==================== block 1
Fig. 1: block 1, the metal 3 layer
Scale bar: 20 um.
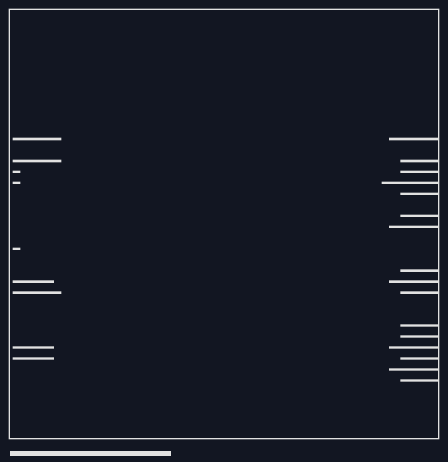

--- src/rtl/triple_buffer_manager.sv ---
// triple_buffer_manager
//
// Arbitrates three SDRAM frame-buffer slots between one writer (camera) and one
// reader (composer / HSV fetch). The writer never stalls; at each of its own frame
// boundaries the reader moves to the newest completed frame, if there is one.
//
// Optional statistics: define TRIPLE_BUFFER_STATS_EN to build the drop/repeat
// counters. When it is undefined, the counter ports read 0, clear_stats is ignored,
// and no counter registers are built.
//
// Ports:
//   clk           system clock
//   reset_n       synchronous, active-low reset
//   enable        level; 0 freezes all buffer assignments (vsync edges are consumed)
//   wr_vsync_in   async writer vsync; a rising edge marks a completed frame
//   rd_vsync_in   async reader vsync; a rising edge marks a reader frame boundary
//   write_port    slot the writer fills
//   read_port     slot the reader displays
//   write_swap    one-cycle pulse when write_port changes
//   read_swap     one-cycle pulse when read_port changes
//   fresh         a completed frame is waiting that the reader has not taken
//   clear_stats   one-cycle pulse; zeroes the counters
//   drop_count    frames overwritten before being read (saturating)
//   repeat_count  reader frames that kept the old slot (saturating)
module triple_buffer_manager #(
  parameter int unsigned SYNC_STAGES = 2,
  parameter int unsigned CNT_W       = 16
) (
  input  logic             clk,
  input  logic             reset_n,
  input  logic             enable,
  input  logic             wr_vsync_in,
  input  logic             rd_vsync_in,
  output logic [1:0]       write_port,
  output logic [1:0]       read_port,
  output logic             write_swap,
  output logic             read_swap,
  output logic             fresh,
  input  logic             clear_stats,
  output logic [CNT_W-1:0] drop_count,
  output logic [CNT_W-1:0] repeat_count
);

  // Input synchronisers. The history flop follows the last sync stage, so an
  // input held high yields a single edge.
  logic [SYNC_STAGES-1:0] wr_sync_q, rd_sync_q;
  logic                   wr_hist_q, rd_hist_q;
  logic                   wr_edge, rd_edge;

  always_ff @(posedge clk) begin
    if (!reset_n) begin
      wr_sync_q <= '0;
      rd_sync_q <= '0;
      wr_hist_q <= 1'b0;
      rd_hist_q <= 1'b0;
    end else begin
      wr_sync_q <= {wr_sync_q[SYNC_STAGES-2:0], wr_vsync_in};
      rd_sync_q <= {rd_sync_q[SYNC_STAGES-2:0], rd_vsync_in};
      wr_hist_q <= wr_sync_q[SYNC_STAGES-1];
      rd_hist_q <= rd_sync_q[SYNC_STAGES-1];
    end
  end

  assign wr_edge = wr_sync_q[SYNC_STAGES-1] & ~wr_hist_q;
  assign rd_edge = rd_sync_q[SYNC_STAGES-1] & ~rd_hist_q;

  // Slot state.
  logic [1:0] w_q, w_d, r_q, r_d, l_q, l_d;
  logic       fresh_q, fresh_d;
  logic       wswap_q, wswap_d, rswap_q, rswap_d;
  logic       drop_ev, repeat_ev;

  always_comb begin
    w_d       = w_q;
    r_d       = r_q;
    l_d       = l_q;
    fresh_d   = fresh_q;
    wswap_d   = 1'b0;
    rswap_d   = 1'b0;
    drop_ev   = 1'b0;
    repeat_ev = 1'b0;
    if (enable) begin
      // Write-done is applied first, so a coincident read takes the frame just
      // completed.
      if (wr_edge) begin
        l_d     = w_q;
        // Slots are distinct values in 0..2, so 3-W-R is the remaining one.
        w_d     = 2'd3 - w_q - r_q;
        fresh_d = 1'b1;
        wswap_d = 1'b1;
        drop_ev = fresh_q;
      end
      if (rd_edge) begin
        if (fresh_d) begin
          r_d     = l_d;
          fresh_d = 1'b0;
          rswap_d = 1'b1;
        end else begin
          repeat_ev = 1'b1;
        end
      end
    end
  end

  always_ff @(posedge clk) begin
    if (!reset_n) begin
      w_q     <= 2'd0;
      r_q     <= 2'd1;
      l_q     <= 2'd1;
      fresh_q <= 1'b0;
      wswap_q <= 1'b0;
      rswap_q <= 1'b0;
    end else begin
      w_q     <= w_d;
      r_q     <= r_d;
      l_q     <= l_d;
      fresh_q <= fresh_d;
      wswap_q <= wswap_d;
      rswap_q <= rswap_d;
    end
  end

  assign write_port = w_q;
  assign read_port  = r_q;
  assign fresh      = fresh_q;
  assign write_swap = wswap_q;
  assign read_swap  = rswap_q;

`ifdef TRIPLE_BUFFER_STATS_EN
  logic [CNT_W-1:0] drop_cnt_q, drop_cnt_d;
  logic [CNT_W-1:0] repeat_cnt_q, repeat_cnt_d;

  always_comb begin
    drop_cnt_d   = drop_cnt_q;
    repeat_cnt_d = repeat_cnt_q;
    if (clear_stats) begin
      drop_cnt_d   = '0;
      repeat_cnt_d = '0;
    end else begin
      if (drop_ev && (drop_cnt_q != '1)) begin
        drop_cnt_d = drop_cnt_q + 1'b1;
      end
      if (repeat_ev && (repeat_cnt_q != '1)) begin
        repeat_cnt_d = repeat_cnt_q + 1'b1;
      end
    end
  end

  always_ff @(posedge clk) begin
    if (!reset_n) begin
      drop_cnt_q   <= '0;
      repeat_cnt_q <= '0;
    end else begin
      drop_cnt_q   <= drop_cnt_d;
      repeat_cnt_q <= repeat_cnt_d;
    end
  end

  assign drop_count   = drop_cnt_q;
  assign repeat_count = repeat_cnt_q;
`else
  logic unused_stats;
  assign unused_stats = clear_stats ^ drop_ev ^ repeat_ev;
  assign drop_count   = '0;
  assign repeat_count = '0;
`endif

  // Slot-ownership invariants.
  always_ff @(posedge clk) begin
    if (reset_n) begin
      assert (w_q != r_q);
      assert (w_q != l_q);
      assert (fresh_q || (l_q == r_q));
    end
  end

endmodule

--- config.mk ---
export PLATFORM = sky130hd
export DESIGN_NAME = triple_buffer_manager
export DESIGN_NICKNAME = d
export VERILOG_FILES = /design/src/rtl/triple_buffer_manager.sv
export SDC_FILE = /design/constraint.sdc
export NUM_CORES = 1
export LEC_CHECK = 0
export CORE_MARGIN = 4
export CORE_UTILIZATION = 40
export DETAILED_ROUTE_END_ITERATION = 7
export PLACE_DENSITY = 0.85
export SLEW_MARGIN = 20
export SYNTH_ARGS = -nofsm -noshare
export SYNTH_HDL_FRONTEND = slang
export SYNTH_SLANG_ARGS = --single-unit
--- constraint.sdc ---
create_clock -name clk -period 2.47 [get_ports clk]
set_clock_uncertainty 0.2 [all_clocks]
set_input_delay 0.494 -clock clk [delete_from_list [all_inputs] [get_ports clk]]
set_output_delay 0.494 -clock clk [all_outputs]
set_load 0.05 [all_outputs]
==================== block 2
[src/rtl/helen_pkg.sv]
// helen_pkg
// Shared constants for the on-chip RAM arbiter: RAM geometry, port indices
// and the saturating burst-run increment used by the arbitration state.
package helen_pkg;

  localparam int HELEN_RAM_ADDR_W = 13;
  localparam int HELEN_RAM_DATA_W = 32;
  localparam int HELEN_RAM_WORDS  = 8192;

  localparam logic PORT_CPU = 1'b0;
  localparam logic PORT_DMA = 1'b1;

  // The run counter is 4 bits and sticks at 15 rather than wrapping, so a
  // long uncontended stream never looks like a fresh burst.
  function automatic logic [3:0] run_next(input logic [3:0] r);
    return (r == 4'hF) ? r : r + 4'd1;
  endfunction

endpackage

[src/rtl/helen_rr_pick2.sv]
// helen_rr_pick2
// Combinational two-way round-robin grant with a bounded burst length.
// Ports:
//   req0, req1     : port requests
//   owner          : port that received the most recent grant
//   run            : consecutive grants given to owner
//   freeze         : blocks every grant while high
//   grant0, grant1 : one-hot (or zero) grant for this cycle
module helen_rr_pick2
  import helen_pkg::*;
#(
  parameter int BURST_MAX = 4
) (
  input  logic       req0,
  input  logic       req1,
  input  logic       owner,
  input  logic [3:0] run,
  input  logic       freeze,
  output logic       grant0,
  output logic       grant1
);

  localparam logic [3:0] BURST_LIM = 4'(BURST_MAX);

  logic sel;

  always_comb begin
    grant0 = 1'b0;
    grant1 = 1'b0;
    sel    = owner;
    if (!freeze) begin
      if (req0 && req1) begin
        // Owner keeps the RAM until it has used up its burst allowance.
        sel    = (run < BURST_LIM) ? owner : ~owner;
        grant0 = (sel == PORT_CPU);
        grant1 = (sel == PORT_DMA);
      end else begin
        grant0 = req0;
        grant1 = req1;
      end
    end
  end

endmodule

[src/rtl/helen_onchip_arbiter.sv]
// helen_onchip_arbiter
// Shares the single-port on-chip RAM between two Avalon-MM masters
// (port 0 = Nios data master, port 1 = telemetry/DMA master). One access is
// accepted per cycle; reads return one cycle after acceptance.
// Ports:
//   clk, reset        : system clock, async active-high reset
//   freeze            : suppresses new grants (in-flight read still returns)
//   m0_* / m1_*       : Avalon-MM slave side for each master
//   ram_*             : RAM slave pins; ram_readdata comes back from the RAM
module helen_onchip_arbiter
  import helen_pkg::*;
#(
  parameter int ADDR_W    = HELEN_RAM_ADDR_W,
  parameter int DATA_W    = HELEN_RAM_DATA_W,
  parameter int BURST_MAX = 4
) (
  input  logic                clk,
  input  logic                reset,
  input  logic                freeze,
  input  logic [ADDR_W-1:0]   m0_address,
  input  logic [DATA_W/8-1:0] m0_byteenable,
  input  logic                m0_read,
  input  logic                m0_write,
  input  logic [DATA_W-1:0]   m0_writedata,
  output logic                m0_waitrequest,
  output logic [DATA_W-1:0]   m0_readdata,
  output logic                m0_readdatavalid,
  input  logic [ADDR_W-1:0]   m1_address,
  input  logic [DATA_W/8-1:0] m1_byteenable,
  input  logic                m1_read,
  input  logic                m1_write,
  input  logic [DATA_W-1:0]   m1_writedata,
  output logic                m1_waitrequest,
  output logic [DATA_W-1:0]   m1_readdata,
  output logic                m1_readdatavalid,
  output logic [ADDR_W-1:0]   ram_address,
  output logic [DATA_W/8-1:0] ram_byteenable,
  output logic                ram_chipselect,
  output logic                ram_write,
  output logic [DATA_W-1:0]   ram_writedata,
  output logic                ram_clken,
  input  logic [DATA_W-1:0]   ram_readdata
);

  logic       req0, req1;
  logic       grant0, grant1;
  logic       owner;
  logic [3:0] run;
  logic       rd_pend;
  logic       rd_own;

  assign req0 = m0_read | m0_write;
  assign req1 = m1_read | m1_write;

  // Reset is folded into freeze so nothing reaches the RAM while it is held.
  helen_rr_pick2 #(.BURST_MAX(BURST_MAX)) u_pick (
    .req0   (req0),
    .req1   (req1),
    .owner  (owner),
    .run    (run),
    .freeze (freeze | reset),
    .grant0 (grant0),
    .grant1 (grant1)
  );

  assign m0_waitrequest = req0 & ~grant0;
  assign m1_waitrequest = req1 & ~grant1;

  always_comb begin
    ram_address    = '0;
    ram_byteenable = '0;
    ram_writedata  = '0;
    ram_write      = 1'b0;
    if (grant0) begin
      ram_address    = m0_address;
      ram_byteenable = m0_byteenable;
      ram_writedata  = m0_writedata;
      ram_write      = m0_write;
    end else if (grant1) begin
      ram_address    = m1_address;
      ram_byteenable = m1_byteenable;
      ram_writedata  = m1_writedata;
      ram_write      = m1_write;
    end
  end

  assign ram_chipselect = grant0 | grant1;
  assign ram_clken      = 1'b1;

  always_ff @(posedge clk or posedge reset) begin
    if (reset) begin
      owner   <= PORT_CPU;
      run     <= 4'd0;
      rd_pend <= 1'b0;
      rd_own  <= PORT_CPU;
    end else begin
      // read|write together counts as a write, so only a pure read returns data.
      rd_pend <= (grant0 & ~m0_write) | (grant1 & ~m1_write);
      rd_own  <= grant1 ? PORT_DMA : PORT_CPU;
      if (grant0 | grant1) begin
        if ((grant1 ? PORT_DMA : PORT_CPU) == owner) begin
          run <= run_next(run);
        end else begin
          owner <= grant1 ? PORT_DMA : PORT_CPU;
          run   <= 4'd1;
        end
      end
    end
  end

  // RAM output is unregistered on our side: route it straight to the owner.
  assign m0_readdatavalid = rd_pend & (rd_own == PORT_CPU);
  assign m1_readdatavalid = rd_pend & (rd_own == PORT_DMA);
  assign m0_readdata      = m0_readdatavalid ? ram_readdata : '0;
  assign m1_readdata      = m1_readdatavalid ? ram_readdata : '0;

endmodule

[config.mk]
export PLATFORM = sky130hd
export DESIGN_NAME = helen_onchip_arbiter
export DESIGN_NICKNAME = d
export VERILOG_FILES = /design/src/rtl/helen_pkg.sv /design/src/rtl/helen_rr_pick2.sv /design/src/rtl/helen_onchip_arbiter.sv
export SDC_FILE = /design/constraint.sdc
export NUM_CORES = 1
export LEC_CHECK = 0
export CELL_PAD_IN_SITES_DETAIL_PLACEMENT = 0
export CELL_PAD_IN_SITES_GLOBAL_PLACEMENT = 2
export CORE_MARGIN = 10
export CORE_UTILIZATION = 10
export DETAILED_ROUTE_END_ITERATION = 7
export GPL_ROUTABILITY_DRIVEN = 0
export PLACE_DENSITY = 0.95
export SETUP_SLACK_MARGIN = 0.05
export SLEW_MARGIN = 10
export SYNTH_ARGS = -nofsm -noshare
export SYNTH_HDL_FRONTEND = slang
export SYNTH_HIERARCHICAL = 1
export SYNTH_SLANG_ARGS = --single-unit
[constraint.sdc]
create_clock -name clk -period 6.1 [get_ports clk]
set_input_delay 0.61 -clock clk [delete_from_list [all_inputs] [get_ports clk]]
set_output_delay 0.61 -clock clk [all_outputs]
set_load 0.02 [all_outputs]
==================== block 3
### config.mk
export PLATFORM = sky130hd
export DESIGN_NAME = rl_force_collector_flat
export DESIGN_NICKNAME = d
export VERILOG_FILES = /design/src/rtl/rl_force_collector_pkg.sv /design/src/rtl/rl_force_collector_if.sv /design/src/rtl/rl_force_collector_rr_arbiter.sv /design/src/rtl/rl_force_collector.sv /design/src/flat_wrapper.sv
export SDC_FILE = /design/constraint.sdc
export NUM_CORES = 1
export LEC_CHECK = 0
export CORE_MARGIN = 3
export CORE_UTILIZATION = 51
export CTS_CLUSTER_DIAMETER = 120
export CTS_CLUSTER_SIZE = 40
export DETAILED_ROUTE_END_ITERATION = 8
export GPL_TIMING_DRIVEN = 0
export PLACE_DENSITY = 0.81
export SKIP_LAST_GASP = 1
export SLEW_MARGIN = 0
export SYNTH_ARGS = -nofsm -noshare
export SYNTH_HDL_FRONTEND = slang
export SYNTH_SLANG_ARGS = --single-unit
### constraint.sdc
create_clock -name clk -period 7.05 [get_ports clk]
set_input_delay 1.41 -clock clk [delete_from_list [all_inputs] [get_ports clk]]
set_output_delay 1.41 -clock clk [all_outputs]
set_load 0.02 [all_outputs]
### src/rtl/rl_force_collector_pkg.sv
// Shared types and constants for the RL force collector: state encoding,
// default widths and the clog2 helper used to validate the index width.
package rl_collect_pkg;

   localparam int DEFAULT_DATA_WIDTH    = 32;
   localparam int DEFAULT_PIPELINE_NUM  = 8;
   localparam int DEFAULT_PIPE_ID_WIDTH = 3;

   typedef enum logic [1:0] {
      ST_IDLE  = 2'd0,
      ST_RUN   = 2'd1,
      ST_DRAIN = 2'd2,
      ST_DONE  = 2'd3
   } state_t;

   function automatic int clog2(input int value);
      int result;
      result = 0;
      for (int i = 0; i < 31; i++) begin
         if ((1 << i) < value) begin
            result = i + 1;
         end
      end
      return result;
   endfunction

endpackage

### src/rtl/rl_force_collector_if.sv
// Output stream of the collector: tagged force word with ready/valid handshake.
interface rl_force_collector_if
   import rl_collect_pkg::*;
#(
   parameter int DATA_WIDTH    = DEFAULT_DATA_WIDTH,
   parameter int PIPE_ID_WIDTH = DEFAULT_PIPE_ID_WIDTH
) ();

   logic [DATA_WIDTH-1:0]    force_out;
   logic [PIPE_ID_WIDTH-1:0] force_out_id;
   logic                     force_out_valid;
   logic                     force_out_ready;

   modport master (
      output force_out,
      output force_out_id,
      output force_out_valid,
      input  force_out_ready
   );

   modport slave (
      input  force_out,
      input  force_out_id,
      input  force_out_valid,
      output force_out_ready
   );

endinterface

### src/rtl/rl_force_collector_rr_arbiter.sv
// Combinational round-robin arbiter: grants the first request at or above ptr,
// wrapping modulo REQ_NUM. The pointer register lives in the parent.
module rl_rr_arbiter #(
   parameter int REQ_NUM   = 8,
   parameter int IDX_WIDTH = 3
) (
   input  logic [REQ_NUM-1:0]   req,
   input  logic [IDX_WIDTH-1:0] ptr,
   output logic [REQ_NUM-1:0]   grant,
   output logic [IDX_WIDTH-1:0] grant_idx,
   output logic                 any_grant
);

   always_comb begin
      int j;
      grant     = '0;
      grant_idx = '0;
      any_grant = 1'b0;
      j         = 0;
      for (int k = 0; k < REQ_NUM; k++) begin
         j = int'(ptr) + k;
         if (j >= REQ_NUM) begin
            j = j - REQ_NUM;
         end
         if (!any_grant && req[j]) begin
            any_grant = 1'b1;
            grant[j]  = 1'b1;
            grant_idx = IDX_WIDTH'(j);
         end
      end
   end

endmodule

### src/rtl/rl_force_collector.sv
// Collects one force result per RL pipeline and serialises them round-robin.
// Optional output force_count is enabled by defining RL_FORCE_COLLECT_COUNT_EN.
module rl_force_collector
   import rl_collect_pkg::*;
#(
   parameter int DATA_WIDTH    = DEFAULT_DATA_WIDTH,
   parameter int PIPELINE_NUM  = DEFAULT_PIPELINE_NUM,
   parameter int PIPE_ID_WIDTH = DEFAULT_PIPE_ID_WIDTH
) (
   input  logic                               clk,
   input  logic                               rst,
   input  logic                               start,
   output logic                               pipe_start,
   input  logic [PIPELINE_NUM-1:0]            pipe_done,
   input  logic [PIPELINE_NUM*DATA_WIDTH-1:0] force_in,
   input  logic [PIPELINE_NUM-1:0]            force_in_valid,
   output logic [PIPELINE_NUM-1:0]            force_in_ready,
   rl_force_collector_if.master               out_bus,
   output logic                               busy,
   output logic                               done
`ifdef RL_FORCE_COLLECT_COUNT_EN
   ,
   output logic [31:0]                        force_count
`endif
);

   if (PIPE_ID_WIDTH != clog2(PIPELINE_NUM) || PIPELINE_NUM < 2 || PIPELINE_NUM > 256)
   begin : g_bad_config
      $error("rl_force_collector: illegal PIPELINE_NUM / PIPE_ID_WIDTH combination");
   end

   state_t                   state_reg;
   logic                     pipe_start_reg;
   logic [PIPELINE_NUM-1:0]  sticky_reg;
   logic [PIPELINE_NUM-1:0]  sticky_next;
   logic [PIPELINE_NUM-1:0]  pending_reg;
   logic [PIPELINE_NUM-1:0]  pending_next;
   logic [DATA_WIDTH-1:0]    data_reg [PIPELINE_NUM];
   logic [PIPE_ID_WIDTH-1:0] ptr_reg;
   logic [PIPE_ID_WIDTH-1:0] ptr_next;
   logic [DATA_WIDTH-1:0]    out_data_reg;
   logic [PIPE_ID_WIDTH-1:0] out_id_reg;
   logic                     out_valid_reg;

   logic                     accepting;
   logic                     start_accept;
   logic                     slot_free;
   logic [PIPELINE_NUM-1:0]  arb_grant;
   logic [PIPE_ID_WIDTH-1:0] arb_idx;
   logic                     arb_any;
   logic [PIPELINE_NUM-1:0]  grant_eff;
   logic [PIPELINE_NUM-1:0]  wr;

   assign accepting    = (state_reg == ST_RUN) || (state_reg == ST_DRAIN);
   assign start_accept = start && ((state_reg == ST_IDLE) || (state_reg == ST_DONE));
   assign slot_free    = !out_valid_reg || out_bus.force_out_ready;

   rl_rr_arbiter #(
      .REQ_NUM   (PIPELINE_NUM),
      .IDX_WIDTH (PIPE_ID_WIDTH)
   ) u_arb (
      .req       (pending_reg),
      .ptr       (ptr_reg),
      .grant     (arb_grant),
      .grant_idx (arb_idx),
      .any_grant (arb_any)
   );

   assign grant_eff = slot_free ? arb_grant : '0;
   assign ptr_next  = (int'(arb_idx) == PIPELINE_NUM - 1) ? '0 : arb_idx + 1'b1;

   // An entry being granted this cycle may be refilled on the same edge.
   for (genvar gi = 0; gi < PIPELINE_NUM; gi++) begin : g_entry
      assign force_in_ready[gi] = accepting && (!pending_reg[gi] || grant_eff[gi]);
      assign wr[gi]             = force_in_valid[gi] && force_in_ready[gi];
      assign pending_next[gi]   = wr[gi] || (pending_reg[gi] && !grant_eff[gi]);
      assign sticky_next[gi]    = sticky_reg[gi] || (accepting && pipe_done[gi]);
   end

   always_ff @(posedge clk or posedge rst) begin
      if (rst) begin
         pending_reg <= '0;
      end else begin
         pending_reg <= pending_next;
      end
   end

   always_ff @(posedge clk) begin
      for (int i = 0; i < PIPELINE_NUM; i++) begin
         if (wr[i]) begin
            data_reg[i] <= force_in[i*DATA_WIDTH +: DATA_WIDTH];
         end
      end
   end

   always_ff @(posedge clk or posedge rst) begin
      if (rst) begin
         out_valid_reg <= 1'b0;
         out_data_reg  <= '0;
         out_id_reg    <= '0;
         ptr_reg       <= '0;
      end else if (slot_free) begin
         if (arb_any) begin
            out_valid_reg <= 1'b1;
            out_data_reg  <= data_reg[arb_idx];
            out_id_reg    <= arb_idx;
            ptr_reg       <= ptr_next;
         end else begin
            out_valid_reg <= 1'b0;
         end
      end
   end

   always_ff @(posedge clk or posedge rst) begin
      if (rst) begin
         state_reg      <= ST_IDLE;
         pipe_start_reg <= 1'b0;
         sticky_reg     <= '0;
      end else begin
         pipe_start_reg <= 1'b0;
         case (state_reg)
            ST_IDLE, ST_DONE: begin
               if (start) begin
                  state_reg      <= ST_RUN;
                  pipe_start_reg <= 1'b1;
                  sticky_reg     <= '0;
               end
            end
            ST_RUN: begin
               sticky_reg <= sticky_next;
               if (&sticky_next) begin
                  state_reg <= ST_DRAIN;
               end
            end
            ST_DRAIN: begin
               sticky_reg <= sticky_next;
               if (!(|pending_reg) && !out_valid_reg && !(|wr)) begin
                  state_reg <= ST_DONE;
               end
            end
            default: state_reg <= ST_IDLE;
         endcase
      end
   end

`ifdef RL_FORCE_COLLECT_COUNT_EN
   logic [31:0] count_reg;

   always_ff @(posedge clk or posedge rst) begin
      if (rst) begin
         count_reg <= '0;
      end else if (start_accept || pipe_start_reg) begin
         count_reg <= '0;
      end else if (out_valid_reg && out_bus.force_out_ready &&
                   (count_reg != 32'hFFFF_FFFF) && (state_reg != ST_DONE)) begin
         count_reg <= count_reg + 32'd1;
      end
   end

   assign force_count = count_reg;
`endif

   assign pipe_start              = pipe_start_reg;
   assign out_bus.force_out       = out_data_reg;
   assign out_bus.force_out_id    = out_id_reg;
   assign out_bus.force_out_valid = out_valid_reg;
   assign busy                    = accepting;
   assign done                    = (state_reg == ST_DONE);

endmodule

### src/flat_wrapper.sv
// flat-port wrapper written by rule: the top's interface ports become plain ports
module rl_force_collector_flat import rl_collect_pkg::*;
#(
   parameter int DATA_WIDTH    = DEFAULT_DATA_WIDTH,
   parameter int PIPELINE_NUM  = DEFAULT_PIPELINE_NUM,
   parameter int PIPE_ID_WIDTH = DEFAULT_PIPE_ID_WIDTH
)
  (clk, rst, start, pipe_start, pipe_done, force_in, force_in_valid, force_in_ready, busy, done, out_bus_force_out, out_bus_force_out_id, out_bus_force_out_valid, out_bus_force_out_ready);
  rl_force_collector_if #(.DATA_WIDTH(DATA_WIDTH), .PIPE_ID_WIDTH(PIPE_ID_WIDTH)) out_bus_i ();
  input  logic clk;
  input  logic rst;
  input  logic start;
  output logic pipe_start;
  input  logic [PIPELINE_NUM-1:0] pipe_done;
  input  logic [PIPELINE_NUM*DATA_WIDTH-1:0] force_in;
  input  logic [PIPELINE_NUM-1:0] force_in_valid;
  output logic [PIPELINE_NUM-1:0] force_in_ready;
  output logic busy;
  output logic done;
  output wire logic [$bits(out_bus_i.force_out)-1:0] out_bus_force_out;
  output wire logic [$bits(out_bus_i.force_out_id)-1:0] out_bus_force_out_id;
  output wire logic [$bits(out_bus_i.force_out_valid)-1:0] out_bus_force_out_valid;
  input wire logic [$bits(out_bus_i.force_out_ready)-1:0] out_bus_force_out_ready;
  assign out_bus_force_out = out_bus_i.force_out;
  assign out_bus_force_out_id = out_bus_i.force_out_id;
  assign out_bus_force_out_valid = out_bus_i.force_out_valid;
  assign out_bus_i.force_out_ready = out_bus_force_out_ready;
  rl_force_collector #(.DATA_WIDTH(DATA_WIDTH), .PIPELINE_NUM(PIPELINE_NUM), .PIPE_ID_WIDTH(PIPE_ID_WIDTH)) u_core (.clk(clk), .rst(rst), .start(start), .pipe_start(pipe_start), .pipe_done(pipe_done), .force_in(force_in), .force_in_valid(force_in_valid), .force_in_ready(force_in_ready), .out_bus(out_bus_i), .busy(busy), .done(done));
endmodule
==================== block 4
## src/rtl/lfsr_pkg.sv

```systemverilog
// Shared constants for the parametrised LFSR generator: structure select
// encodings and default maximal-length polynomials for common widths.
package lfsr_pkg;

    // Structure select, sampled on every step
    localparam logic MODE_FIB = 1'b0;
    localparam logic MODE_GAL = 1'b1;

    // 4-bit defaults: x^4 + x^3 + 1 (Fibonacci), x^4 + x + 1 (Galois)
    localparam logic [3:0]  DEF_TAPS_4  = 4'hC;
    localparam logic [3:0]  DEF_GMASK_4 = 4'h3;
    localparam logic [3:0]  DEF_SEED_4  = 4'h1;

    // 8-bit defaults: x^8 + x^6 + x^5 + x^4 + 1 / x^8 + x^4 + x^3 + x^2 + 1
    localparam logic [7:0]  DEF_TAPS_8  = 8'hB8;
    localparam logic [7:0]  DEF_GMASK_8 = 8'h1D;
    localparam logic [7:0]  DEF_SEED_8  = 8'h01;

    // 16-bit defaults, compatible with the fixed 16-bit predecessor
    localparam logic [15:0] DEF_TAPS_16  = 16'hB400;
    localparam logic [15:0] DEF_GMASK_16 = 16'h6801;
    localparam logic [15:0] DEF_SEED_16  = 16'h0001;

endpackage

```

## src/rtl/lfsr_next.sv

```systemverilog
// Purely combinational next-state function of the LFSR. Both structures
// shift towards the MSB; Fibonacci feeds the tap parity into bit 0, Galois
// folds the mask in whenever the outgoing MSB is set.
module lfsr_next
    import lfsr_pkg::*;
#(
    parameter int               WIDTH = 16,
    parameter logic [WIDTH-1:0] TAPS  = WIDTH'(DEF_TAPS_16),
    parameter logic [WIDTH-1:0] GMASK = WIDTH'(DEF_GMASK_16)
) (
    input  logic [WIDTH-1:0] state,
    input  logic             mode,
    output logic [WIDTH-1:0] next
);

    logic             fib_fb;
    logic [WIDTH-1:0] shifted;

    // Select Fibonacci or Galois successor of the current state
    always_comb begin
        fib_fb  = ^(state & TAPS);
        shifted = {state[WIDTH-2:0], 1'b0};
        next    = shifted;
        if (mode == MODE_FIB) begin
            next = {state[WIDTH-2:0], fib_fb};
        end else if (state[WIDTH-1]) begin
            next = shifted ^ GMASK;
        end
    end

endmodule

```

## src/rtl/lfsr_gen.sv

```systemverilog
// Parametrised LFSR generator with runtime seed load, all-zero lock-up
// recovery, a step counter and period/wrap detection.
//
// Control is level-based, no handshake: each rising edge applies exactly
// one action with priority load > lock-up recovery > step > hold.
// wrap and lockup are single-cycle pulses registered together with lfsr.
module lfsr_gen
    import lfsr_pkg::*;
#(
    parameter int               WIDTH = 16,
    parameter logic [WIDTH-1:0] TAPS  = WIDTH'(DEF_TAPS_16),
    parameter logic [WIDTH-1:0] GMASK = WIDTH'(DEF_GMASK_16),
    parameter logic [WIDTH-1:0] SEED  = WIDTH'(DEF_SEED_16)
) (
    input  logic             clk,
    input  logic             reset,
    input  logic             enable,
    input  logic             mode,
    input  logic             load,
    input  logic [WIDTH-1:0] seed_in,
    output logic [WIDTH-1:0] lfsr,
    output logic             sout,
    output logic [WIDTH-1:0] step_cnt,
    output logic [WIDTH-1:0] period,
    output logic             wrap,
    output logic             lockup
);

    logic [WIDTH-1:0] lfsr_q, lfsr_d;
    logic [WIDTH-1:0] seed_q, seed_d;
    logic [WIDTH-1:0] step_cnt_q, step_cnt_d;
    logic [WIDTH-1:0] period_q, period_d;
    logic             wrap_q, wrap_d;
    logic             lockup_q, lockup_d;
    logic [WIDTH-1:0] next_state;

    lfsr_next #(
        .WIDTH (WIDTH),
        .TAPS  (TAPS),
        .GMASK (GMASK)
    ) u_next (
        .state (lfsr_q),
        .mode  (mode),
        .next  (next_state)
    );

    // Prioritised update: load, then lock-up recovery, then step, else hold
    always_comb begin
        lfsr_d     = lfsr_q;
        seed_d     = seed_q;
        step_cnt_d = step_cnt_q;
        period_d   = period_q;
        wrap_d     = 1'b0;
        lockup_d   = 1'b0;
        if (load) begin
            lfsr_d     = seed_in;
            seed_d     = seed_in;
            step_cnt_d = '0;
        end else if (enable && (lfsr_q == '0)) begin
            // Zero is a fixed point of both structures; restart from SEED
            lfsr_d     = SEED;
            seed_d     = SEED;
            step_cnt_d = '0;
            lockup_d   = 1'b1;
        end else if (enable) begin
            lfsr_d = next_state;
            if (next_state == seed_q) begin
                wrap_d     = 1'b1;
                period_d   = step_cnt_q + WIDTH'(1);
                step_cnt_d = '0;
            end else begin
                step_cnt_d = step_cnt_q + WIDTH'(1);
            end
        end
    end

    // State registers with asynchronous reset to the configured seed
    always_ff @(posedge clk or posedge reset) begin
        if (reset) begin
            lfsr_q     <= SEED;
            seed_q     <= SEED;
            step_cnt_q <= '0;
            period_q   <= '0;
            wrap_q     <= 1'b0;
            lockup_q   <= 1'b0;
        end else begin
            lfsr_q     <= lfsr_d;
            seed_q     <= seed_d;
            step_cnt_q <= step_cnt_d;
            period_q   <= period_d;
            wrap_q     <= wrap_d;
            lockup_q   <= lockup_d;
        end
    end

    assign lfsr     = lfsr_q;
    assign sout     = lfsr_q[WIDTH-1];
    assign step_cnt = step_cnt_q;
    assign period   = period_q;
    assign wrap     = wrap_q;
    assign lockup   = lockup_q;

endmodule
```

## config.mk

```make
export PLATFORM = sky130hd
export DESIGN_NAME = lfsr_gen
export DESIGN_NICKNAME = d
export VERILOG_FILES = /design/src/rtl/lfsr_pkg.sv /design/src/rtl/lfsr_next.sv /design/src/rtl/lfsr_gen.sv
export SDC_FILE = /design/constraint.sdc
export NUM_CORES = 1
export LEC_CHECK = 0
export CAP_MARGIN = 20
export CORE_MARGIN = 2
export CORE_UTILIZATION = 55
export DETAILED_ROUTE_END_ITERATION = 6
export GPL_TIMING_DRIVEN = 1
export PLACE_DENSITY = 0.95
export REMOVE_ABC_BUFFERS = 1
export SLEW_MARGIN = 20
export SYNTH_ARGS = -nofsm -noshare
export SYNTH_HDL_FRONTEND = slang
export SYNTH_HIERARCHICAL = 1
export SYNTH_SLANG_ARGS = --single-unit
```

## constraint.sdc

```tcl
create_clock -name clk -period 5.71 [get_ports clk]
set_input_delay 0.571 -clock clk [delete_from_list [all_inputs] [get_ports clk]]
set_output_delay 0.571 -clock clk [all_outputs]
set_load 0.01 [all_outputs]
```

Fig. 2: block 3, the metal 3 layer
Scale bar: 50 um.
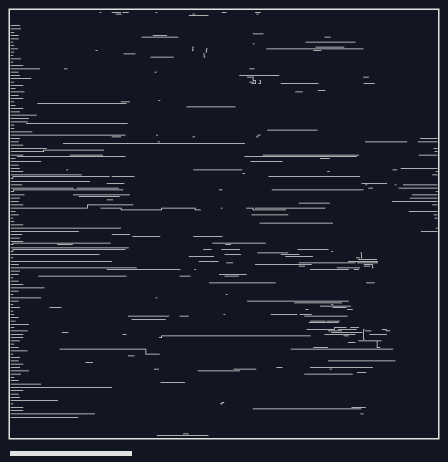
share of all routed wire: 7.0%
main direction: horizontal
longest straight run: 74.3 um
nets with wire on the layer: 261
wire length on this layer: 3,190 um

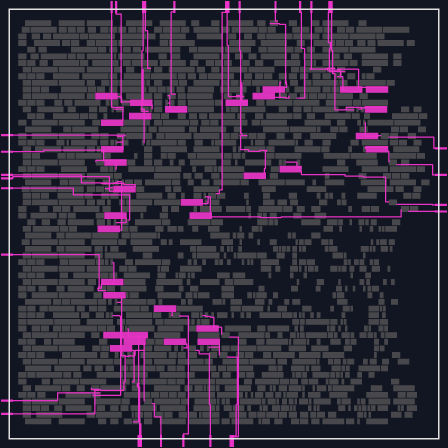
Fig. 3. Port wiring (block 3).
legend:
  `out_bus_force_out`:
    colour: magenta
    bits: 32
    direction: output
    end_cells: 32
    buffers: 32
    wire: 1,980 um
io pins: 323
number of port buffers: 322

==> metrics.cfg, block 3 <==
[global_routing]
grt-ovfl-total = 0
grt_pass1_vias = 10600

[drt]
totalWireLength_um = 45800
drtIter0Drc = 867
first_pass_iters = 5

[setup_path]
r2r_slack_ns = 1.80
crit_arrival_ns = 5.31
ff2ff_path_depth = 12
crit_type = reg2out
crit_path_end_kind = output pin

[sta]
final_max_slew_viol_count = 0
rsz0062_at_grt = no

[outcome]
status = finished, final reports clean

[final_layout]
finalInstanceArea_sq_mm = 0.0190
syn2layout_area_growth_pct = 30.1

[power_and_ir_drop]
switching_share_pct = 44.4
vdd_drop_max_v = 0.000323
powerSeq_mw = 2.82
p_comb_mw = 6.63
leakagePower_nw = 7.09
switching_power_mw = 4.61

[cts]
cts_buffers = 12
cts_resized = 0
cts_hold_buf = 0

[synthesis]
ys.flops = 314
ys_sh_simple_pct = 7.18
synth_cells = 1006
synth-area-yosys_sq_mm = 0.0146

[job]
openroad.warnings = 36

-- block 3: worst max-delay path, stage by stage (launching register included) --
cell and delay, ns:
dfrtp_1 0.41, buf_4 0.24, clkinv_1 0.41, ha_1 0.49
xor2_4 0.32, mux4_2 0.42, nand2_1 0.10, nor4b_1 0.97
nor3_1 0.18, o21ai_0 0.26, nand4_1 0.27, inv_1 0.11
clkdlybuf4s50_1 0.63
-- block 3: layer usage --
| layer | share of wire, % | track usage [%] |
|---|---|---|
| met1 | 41 | 39.3 |
| met4 | 3.1 | 9.11 |
| met5 | 0.050 | 0 |
| met2 | 49 | 48.9 |
| met3 | 7.0 | 5.02 |
-- block 3: layout make-up --
| cell class | instances | area share, % |
|---|---|---|
| Multi-Input combinational cell | 616 | 26.6 |
| Antenna cell | 4 | 0.0526 |
| Tap cell | 378 | 2.48 |
| Timing Repair Buffer | 332 | 18.2 |
| Sequential cell | 314 | 48.0 |
| Clock buffer | 17 | 1.79 |
| Clock inverter | 3 | 0.289 |
| Inverter | 23 | 0.454 |
| Buffer | 53 | 2.14 |
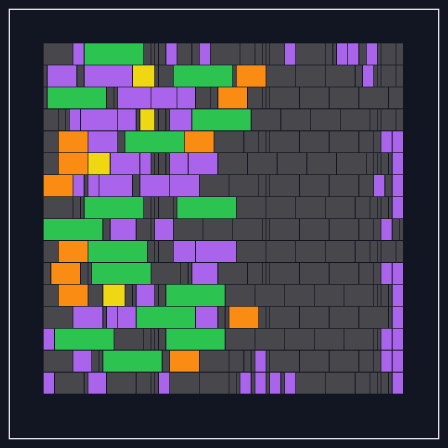
Fig. 4. Cell classes on the final placement (block 1).
Fill, decap, tap and diode cells in grey.
legend:
  remaining logic cells:
    colour: purple
    cells: 63
    share_of_their_area: 46%
  clock drivers and dummy loads:
    colour: yellow
    cells: 4
    share_of_their_area: 3.4%
  remaining buffers and delay cells:
    colour: orange
    cells: 11
    share_of_their_area: 14%
  registers:
    colour: green
    cells: 15
    share_of_their_area: 37%

About Fig. 1:
nets with wire on the layer: 25
longest straight run: 6.70 um
share of all routed wire: 10%
main direction: horizontal
vias: 441
Post-Route WL: 1130 um
met3 Use GR: 1.97%

==> metrics.cfg, block 1 <==
[setup_path]
start_kind = flop
crit_arrival_ns = 1.53
r2r_start = wr_sync_q[1]$_SDFF_PN0_
slowest_stage = clkdlybuf4s50_1
ff2ff_path_depth = 4
crit_family = buffers and inverters

[power_and_ir_drop]
clkPwrFrac_pct = 25.7
total_power_uw = 533
p_comb_uw = 144
power_leader = registers

[sta]
slew_headroom_pct = 66.4
layout_min_cycle_time_ns = 2.23
setup_viol = 0
fmax_mhz = 449

[final_layout]
syn2layout_area_growth_pct = 4.01

[placed_design]
place_hpwl_um = 892
place_congestion = 0.695
port_buffers = 11

[outcome]
status = finished, final reports clean

[min_path]
hp-start = rd_sync_q[0]$_SDFF_PN0_

[global_routing]
grt_pass1_wl_um = 1750
antenna_found_initial = 0

[synthesis]
synth-area-yosys_sq_um = 812

[cts]
cts_buffer_depth = 2
cts_hold_buf = 0

## block 1: state kept, by name, summed over array words and instances, names as in the netlist
name	flops
rd_sync_q	2
write_port	2
fresh	1
wr_hist_q	1
read_port	2
l_q	2
read_swap	1
write_swap	1
rd_hist_q	1
wr_sync_q	2
## block 1: metal layers
metal	track usage, %	vias up	wire length [um]
li1	-	216	-
met1	8.89	200	412
met2	15.5	25	605
met3	1.97	0	112
met4	6.38	0	0
met5	0	-	0
## block 1: cells in the final DEF, fill, tap and decap left out, types with 2 or more instances in the layout
cell	count
clkbuf_4	3
o211a_1	3
clkdlybuf4s50_1	11
mux2i_1	4
and2_2	2
dfxtp_1	15
nand2_1	4
conb_1	32
and2_1	7
## block 1: logic make-up after synthesis
logic type	Yosys count	share of synthesized area (%)
mux	5	6.32
buf+inv	35	31.9
xor+xnor	2	3.08
simple gates	18	14.9
compound gates	4	4.78
flops	15	37.0
fa+ha+maj	1	1.54
other cells	1	0.462
## block 1: final cells by class
class,instances,area (sq um)
fill,203,1100
multi-input combinational,62,369
sequential,15,300
timing repair buffer,11,110
tap,27,33.8
clock buffer,3,22.5
clock inverter,1,5.00
inverter,1,3.75
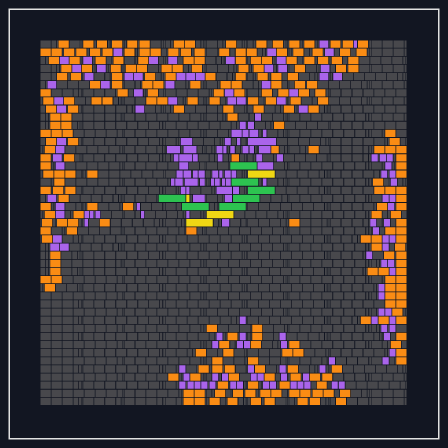
Fig. 5. Cell classes on the final placement (block 2).
Fill, decap, tap and diode cells in grey.
legend:
  remaining buffers and delay cells:
    colour: orange
    cells: 257
    share_of_their_area: 63%
  registers:
    colour: green
    cells: 7
    share_of_their_area: 4.3%
  remaining logic cells:
    colour: purple
    cells: 172
    share_of_their_area: 30%
  clock drivers and dummy loads:
    colour: yellow
    cells: 4
    share_of_their_area: 1.9%
fin util: 28.5%
cell area after layout: 0.00429 sq mm

==> metrics.cfg, block 2 <==
[global_routing]
use_met2_pct = 16.8
grt-busiest-layer = met2
grt_util_met3_pct = 3.66
grt-ovfl-total = 0

[outcome]
status = finished, final reports clean

[final_layout]
seq_area_sq_um = 175
fill_cells = 1609
diodes = 0

[synthesis]
edf_count = 0
synth-compound-area-share_pct = 34.9
synth_nets = 340
ys_cells = 202
netlist_area_sq_mm = 0.00152

[drt]
dr_wl_met3_um = 929
vias = 2503
route.met2.wl_um = 5720
first_pass_iters = 4
ant_nets = 0

[cts]
cts_buffer_depth = 2
htreeDepth = 1
postCtsSetupBuffers = 0

[sta]
fmax_mhz = 220
final_max_slew_viol_count = 0

[power_and_ir_drop]
leakagePower_nw = 1.71

[floorplanning]
die_h_um = 143
tap_cells = 188

[setup_path]
path_cells = clkdlybuf4s50_1, or2_2, o211a_1, nor4b_2, buf_4, inv_2, nor2_4, a22o_1, clkdlybuf4s50_1
ff2ff_path_depth = 6

[placed_design]
place_hpwl_um = 9260

-- block 2: metrics by stage --
step	setup slack [ns]	total power [mW]	std cells
after floorplan	3.08	0.390	202
final	1.56	0.788	628
after CTS	1.56	0.796	628
after detailed placement	1.57	0.681	624
after global routing	1.33	0.832	628
after global placement	1.60	0.674	624
-- block 2: report_power, final --
group	internal [mW]	switching, mW	total (mW)	leakage [nW]
Clock	0.0870	0.0252	0.112	0.0382
Combinational	0.301	0.270	0.571	1.58
Sequential	0.0604	0.0450	0.105	0.0896
Total	0.448	0.340	0.788	1.71
-- block 2: synthesized netlist by cell type (all sizes together) (3+ instances only) --
| library cell | count | share of area, % |
|---|---|---|
| a21oi | 4 | 1.3 |
| and2 | 36 | 15 |
| clkbuf | 8 | 2.0 |
| or2 | 5 | 2.1 |
| and3 | 33 | 14 |
| dfrtp | 7 | 12 |
| nand3 | 3 | 0.99 |
| nand2 | 6 | 1.5 |
| buf | 15 | 7.3 |
| inv | 6 | 1.5 |
| a22o | 48 | 28 |
| nor2 | 4 | 1.6 |
| o21ai | 3 | 0.99 |
| nor3 | 3 | 0.99 |
-- block 2: flip-flops by register name (all words and copies together) (netlist names) --
register / cells
run: 4
owner: 1
rd_own: 1
rd_pend: 1
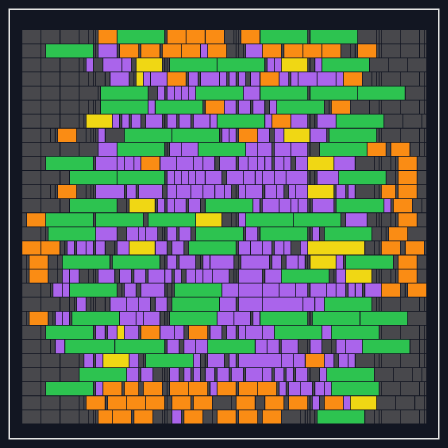
Fig. 6. Cell classes on the final placement (block 4).
Fill, decap, tap and diode cells in grey.
legend:
  registers:
    colour: green
    cells: 66
    share_of_their_area: 40%
  clock drivers and dummy loads:
    colour: yellow
    cells: 16
    share_of_their_area: 5.2%
  remaining buffers and delay cells:
    colour: orange
    cells: 74
    share_of_their_area: 18%
  remaining logic cells:
    colour: purple
    cells: 253
    share_of_their_area: 38%
sequential share of cell area: 38.8%
core area: 0.00596 sq mm
number of cell rows: 28

==> metrics.cfg, block 4 <==
[drt]
first_pass_iters = 5
wl_met1_um = 3520

[outcome]
status = finished, final reports clean

[job]
maxCapViolCount = 0

[setup_path]
cp_slowest_stage_delay_ns = 0.98
critPathLaunch = lfsr[12]$_DFFE_PP0P_
crit_cells = 8

[cts]
cts_buffer_depth = 2
postCtsSetupBuffers = 0
cts_hold_buf = 0

[synthesis]
top_logic_kind = simple AND/OR/NAND/NOR gates
synth_cell_type_count = 43

[sta]
layout_min_cycle_time_ns = 3.58

[final_layout]
bufAreaShareNonClock_pct = 17.2

[placed_design]
pre_cts_ws_ns = 2.04

## block 4: path summary, 6_finish.rpt
check                                          endpoint  slack (ns)
worst max-delay path              period[4]$_DFFE_PP0P_        2.13
worst min-delay path              period[7]$_DFFE_PP0P_        0.52
worst max register to register    period[4]$_DFFE_PP0P_        2.13
worst min register to register    period[7]$_DFFE_PP0P_        0.52
max in group asynchronous         seed_q[3]$_DFFE_PP0P_        4.40
min in group asynchronous       step_cnt[5]$_DFFE_PP0P_        0.79
## block 4: state kept, by name, indices dropped and copies added (netlist names)
register,cells
lockup,1
seed_q,16
lfsr,16
period,16
step_cnt,16
wrap,1
## block 4: Yosys cell counts, types with 7 or more instances
library cell / number
xor2_1: 20
o21ai_0: 41
inv_1: 27
xnor2_1: 10
mux2i_1: 8
dfrtp_1: 64
nand2_1: 47
buf_4: 13
clkbuf_1: 14
mux2_2: 7
nor2_1: 8
nor2b_1: 18
a31oi_1: 15
## block 4: power by group
part           internal [mW]  total, mW  switching, mW
Clock                  0.250      0.426          0.176
Combinational         0.0764      0.157         0.0810
Sequential             0.492      0.524         0.0320

==> layout pictures side by side <==
Cell outlines without signal wires.
picture 1
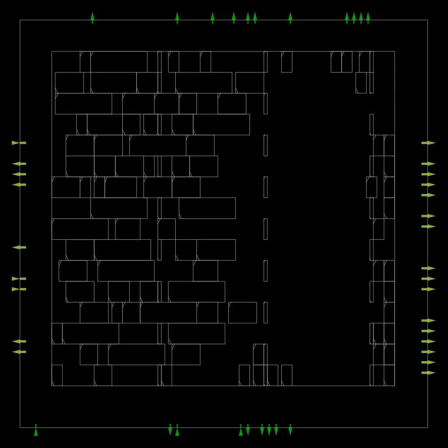
picture 2
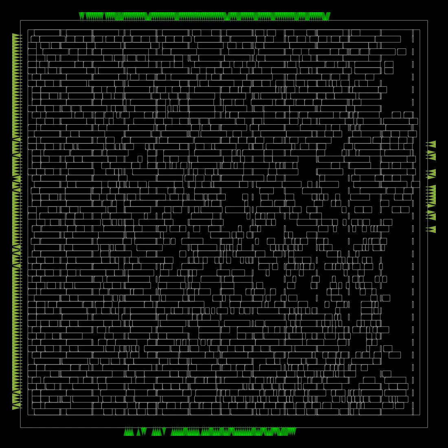
picture 3
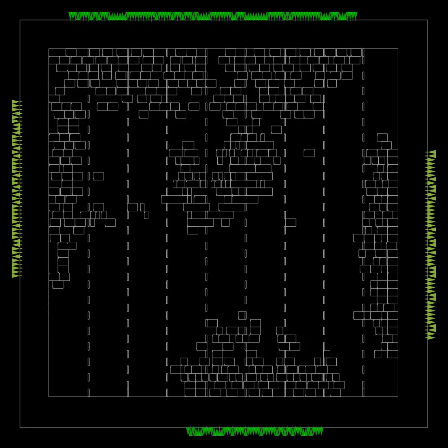
picture 4
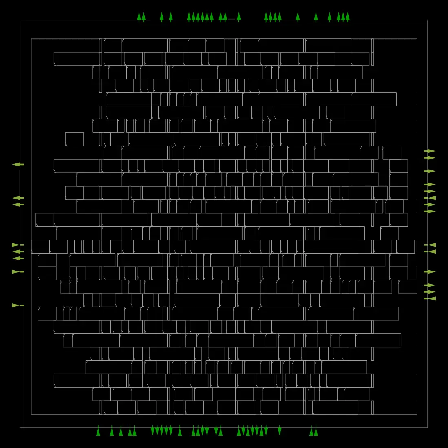
For block 2, see picture 3.
For block 4, see picture 4.
For block 3, see picture 2.
For block 1, see picture 1.
- lowest utilization: picture 3
- fewest sequential cells: picture 3


==================== block 5
Fig. 7: block 5, cell classes on the final placement
Fill, decap, tap and diode cells in grey.
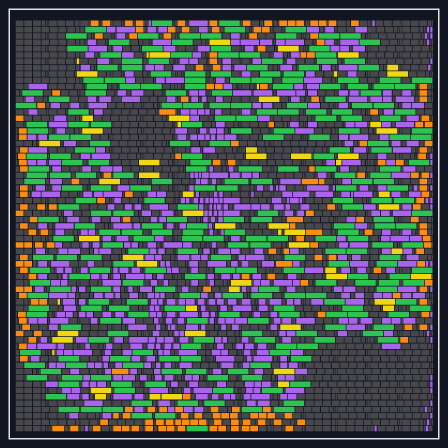

**config.mk**
```make
export PLATFORM = sky130hd
export DESIGN_NAME = store_queue_gen
export DESIGN_NICKNAME = d
export VERILOG_FILES = /design/src/rtl/store_queue_gen.sv
export SDC_FILE = /design/constraint.sdc
export NUM_CORES = 1
export LEC_CHECK = 0
export ABC_CLOCK_PERIOD_IN_PS = 4700
export CORE_MARGIN = 2
export CORE_UTILIZATION = 47
export DETAILED_ROUTE_END_ITERATION = 10
export MAX_ROUTING_LAYER = met4
export PLACE_DENSITY = 0.73
export SLEW_MARGIN = 20
export SYNTH_ARGS = -nofsm -noshare
export SYNTH_HDL_FRONTEND = slang
export SYNTH_SLANG_ARGS = --single-unit
```
**constraint.sdc**
```tcl
create_clock -name clk -period 4.7 [get_ports clk]
set_input_delay 0.94 -clock clk [delete_from_list [all_inputs] [get_ports clk]]
set_output_delay 0.94 -clock clk [all_outputs]
set_load 0.05 [all_outputs]
```
**src/rtl/store_queue_gen.sv**
```systemverilog
// store_queue_gen: in-order store queue between the LSU issue path and the
// data-memory port. Stores are enqueued speculatively (PENDING), promoted to
// RELEASED when their id retires, and drained from the head in program order.
// A flush discards every PENDING entry and rolls the tail back to just past
// the last RELEASED entry; RELEASED entries still drain.
//
// Optional feature macro: STORE_QUEUE_FORWARD_EN
//   defined   -> store-to-load forwarding from the youngest matching entry
//                when that entry writes the whole word
//   undefined -> fwd_valid / fwd_data tied to 0
//
// Ports:
//   clk, rst_n                      clock, async active-low reset
//   enq_valid/ready/addr/be/data/id store enqueue handshake
//   retire_valid, retire_id         in-order retirement of a store id
//   flush                           drop all PENDING entries
//   out_valid/ready/addr/be/data    head store presented to memory
//   ld_check_valid, ld_addr         load address probe
//   ld_conflict                     probe matches a live entry (same word)
//   fwd_valid, fwd_data             forwarded store data
//   count, empty, no_released_pending  occupancy status
`timescale 1ns/1ps

// One queue slot: lifecycle state plus payload, retire match and word compare.
module store_queue_gen_entry #(
  parameter int ADDR_W = 32,
  parameter int DATA_W = 32,
  parameter int ID_W   = 3,
  parameter int OFF    = 2
) (
  input  logic                  clk,
  input  logic                  rst_n,
  input  logic                  i_wr,
  input  logic [ADDR_W-1:0]     i_addr,
  input  logic [DATA_W/8-1:0]   i_be,
  input  logic [DATA_W-1:0]     i_data,
  input  logic [ID_W-1:0]       i_id,
  input  logic                  i_deq,
  input  logic                  i_ret_v,
  input  logic [ID_W-1:0]       i_ret_id,
  input  logic                  i_flush,
  input  logic [ADDR_W-OFF-1:0] i_ld_waddr,
  output logic                  o_busy,
  output logic                  o_rel,
  output logic                  o_rel_nxt,
  output logic                  o_hit,
  output logic [ADDR_W-1:0]     o_addr,
  output logic [DATA_W/8-1:0]   o_be,
  output logic [DATA_W-1:0]     o_data
);
  typedef enum logic [1:0] {S_EMPTY = 2'd0, S_PEND = 2'd1, S_REL = 2'd2} st_e;

  st_e                r_st, w_st_nxt;
  logic [ADDR_W-1:0]   r_addr;
  logic [DATA_W/8-1:0] r_be;
  logic [DATA_W-1:0]   r_data;
  logic [ID_W-1:0]     r_id;

  // Retire is checked before flush so a store retiring in the flush cycle survives.
  always_comb begin
    w_st_nxt = r_st;
    case (r_st)
      S_EMPTY: if (i_wr) w_st_nxt = S_PEND;
      S_PEND: begin
        if (i_ret_v && (r_id == i_ret_id)) w_st_nxt = S_REL;
        else if (i_flush)                  w_st_nxt = S_EMPTY;
      end
      S_REL:   if (i_deq) w_st_nxt = S_EMPTY;
      default: w_st_nxt = S_EMPTY;
    endcase
  end

  always_ff @(posedge clk or negedge rst_n) begin
    if (!rst_n) begin
      r_st   <= S_EMPTY;
      r_addr <= '0;
      r_be   <= '0;
      r_data <= '0;
      r_id   <= '0;
    end else begin
      r_st <= w_st_nxt;
      if (i_wr) begin
        r_addr <= i_addr;
        r_be   <= i_be;
        r_data <= i_data;
        r_id   <= i_id;
      end
    end
  end

  assign o_busy    = (r_st != S_EMPTY);
  assign o_rel     = (r_st == S_REL);
  assign o_rel_nxt = (w_st_nxt == S_REL);
  assign o_hit     = o_busy && (r_addr[ADDR_W-1:OFF] == i_ld_waddr);
  assign o_addr    = r_addr;
  assign o_be      = r_be;
  assign o_data    = r_data;
endmodule

module store_queue_gen #(
  parameter int DEPTH  = 4,
  parameter int ADDR_W = 32,
  parameter int DATA_W = 32,
  parameter int ID_W   = 3
) (
  input  logic                     clk,
  input  logic                     rst_n,
  input  logic                     enq_valid,
  output logic                     enq_ready,
  input  logic [ADDR_W-1:0]        enq_addr,
  input  logic [DATA_W/8-1:0]      enq_be,
  input  logic [DATA_W-1:0]        enq_data,
  input  logic [ID_W-1:0]          enq_id,
  input  logic                     retire_valid,
  input  logic [ID_W-1:0]          retire_id,
  input  logic                     flush,
  output logic                     out_valid,
  input  logic                     out_ready,
  output logic [ADDR_W-1:0]        out_addr,
  output logic [DATA_W/8-1:0]      out_be,
  output logic [DATA_W-1:0]        out_data,
  input  logic                     ld_check_valid,
  input  logic [ADDR_W-1:0]        ld_addr,
  output logic                     ld_conflict,
  output logic                     fwd_valid,
  output logic [DATA_W-1:0]        fwd_data,
  output logic [$clog2(DEPTH):0]   count,
  output logic                     empty,
  output logic                     no_released_pending
);
  localparam int AW  = $clog2(DEPTH);
  localparam int PW  = AW + 1;
  localparam int OFF = $clog2(DATA_W/8);

  logic [PW-1:0] r_head, r_tail;
  logic [PW-1:0] w_head_nxt, w_tail_nxt, w_count, w_relcnt;
  logic [AW-1:0] w_hidx, w_tidx;
  logic          w_full, w_enq, w_deq;

  logic [DEPTH-1:0]                w_busy, w_rel, w_rel_nxt, w_hit;
  logic [DEPTH-1:0][ADDR_W-1:0]    w_addr;
  logic [DEPTH-1:0][DATA_W/8-1:0]  w_be;
  logic [DEPTH-1:0][DATA_W-1:0]    w_data;

  assign w_hidx  = r_head[AW-1:0];
  assign w_tidx  = r_tail[AW-1:0];
  assign w_count = r_tail - r_head;
  assign w_full  = (w_count == PW'(DEPTH));

  // Ready uses the current count only; a same-cycle dequeue does not open a slot.
  assign enq_ready = !w_full && !flush;
  assign w_enq     = enq_valid && enq_ready;
  assign w_deq     = out_valid && out_ready;

  for (genvar g = 0; g < DEPTH; g++) begin : g_ent
    store_queue_gen_entry #(
      .ADDR_W(ADDR_W), .DATA_W(DATA_W), .ID_W(ID_W), .OFF(OFF)
    ) u_ent (
      .clk        (clk),
      .rst_n      (rst_n),
      .i_wr       (w_enq && (w_tidx == AW'(g))),
      .i_addr     (enq_addr),
      .i_be       (enq_be),
      .i_data     (enq_data),
      .i_id       (enq_id),
      .i_deq      (w_deq && (w_hidx == AW'(g))),
      .i_ret_v    (retire_valid),
      .i_ret_id   (retire_id),
      .i_flush    (flush),
      .i_ld_waddr (ld_addr[ADDR_W-1:OFF]),
      .o_busy     (w_busy[g]),
      .o_rel      (w_rel[g]),
      .o_rel_nxt  (w_rel_nxt[g]),
      .o_hit      (w_hit[g]),
      .o_addr     (w_addr[g]),
      .o_be       (w_be[g]),
      .o_data     (w_data[g])
    );
  end

  if (OFF > 0) begin : g_lo
    logic w_unused_ld_lo;
    assign w_unused_ld_lo = ^ld_addr[OFF-1:0];
  end

  // Released entries are a contiguous prefix from head, so after a flush the
  // new tail is simply head + number of entries that will be RELEASED.
  always_comb begin
    w_relcnt = '0;
    for (int i = 0; i < DEPTH; i++) w_relcnt = w_relcnt + PW'(w_rel_nxt[i]);
  end

  assign w_head_nxt = r_head + PW'(w_deq);
  assign w_tail_nxt = flush ? (w_head_nxt + w_relcnt) : (r_tail + PW'(w_enq));

  always_ff @(posedge clk or negedge rst_n) begin
    if (!rst_n) begin
      r_head <= '0;
      r_tail <= '0;
    end else begin
      r_head <= w_head_nxt;
      r_tail <= w_tail_nxt;
    end
  end

  assign out_valid = w_rel[w_hidx];
  assign out_addr  = w_addr[w_hidx];
  assign out_be    = w_be[w_hidx];
  assign out_data  = w_data[w_hidx];

  assign ld_conflict = ld_check_valid && (|w_hit);

`ifdef STORE_QUEUE_FORWARD_EN
  // Walk oldest to youngest; the last hit seen is the youngest match.
  logic [AW-1:0] w_fsel;
  always_comb begin
    w_fsel = w_hidx;
    for (int k = 0; k < DEPTH; k++) begin
      if (w_hit[AW'(w_hidx + AW'(k))]) w_fsel = AW'(w_hidx + AW'(k));
    end
  end
  assign fwd_valid = ld_conflict && (&w_be[w_fsel]);
  assign fwd_data  = w_data[w_fsel];
`else
  assign fwd_valid = 1'b0;
  assign fwd_data  = '0;
`endif

  assign count               = w_count;
  assign empty               = (w_count == '0);
  assign no_released_pending = ~|w_rel;

  logic w_unused_busy;
  assign w_unused_busy = ^w_busy;
endmodule

```
==================== block 6
[config.mk]
export PLATFORM = sky130hd
export DESIGN_NAME = l1a_chk_cfeb_sched
export DESIGN_NICKNAME = d
export VERILOG_FILES = /design/src/rtl/l1a_chk_cfeb_sched.sv
export SDC_FILE = /design/constraint.sdc
export NUM_CORES = 1
export LEC_CHECK = 0
export ABC_AREA = 1
export CAP_MARGIN = 30
export CORE_AREA = 2 2 51 88
export CTS_CLUSTER_SIZE = 25
export DETAILED_ROUTE_END_ITERATION = 7
export DIE_AREA = 0 0 53 90
export MAX_ROUTING_LAYER = met4
export PLACE_DENSITY_LB_ADDON = 0.15
export REMOVE_ABC_BUFFERS = 1
export SYNTH_ARGS = -nofsm -noshare
export SYNTH_HDL_FRONTEND = slang
export SYNTH_SLANG_ARGS = --single-unit
[constraint.sdc]
create_clock -name CLK -period 1.4 [get_ports CLK]
set_clock_uncertainty 0.15 [all_clocks]
set_input_delay 0.28 -clock CLK [delete_from_list [all_inputs] [get_ports CLK]]
set_output_delay 0.28 -clock CLK [all_outputs]
set_load 0.005 [all_outputs]
[src/rtl/l1a_chk_cfeb_sched.sv]
// Walks the active CFEB FIFOs of one event through the L1A checker, one CFEB at a time.
// Optional feature macro L1A_SCHED_STATS_EN adds TMO_CNT, a saturating count of PROC_TMO pulses.
module l1a_chk_cfeb_sched #(
  parameter int NCFEB    = 7,
  parameter int TMO_BITS = 10
) (
  input  logic             CLK,
  input  logic             RST,
  input  logic             HEADER_END,
  input  logic [NCFEB-1:0] ACT_MASK,
  input  logic [NCFEB-1:0] FIFO_MT,
  input  logic             ACT_CHK,
  input  logic             STRT_TAIL,
  output logic             CFEB_ACT,
  output logic             GO,
  output logic             EOE,
  output logic [2:0]       SEL,
  output logic             NEW_CFEB,
  output logic             PROC_TMO,
  output logic [NCFEB-1:0] PENDING,
  output logic             BUSY
`ifdef L1A_SCHED_STATS_EN
  ,
  output logic [15:0]      TMO_CNT
`endif
);

  typedef enum logic [2:0] {
    S_IDLE, S_SCAN, S_GRANT, S_RUN, S_DRAIN, S_TAIL
  } state_t;

  // The timeout decision is taken one count early so PROC_TMO lands on the
  // same edge at which the counter reaches 2**TMO_BITS-1.
  localparam logic [TMO_BITS-1:0] CNT_LAST = ~(TMO_BITS'(1));

  state_t              state_q, state_d;
  logic [NCFEB-1:0]    pend_q, pend_d;
  logic [2:0]          sel_q, sel_d;
  logic                act_q, act_d;
  logic                go_q, go_d;
  logic                eoe_q, eoe_d;
  logic                busy_q, busy_d;
  logic                tmo_q, tmo_d;
  logic                newc_q, newc_d;
  logic [TMO_BITS-1:0] cnt_q, cnt_d;

  logic [2:0]          low_idx;
  logic [NCFEB-1:0]    sel_oh;
  logic [7:0]          mt_ext;

  always_comb begin
    low_idx = '0;
    for (int i = NCFEB - 1; i >= 0; i--)
      if (pend_q[i]) low_idx = 3'(i);
  end

  always_comb begin
    sel_oh = '0;
    for (int i = 0; i < NCFEB; i++)
      sel_oh[i] = (sel_q == 3'(i));
  end

  always_comb begin
    mt_ext = '0;
    mt_ext[NCFEB-1:0] = FIFO_MT;
  end

  always_comb begin
    state_d = state_q;
    pend_d  = pend_q;
    sel_d   = sel_q;
    act_d   = act_q;
    go_d    = go_q;
    eoe_d   = eoe_q;
    busy_d  = busy_q;
    cnt_d   = cnt_q;
    tmo_d   = 1'b0;
    newc_d  = 1'b0;
    case (state_q)
      S_IDLE: begin
        if (HEADER_END) begin
          pend_d  = ACT_MASK;
          busy_d  = 1'b1;
          state_d = S_SCAN;
        end
      end
      S_SCAN: begin
        if (ACT_CHK) begin
          if (pend_q == '0) begin
            eoe_d   = 1'b1;
            state_d = S_TAIL;
          end else begin
            sel_d   = low_idx;
            act_d   = 1'b1;
            state_d = S_GRANT;
          end
        end
      end
      S_GRANT: begin
        if (!ACT_CHK) begin
          act_d   = 1'b0;
          cnt_d   = '0;
          state_d = S_RUN;
        end
      end
      S_RUN: begin
        cnt_d = cnt_q + 1'b1;
        go_d  = !mt_ext[sel_q];
        // A return in the same cycle as the timeout is a normal completion.
        if (ACT_CHK) begin
          pend_d  = pend_q & ~sel_oh;
          go_d    = 1'b0;
          state_d = S_SCAN;
        end else if (cnt_q == CNT_LAST) begin
          pend_d  = pend_q & ~sel_oh;
          go_d    = 1'b0;
          tmo_d   = 1'b1;
          newc_d  = 1'b1;
          state_d = S_DRAIN;
        end
      end
      S_DRAIN: begin
        if (ACT_CHK) state_d = S_SCAN;
      end
      S_TAIL: begin
        if (STRT_TAIL) begin
          eoe_d   = 1'b0;
          busy_d  = 1'b0;
          state_d = S_IDLE;
        end
      end
      default: state_d = S_IDLE;
    endcase
  end

  always_ff @(posedge CLK or posedge RST) begin
    if (RST) begin
      state_q <= S_IDLE;
      pend_q  <= '0;
      sel_q   <= '0;
      act_q   <= 1'b0;
      go_q    <= 1'b0;
      eoe_q   <= 1'b0;
      busy_q  <= 1'b0;
      tmo_q   <= 1'b0;
      newc_q  <= 1'b0;
      cnt_q   <= '0;
    end else begin
      state_q <= state_d;
      pend_q  <= pend_d;
      sel_q   <= sel_d;
      act_q   <= act_d;
      go_q    <= go_d;
      eoe_q   <= eoe_d;
      busy_q  <= busy_d;
      tmo_q   <= tmo_d;
      newc_q  <= newc_d;
      cnt_q   <= cnt_d;
    end
  end

  assign CFEB_ACT = act_q;
  assign GO       = go_q;
  assign EOE      = eoe_q;
  assign SEL      = sel_q;
  assign NEW_CFEB = newc_q;
  assign PROC_TMO = tmo_q;
  assign PENDING  = pend_q;
  assign BUSY     = busy_q;

`ifdef L1A_SCHED_STATS_EN
  logic [15:0] tmo_cnt_q;

  always_ff @(posedge CLK or posedge RST) begin
    if (RST)                             tmo_cnt_q <= '0;
    else if (tmo_d && tmo_cnt_q != '1)   tmo_cnt_q <= tmo_cnt_q + 16'd1;
  end

  assign TMO_CNT = tmo_cnt_q;
`endif

endmodule
==================== block 7
### config.mk
export PLATFORM = sky130hd
export DESIGN_NAME = depacketizer_buffered
export DESIGN_NICKNAME = d
export VERILOG_FILES = /design/src/rtl/depacketizer_buffered.sv
export SDC_FILE = /design/constraint.sdc
export NUM_CORES = 1
export LEC_CHECK = 0
export ABC_AREA = 1
export CAP_MARGIN = 20
export CORE_ASPECT_RATIO = 2
export CORE_UTILIZATION = 56
export DETAILED_ROUTE_END_ITERATION = 8
export PLACE_DENSITY_LB_ADDON = 0.08
export SLEW_MARGIN = 20
export SYNTH_ARGS = -nofsm -noshare
export SYNTH_HDL_FRONTEND = slang
export SYNTH_SLANG_ARGS = --single-unit
### constraint.sdc
create_clock -name clk -period 4.8 [get_ports clk]
set_input_delay 0.96 -clock clk [delete_from_list [all_inputs] [get_ports clk]]
set_output_delay 0.96 -clock clk [all_outputs]
set_load 0.02 [all_outputs]
### src/rtl/depacketizer_buffered.sv
// Depacketizer with framing check and registered output FIFO.
// Strips per-flit control, concatenates valid-flit payloads, drops malformed
// packets (sticky error + saturating drop counter) and queues good ones.
module depacketizer_buffered #(
    parameter int WIDTH_PKT        = 36,
    parameter int NUM_FLITS        = 4,
    parameter int WIDTH_DATA       = 12,
    parameter int VC_ADDRESS_WIDTH = 1,
    parameter int ADDRESS_WIDTH    = 4,
    parameter int DEPTH            = 4
) (
    input  logic                           clk,
    input  logic                           rst_n,
    input  logic [WIDTH_PKT-1:0]           i_packet_in,
    output logic                           i_ready_out,
    output logic [WIDTH_DATA-1:0]          o_data_out,
    output logic [VC_ADDRESS_WIDTH-1:0]    o_vc_out,
    output logic [$clog2(NUM_FLITS+1)-1:0] o_nflits_out,
    output logic                           o_valid_out,
    input  logic                           o_ready_in,
    output logic                           o_error,
    output logic [7:0]                     o_drop_count
);
    localparam int WIDTH_FLIT     = WIDTH_PKT / NUM_FLITS;
    localparam int WIDTH_DATA_IDL = WIDTH_PKT - NUM_FLITS*(3+VC_ADDRESS_WIDTH) - ADDRESS_WIDTH;
    localparam int PW_HEAD        = WIDTH_FLIT - 3 - VC_ADDRESS_WIDTH - ADDRESS_WIDTH;
    localparam int PW_BODY        = WIDTH_FLIT - 3 - VC_ADDRESS_WIDTH;
    localparam int NW             = $clog2(NUM_FLITS+1);
    localparam int PTRW           = $clog2(DEPTH);
    localparam int CW             = $clog2(DEPTH+1);

    typedef struct packed {
        logic [WIDTH_DATA-1:0]       data;
        logic [VC_ADDRESS_WIDTH-1:0] vc;
        logic [NW-1:0]               nflits;
    } entry_t;

    logic [NUM_FLITS-1:0]      f_valid, f_head, f_tail;
    logic [WIDTH_DATA_IDL-1:0] assembled;

    // Per-flit control extraction and payload placement (invalid flits zeroed)
    for (genvar k = 0; k < NUM_FLITS; k++) begin : g_flit
        logic [WIDTH_FLIT-1:0] flit;
        assign flit       = i_packet_in[(NUM_FLITS-k)*WIDTH_FLIT-1 -: WIDTH_FLIT];
        assign f_valid[k] = flit[WIDTH_FLIT-1];
        assign f_head[k]  = flit[WIDTH_FLIT-2];
        assign f_tail[k]  = flit[WIDTH_FLIT-3];
        if (k == 0) begin : g_head
            assign assembled[WIDTH_DATA_IDL-1 -: PW_HEAD] =
                flit[PW_HEAD-1:0] & {PW_HEAD{flit[WIDTH_FLIT-1]}};
        end else begin : g_body
            assign assembled[(NUM_FLITS-k)*PW_BODY-1 -: PW_BODY] =
                flit[PW_BODY-1:0] & {PW_BODY{flit[WIDTH_FLIT-1]}};
        end
    end

    // Dest field, body VC fields and low payload bits are intentionally dropped
    logic unused_bits;
    assign unused_bits = ^{i_packet_in, assembled};

    logic          frame_err;
    logic [NW-1:0] nflits;

    // Locate the first valid tail and validate head/tail framing around it
    always_comb begin
        logic tail_found, gap;
        tail_found = 1'b0;
        gap        = 1'b0;
        nflits     = '0;
        frame_err  = ~f_head[0];
        for (int k = 0; k < NUM_FLITS; k++) begin
            if (k > 0 && f_head[k]) frame_err = 1'b1;
            if (tail_found) begin
                if (f_valid[k]) frame_err = 1'b1;
            end else if (f_valid[k] && f_tail[k]) begin
                tail_found = 1'b1;
                nflits     = NW'(k + 1);
                if (gap) frame_err = 1'b1;
            end else if (!f_valid[k]) begin
                gap = 1'b1;
            end
        end
        if (!tail_found) frame_err = 1'b1;
    end

    entry_t          mem [DEPTH];
    logic [PTRW-1:0] wr_ptr, rd_ptr;
    logic [CW-1:0]   count;
    logic            accept, push, pop;
    entry_t          new_entry, head_entry;

    assign i_ready_out = (count < CW'(DEPTH));
    assign o_valid_out = (count != '0);
    assign accept      = i_packet_in[WIDTH_PKT-1] && i_ready_out;
    assign push        = accept && !frame_err;
    assign pop         = o_valid_out && o_ready_in;

    assign new_entry.data   = assembled[WIDTH_DATA_IDL-1 -: WIDTH_DATA];
    assign new_entry.vc     = i_packet_in[WIDTH_PKT-4 -: VC_ADDRESS_WIDTH];
    assign new_entry.nflits = nflits;

    assign head_entry   = mem[rd_ptr];
    assign o_data_out   = head_entry.data;
    assign o_vc_out     = head_entry.vc;
    assign o_nflits_out = head_entry.nflits;

    // Circular buffer storage, pointers and occupancy
    always_ff @(posedge clk or negedge rst_n) begin
        if (!rst_n) begin
            for (int i = 0; i < DEPTH; i++) mem[i] <= '0;
            wr_ptr <= '0;
            rd_ptr <= '0;
            count  <= '0;
        end else begin
            if (push) begin
                mem[wr_ptr] <= new_entry;
                wr_ptr      <= wr_ptr + 1'b1;
            end
            if (pop) rd_ptr <= rd_ptr + 1'b1;
            if (push && !pop)      count <= count + 1'b1;
            else if (!push && pop) count <= count - 1'b1;
        end
    end

    // Sticky framing error and saturating drop counter
    always_ff @(posedge clk or negedge rst_n) begin
        if (!rst_n) begin
            o_error      <= 1'b0;
            o_drop_count <= '0;
        end else if (accept && frame_err) begin
            o_error <= 1'b1;
            if (o_drop_count != 8'hFF) o_drop_count <= o_drop_count + 8'd1;
        end
    end
endmodule

==================== block 8
$ cat src/rtl/dds_sweep_controller.sv
// dds_sweep_controller: frequency-sweep sequencer for the DDS phase accumulator.
// Latches a start/stop/step/dwell configuration over a valid/ready handshake.
// Drives the accumulator frequency word, enable and clear, and counts
// carry-outs (quarter periods) to step the frequency after each dwell.
// Optional feature macro: SWEEP_WRAP_EN. When it is defined, the sweep restarts
// from the start word instead of finishing in DONE.
module dds_sweep_controller #(
    parameter int unsigned FW_WIDTH    = 8,
    parameter int unsigned DWELL_WIDTH = 8
) (
    input  logic                   clk_star,
    input  logic                   reset_n,
    input  logic                   cfg_valid,
    output logic                   cfg_ready,
    input  logic [FW_WIDTH-1:0]    cfg_start,
    input  logic [FW_WIDTH-1:0]    cfg_stop,
    input  logic [FW_WIDTH-1:0]    cfg_step,
    input  logic [DWELL_WIDTH-1:0] cfg_dwell,
    input  logic                   go,
    input  logic                   abort,
    input  logic                   co,
    output logic [FW_WIDTH-1:0]    freq_word,
    output logic                   acc_en,
    output logic                   acc_clr,
    output logic                   busy,
    output logic                   done
);

    localparam int unsigned SUM_WIDTH = FW_WIDTH + 1;
    localparam int unsigned Q_WIDTH   = 2;

    typedef enum logic [1:0] {
        IDLE = 2'd0,
        ARM  = 2'd1,
        RUN  = 2'd2,
        DONE = 2'd3
    } state_t;

    state_t                 state;
    logic [FW_WIDTH-1:0]    start_r;
    logic [FW_WIDTH-1:0]    stop_r;
    logic [FW_WIDTH-1:0]    step_r;
    logic [DWELL_WIDTH-1:0] dwell_r;
    logic [Q_WIDTH-1:0]     q;
    logic [DWELL_WIDTH-1:0] p;

    logic                   cfg_fire_c;
    logic [DWELL_WIDTH-1:0] dwell_last_c;
    logic [SUM_WIDTH-1:0]   sum_c;
    logic                   period_done_c;
    logic                   last_dwell_c;
    logic                   sweep_end_c;

    // Config is only accepted while no sweep is in progress
    assign cfg_ready  = (state == IDLE) || (state == DONE);
    assign cfg_fire_c = cfg_valid && cfg_ready;

    // Last period index of a dwell; a dwell of 0 behaves as 1
    assign dwell_last_c = (dwell_r == '0) ? '0 : DWELL_WIDTH'(dwell_r - 1'b1);

    // Next word computed one bit wider so an overflow past stop is never missed
    assign sum_c = SUM_WIDTH'(freq_word) + SUM_WIDTH'(step_r);

    // Period and sweep boundary decode for the RUN state
    assign period_done_c = co && (q == Q_WIDTH'(3));
    assign last_dwell_c  = (p == dwell_last_c);
    assign sweep_end_c   = (step_r == '0) || (sum_c > SUM_WIDTH'(stop_r));

    // Sweep sequencer: state, counters, latched config and registered outputs
    always_ff @(posedge clk_star or negedge reset_n) begin
        if (!reset_n) begin
            state     <= IDLE;
            start_r   <= '0;
            stop_r    <= '0;
            step_r    <= '0;
            dwell_r   <= DWELL_WIDTH'(1);
            q         <= '0;
            p         <= '0;
            freq_word <= '0;
            acc_en    <= 1'b0;
            acc_clr   <= 1'b0;
            busy      <= 1'b0;
            done      <= 1'b0;
        end else begin
            acc_clr <= 1'b0;
            done    <= 1'b0;

            if (cfg_fire_c) begin
                start_r <= cfg_start;
                stop_r  <= cfg_stop;
                step_r  <= cfg_step;
                dwell_r <= cfg_dwell;
            end

            if (abort) begin
                state  <= IDLE;
                acc_en <= 1'b0;
                busy   <= 1'b0;
            end else begin
                case (state)
                    IDLE, DONE: begin
                        if (go) begin
                            state     <= ARM;
                            freq_word <= cfg_fire_c ? cfg_start : start_r;
                            q         <= '0;
                            p         <= '0;
                            acc_clr   <= 1'b1;
                            acc_en    <= 1'b0;
                            busy      <= 1'b1;
                        end
                    end
                    ARM: begin
                        state  <= RUN;
                        acc_en <= 1'b1;
                    end
                    RUN: begin
                        if (co) begin
                            q <= Q_WIDTH'(q + 1'b1);
                        end
                        if (period_done_c) begin
                            if (!last_dwell_c) begin
                                p <= DWELL_WIDTH'(p + 1'b1);
                            end else if (!sweep_end_c) begin
                                freq_word <= sum_c[FW_WIDTH-1:0];
                                p         <= '0;
                            end else begin
                                done <= 1'b1;
`ifdef SWEEP_WRAP_EN
                                freq_word <= start_r;
                                p         <= '0;
                                q         <= '0;
                                acc_clr   <= 1'b1;
`else
                                state  <= DONE;
                                acc_en <= 1'b0;
                                busy   <= 1'b0;
`endif
                            end
                        end
                    end
                    default: begin
                        state  <= IDLE;
                        acc_en <= 1'b0;
                        busy   <= 1'b0;
                    end
                endcase
            end
        end
    end

endmodule

$ cat config.mk
export PLATFORM = sky130hd
export DESIGN_NAME = dds_sweep_controller
export DESIGN_NICKNAME = d
export VERILOG_FILES = /design/src/rtl/dds_sweep_controller.sv
export SDC_FILE = /design/constraint.sdc
export NUM_CORES = 1
export LEC_CHECK = 0
export CORE_ASPECT_RATIO = 1.4
export CORE_UTILIZATION = 45
export CTS_BUF_LIST = sky130_fd_sc_hd__clkbuf_2 sky130_fd_sc_hd__clkbuf_4 sky130_fd_sc_hd__clkbuf_8
export DETAILED_ROUTE_END_ITERATION = 8
export HOLD_SLACK_MARGIN = 0.03
export PLACE_DENSITY = 0.68
export SLEW_MARGIN = 5
export SYNTH_ARGS = -nofsm -noshare
export SYNTH_HDL_FRONTEND = slang
export SYNTH_SLANG_ARGS = --single-unit
$ cat constraint.sdc
create_clock -name clk_star -period 9.9 [get_ports clk_star]
set_input_delay 1.98 -clock clk_star [delete_from_list [all_inputs] [get_ports clk_star]]
set_output_delay 1.98 -clock clk_star [all_outputs]
set_load 0.01 [all_outputs]
Fig. 8: block 6, the metal 2 layer
Cells faint in the background.
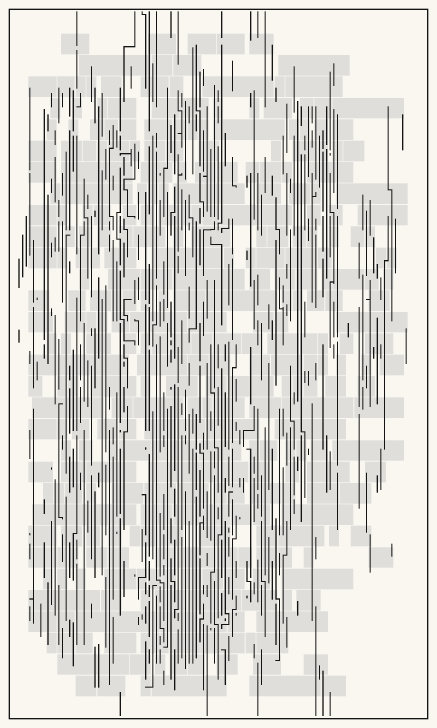
wire length on this layer: 3,420 um
main direction: vertical
share of all routed wire: 58%
longest straight run: 38.1 um
nets with wire on the layer: 327
Post-Route WL: 5910 um
vias: 2,108
met2 GRT Util: 45.7%

==> metrics.cfg, block 6 <==
[outcome]
status = finished, violations left
violations = setup timing

[placed_design]
port_buffers = 34

[power_and_ir_drop]
clkPwrFrac_pct = 8.4
p_comb_mw = 4.47
total_power_mw = 6.39
leakagePower_nw = 1.48
switching_share_pct = 45.5

[floorplanning]
fp-utilization_pct = 41.5
ios = 35

[global_routing]
grt_use_met1_pct = 22.7

[sta]
final_max_slew_viol_count = 0
setup_ws_ns = -0.209
setup_viol = 22
hold_slack_ns = 0.160
finalCritPeriodShare_pct = 115

[setup_path]
r2r_slack_ns = -0.21
crit_arrival_ns = 1.69
crit_path_end = state_q[0]$_DFFE_PP0P_

[final_layout]
lay_top_count = nand2_1

[drt]
drc = 0

[synthesis]
top_logic_kind = simple AND/OR/NAND/NOR gates
fa_ha_area_share_pct = 1.48
ys.flops = 28

==> block 6: cell type report <==
class,count,area share (%)
flip-flops and latches,28,23.5
clock buffers,4,1.84
multi-input cells,182,37.7
repair buffers,103,30.6
inverters,30,4.26
well taps,49,2.05
==> block 6: state kept, by name, summed over array words and instances, names as in the netlist <==
signal and count:
BUSY 1, CFEB_ACT 1, EOE 1, GO 1
NEW_CFEB 1, PENDING 7, SEL 3, cnt_q 10
state_q 3
==> block 6: critical path, stage by stage, from the launching register on <==
cell and delay [ns]:
dfrtp_2 0.49, buf_6 0.15, nor3_4 0.22, nand3b_1 0.22, nand2_1 0.14, nand3_1 0.10
nand2_1 0.08
==> block 6: worst min-delay path by stage <==
stage                   start  cells past startpoint                   end
2_1_floorplan             RST                      1      BUSY$_DFFE_PP0P_
3_3_place_gp   GO$_DFFE_PP0P_                      2        GO$_DFFE_PP0P_
3_5_place_dp   GO$_DFFE_PP0P_                      2        GO$_DFFE_PP0P_
4_1_cts                   RST                      3  cnt_q[8]$_DFFE_PP0P_
5_1_grt                   RST                      3  cnt_q[8]$_DFFE_PP0P_
6_report                  RST                      3  cnt_q[8]$_DFFE_PP0P_
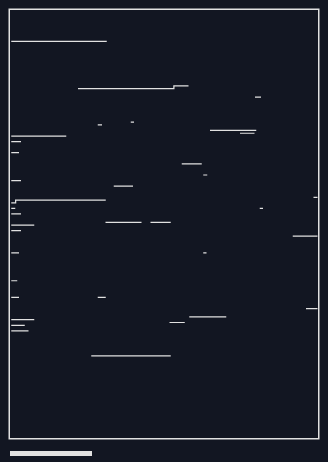
Fig. 9. The metal 3 layer (block 8).
Scale bar: 20 um.
nets with wire on the layer: 28
longest straight run: 23.2 um
share of all routed wire: 2.9%
main direction: horizontal

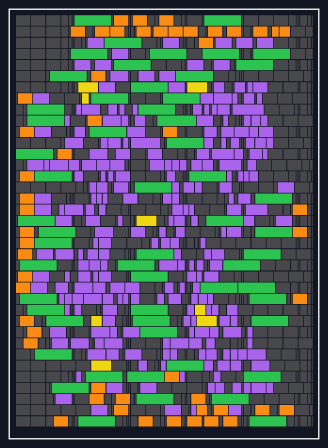
Fig. 10. Cell classes on the final placement (block 8).
Fill, decap, tap and diode cells in grey.
legend:
  remaining buffers and delay cells:
    colour: orange
    cells: 52
    share_of_their_area: 13%
  remaining logic cells:
    colour: purple
    cells: 251
    share_of_their_area: 49%
  registers:
    colour: green
    cells: 56
    share_of_their_area: 36%
  clock drivers and dummy loads:
    colour: yellow
    cells: 8
    share_of_their_area: 2.3%
sequential share of cell area: 34.6%
number of cell rows: 37
cell area after layout: 0.00405 sq mm
fin util: 55.4%

==> metrics.cfg, block 8 <==
[outcome]
status = finished, final reports clean

[setup_path]
critPathLaunch = freq_word[0]$_DFFE_PN0P_
crit_arrival_ns = 4.66

[final_layout]
largestClassByArea = logic gates
comb_area_share_pct = 45.5
seq_area_sq_mm = 0.00140
buffers = 52
stdcell_count = 464

[floorplanning]
die_h_um = 105
fp-utilization_pct = 46.2

[cts]
cts_tree = built

[placed_design]
place_hpwl_um = 5270

[job]
openroad.warnings = 28

[synthesis]
edf_count = 0
synthArstFlopShare_pct = 100

[min_path]
holdPathStages = 1

[drt]
drc = 0

[power_and_ir_drop]
p_comb_uw = 868

==> block 8: sequential cells by signal (all words and copies together), names as in the netlist <==
name,count
start_r,8
acc_en,1
stop_r,8
p,8
q,2
state,2
freq_word,8
acc_clr,1
done,1
busy,1
step_r,8
dwell_r,8
==> block 8: routing by layer <==
metal,vias up,routed length (um),track usage (%)
li1,1236,-,-
met1,1247,2860,23.7
met2,41,3760,34.0
met3,15,200,4.15
met4,0,213,9.26
met5,-,0,0
==> block 8: placed cells by master, fill, tap and decap left out, types with 2 or more instances in the layout <==
cell	instances
dfrtp_1	55
clkdlybuf4s50_1	49
mux2_2	34
inv_1	22
ha_1	22
a21oi_1	20
nand2_1	17
mux2i_1	16
nor2_1	12
o21ai_0	9
a21o_1	8
nand3_1	7
xnor2_1	6
nand2b_1	6
or3_1	5
clkbuf_8	5
nor2b_1	4
xor2_1	4
or4_1	4
nand4_1	4
a22o_1	4
o31ai_1	4
a31oi_1	3
nor3_1	3
o21bai_1	2
o21a_1	2
nor3b_1	2
nand2_2	2
a21bo_2	2
and3b_1	2
nor4_1	2
o21ai_1	2
clkbuf_4	2
buf_4	2
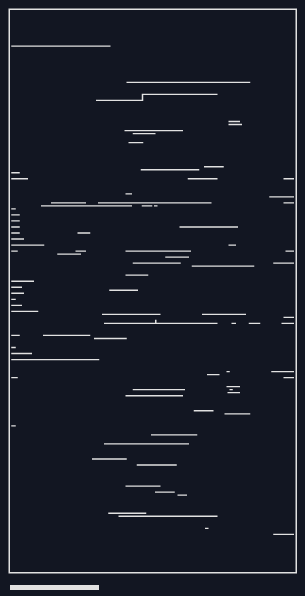
Fig. 11. The metal 3 layer (block 7).
Scale bar: 20 um.
nets with wire on the layer: 61
longest straight run: 27.6 um

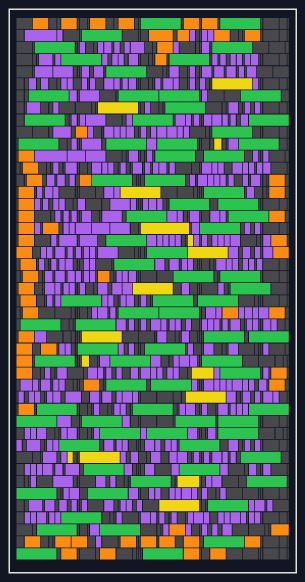
Fig. 12. Cell classes on the final placement (block 7).
Fill, decap, tap and diode cells in grey.
legend:
  remaining logic cells:
    colour: purple
    cells: 430
    share_of_their_area: 42%
  clock drivers and dummy loads:
    colour: yellow
    cells: 16
    share_of_their_area: 6.0%
  registers:
    colour: green
    cells: 80
    share_of_their_area: 40%
  remaining buffers and delay cells:
    colour: orange
    cells: 60
    share_of_their_area: 12%
core area: 0.00754 sq mm
sequential share of cell area: 38.9%
fin util: 68.2%
cell area after layout: 0.00515 sq mm

==> metrics.cfg, block 7 <==
[outcome]
status = finished, final reports clean

[final_layout]
stdcell_count = 680
bufAreaShareNonClock_pct = 11.5
syn2layout_area_growth_pct = 18.0
buffers = 60
layout_top_cells = 181 x nand2_1, 80 x dfrtp_1, 73 x nand4_1
num-clock-buffers = 13

[cts]
cts_hold_buf = 0
cts.sink_count = 80
cts_resized = 0

[job]
maxCapViolCount = 0

[setup_path]
crit_fanout = 34
crit_family = buffers and inverters

[global_routing]
grt_pass1_vias = 4076

[sta]
setup_viol = 0
hold_slack_ns = 0.463
tightest_slew_ns = 0.887

[power_and_ir_drop]
power_leader = combinational cells
total_power_mw = 2.51

[min_path]
hp-start = o_error$_DFFE_PN0P_

[block 7: path summary, 6_finish.rpt]
kind / slack, ns / end / depth (start not counted)
worst max-delay path: 1.13 / o_nflits_out[2] / 6
worst min-delay path: 0.46 / o_error$_DFFE_PN0P_ / 1
worst max register to register: 2.34 / mem[55]$_DFFE_PN0P_ / 5
worst min register to register: 0.46 / o_error$_DFFE_PN0P_ / 1
max in group asynchronous: 3.62 / mem[22]$_DFFE_PN0P_ / 1
min in group asynchronous: 0.65 / mem[13]$_DFFE_PN0P_ / 1
[block 7: logic make-up (layout without fill, tap and decap cells)]
family | Yosys count | count (layout) | synth area share [%]
AOI/OAI and AO/OA | 56 | 56 | 7.00
xor gates and xnor gates | 8 | 8 | 1.61
adders and majority gates | 7 | 7 | 2.18
buffers and inverters | 66 | 105 | 7.86
DFF | 80 | 80 | 45.9
muxes | 1 | 1 | 0.258
and+or+nand+nor | 329 | 329 | 35.2
[block 7: sequential cells by signal, indices dropped and copies added (netlist names)]
register and flops:
o_drop_count 8, wr_ptr 2, rd_ptr 2, mem 64, count 3, o_error 1
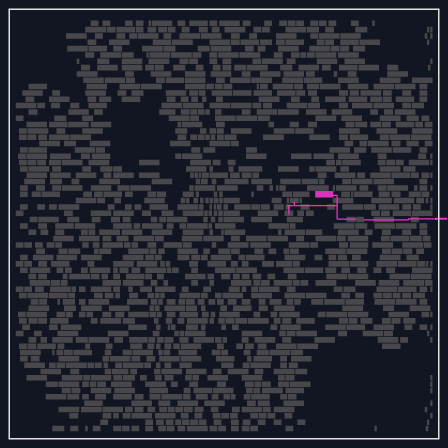
Fig. 13. Port wiring (block 5).
legend:
  `enq_ready`:
    colour: magenta
    bits: 1
    direction: output
    end_cells: 1
    buffers: 1
    wire: 79.7 um

## Picture notes: Fig. 7
legend:
  remaining logic cells:
    colour: purple
    cells: 631
    share_of_their_area: 40%
  remaining buffers and delay cells:
    colour: orange
    cells: 200
    share_of_their_area: 11%
  registers:
    colour: green
    cells: 298
    share_of_their_area: 42%
  clock drivers and dummy loads:
    colour: yellow
    cells: 60
    share_of_their_area: 6.5%

==> metrics.cfg, block 5 <==
[outcome]
status = finished, final reports clean

[drt]
vias = 8838
via_per_inst = 5.55
drtIter0Drc = 537

[global_routing]
grt-ovfl-total = 0
grt_pass1_vias = 9303
antenna_found_initial = 2
track_usage_pct = 22.2

[sta]
setup_ws_ns = 0.472
slew_headroom_pct = 45.5
setup_tns_ns = 0

[setup_path]
critPathLaunch = r_head[0]$_DFF_PN0_
ff2ff_path_depth = 7
crit_path_end = enq_ready
crit_type = reg2out

[cts]
worst_skew_pair.late_latency_ns = 0.51
cts_buffer_depth = 3
cts.sink_count = 298

[floorplanning]
fp-utilization_pct = 47.9
die_area_sq_mm = 0.0338

[final_layout]
largestClassByArea = flip-flops and latches
buffers = 200
comb_cells = 624

[synthesis]
ys.flops = 298
ys_sh_simple_pct = 2.76

[job]
maxCapViolCount = 0

[min_path]
hp-class = in2async

[placed_design]
placed_cells = 1531

[block 5: state kept, by name, indices dropped and copies added (netlist names)]
signal,flops
g_ent.u_ent.r_id,12
r_tail,3
r_head,3
g_ent.u_ent.o_data,128
g_ent.u_ent.o_be,16
g_ent.u_ent.o_addr,128
g_ent.u_ent.r_st,8
[block 5: report_power, final]
| group | switching (mW) | total (mW) | internal (mW) |
|---|---|---|---|
| sequential | 0.927 | 4.68 | 3.75 |
| combinational | 3.95 | 7.34 | 3.39 |
| clock | 1.04 | 2.68 | 1.65 |
| total | 5.91 | 14.7 | 8.80 |
[block 5: cell families after synthesis]
logic type / after synthesis
AND-OR/OR-AND: 23
AND/OR/NAND/NOR: 68
XOR/XNOR: 136
flip-flops: 298
adder cells (fa/ha/maj): 9
other: 1
buffers and inverters: 108
multiplexers: 355
[block 5: routing by layer]
layer	GRT usage [%]	routed length [um]	vias up	part of all wire, %
met5	-	0	-	0
met4	5.82	728	0	2.0
met3	3.63	2030	54	5.7
met2	33.5	16600	265	46
met1	31.5	16300	4610	46
li1	-	-	3909	-

==> layout pictures side by side <==
Cell outlines without signal wires.
Plate I
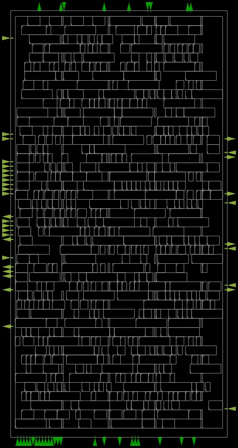
Plate II
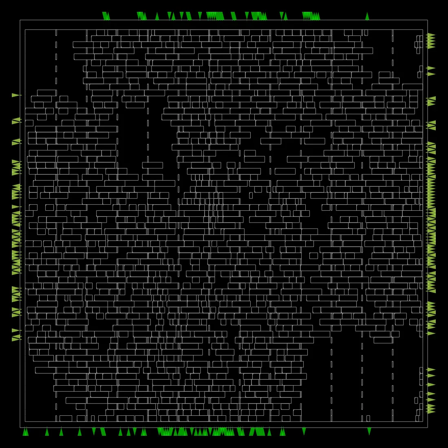
Plate III
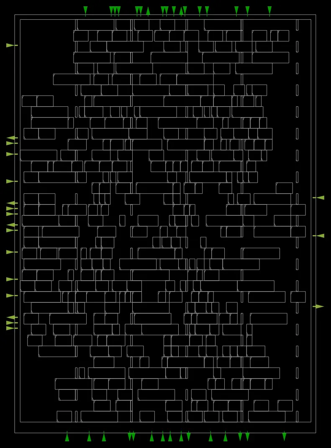
Plate IV
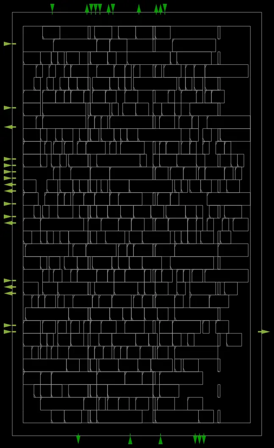
The one with the fewest sequential cells is Plate IV.
The one with the most sequential cells is Plate II.
block 5 -> Plate II
block 6 -> Plate IV
block 8 -> Plate III
block 7 -> Plate I



==> notes/layouts.md <==
Pictures saved along the way, in no particular order.

The metal 3 layer.
panel A
Scale bar: 50 um.
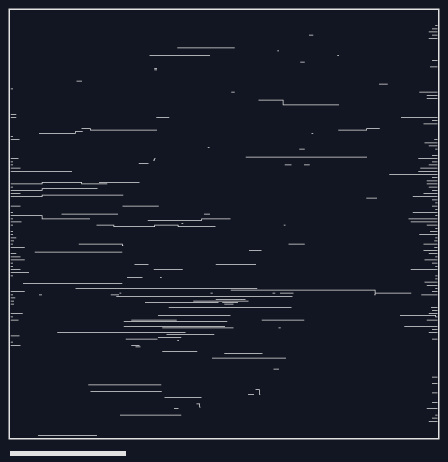
panel B
Scale bar: 50 um.
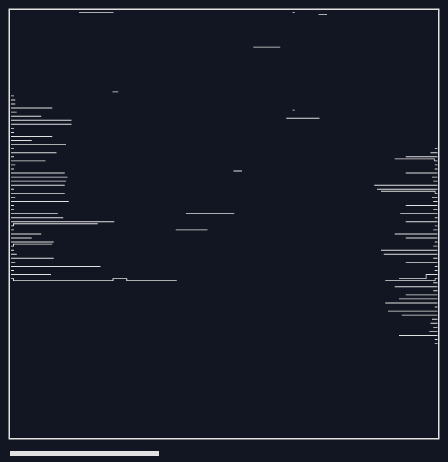
panel C
Scale bar: 20 um.
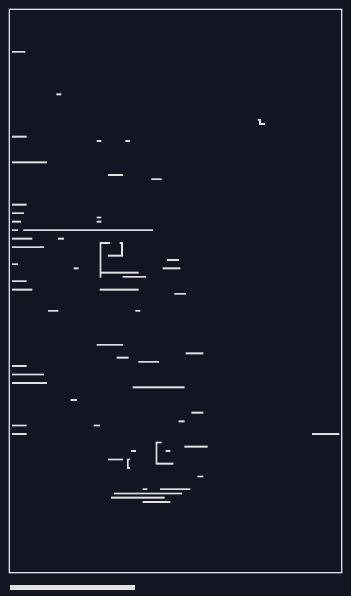
panel D
Scale bar: 20 um.
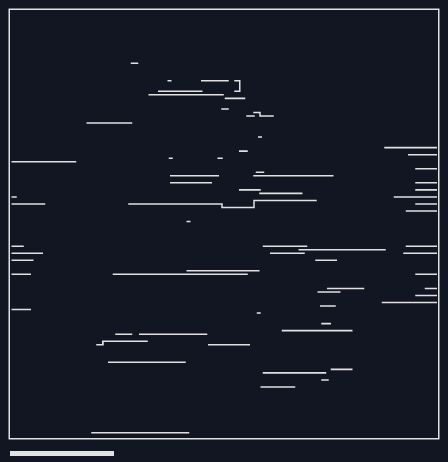
Of these, largest die: panel A
- panel B = block 2
- panel A = block 5
- panel D = block 4
- panel C = block 6

Key to panel D:
nets with wire on the layer: 52
main direction: horizontal
wire length on this layer: 447 um


==> gallery <==
The metal 2 layer.
Cells faint in the background.
(a)
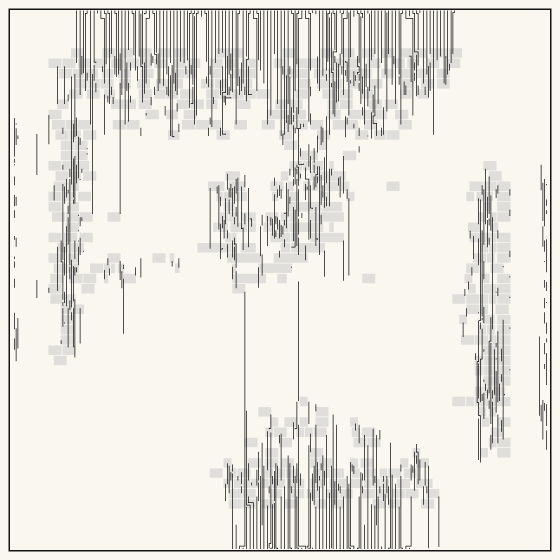
(b)
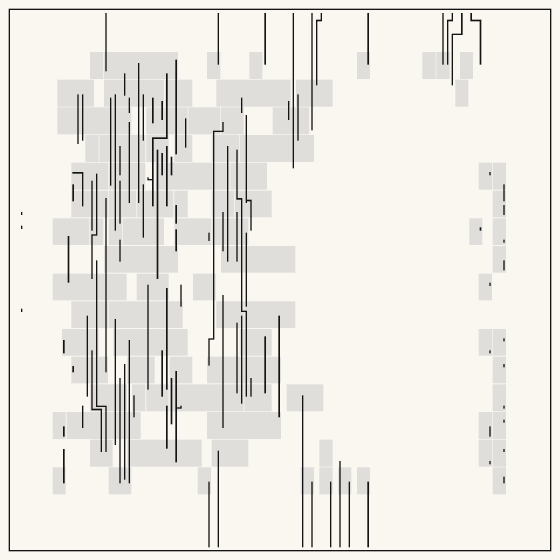
(c)
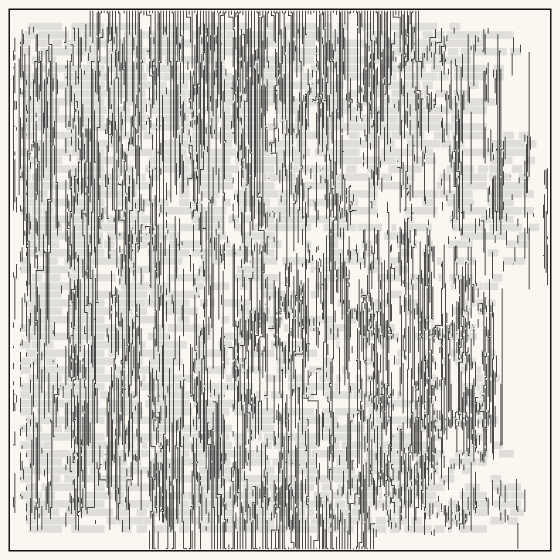
(d)
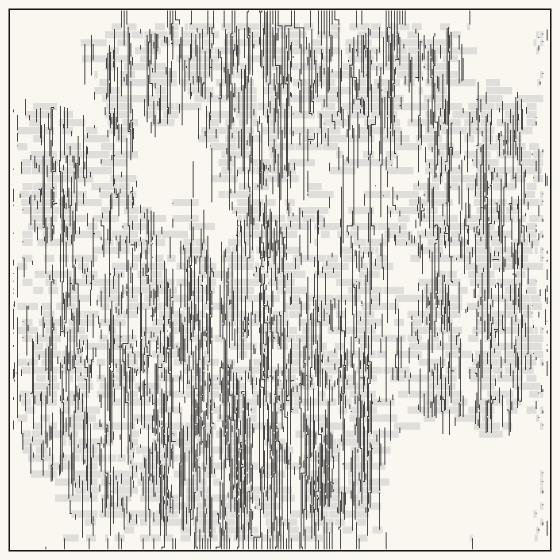
(e)
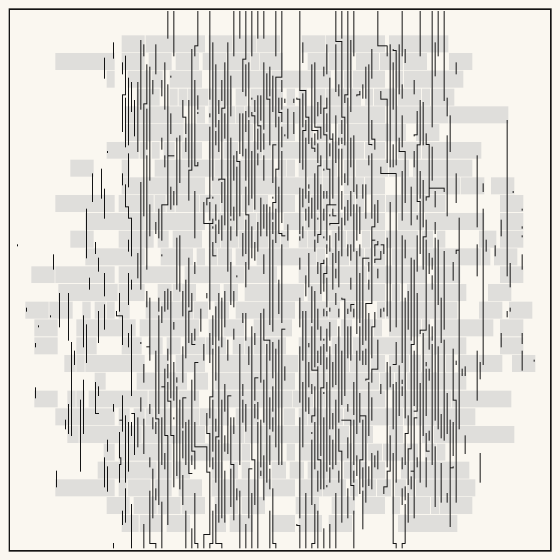
(f)
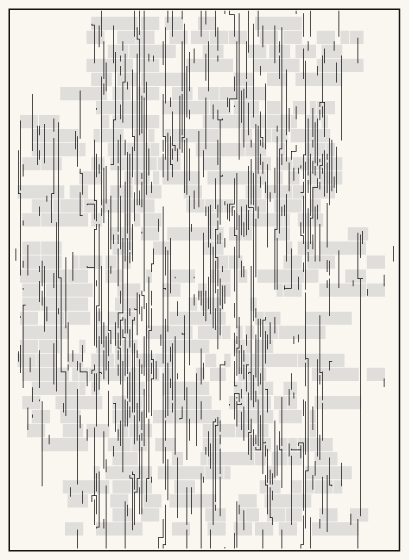
block 2: (a)
block 8: (f)
block 5: (d)
block 4: (e)
block 3: (c)
block 1: (b)

Key to (a):
wire length on this layer: 5,720 um
nets with wire on the layer: 507
share of all routed wire: 53%

No activity file was given, so power comes from the tool's default toggle rates.
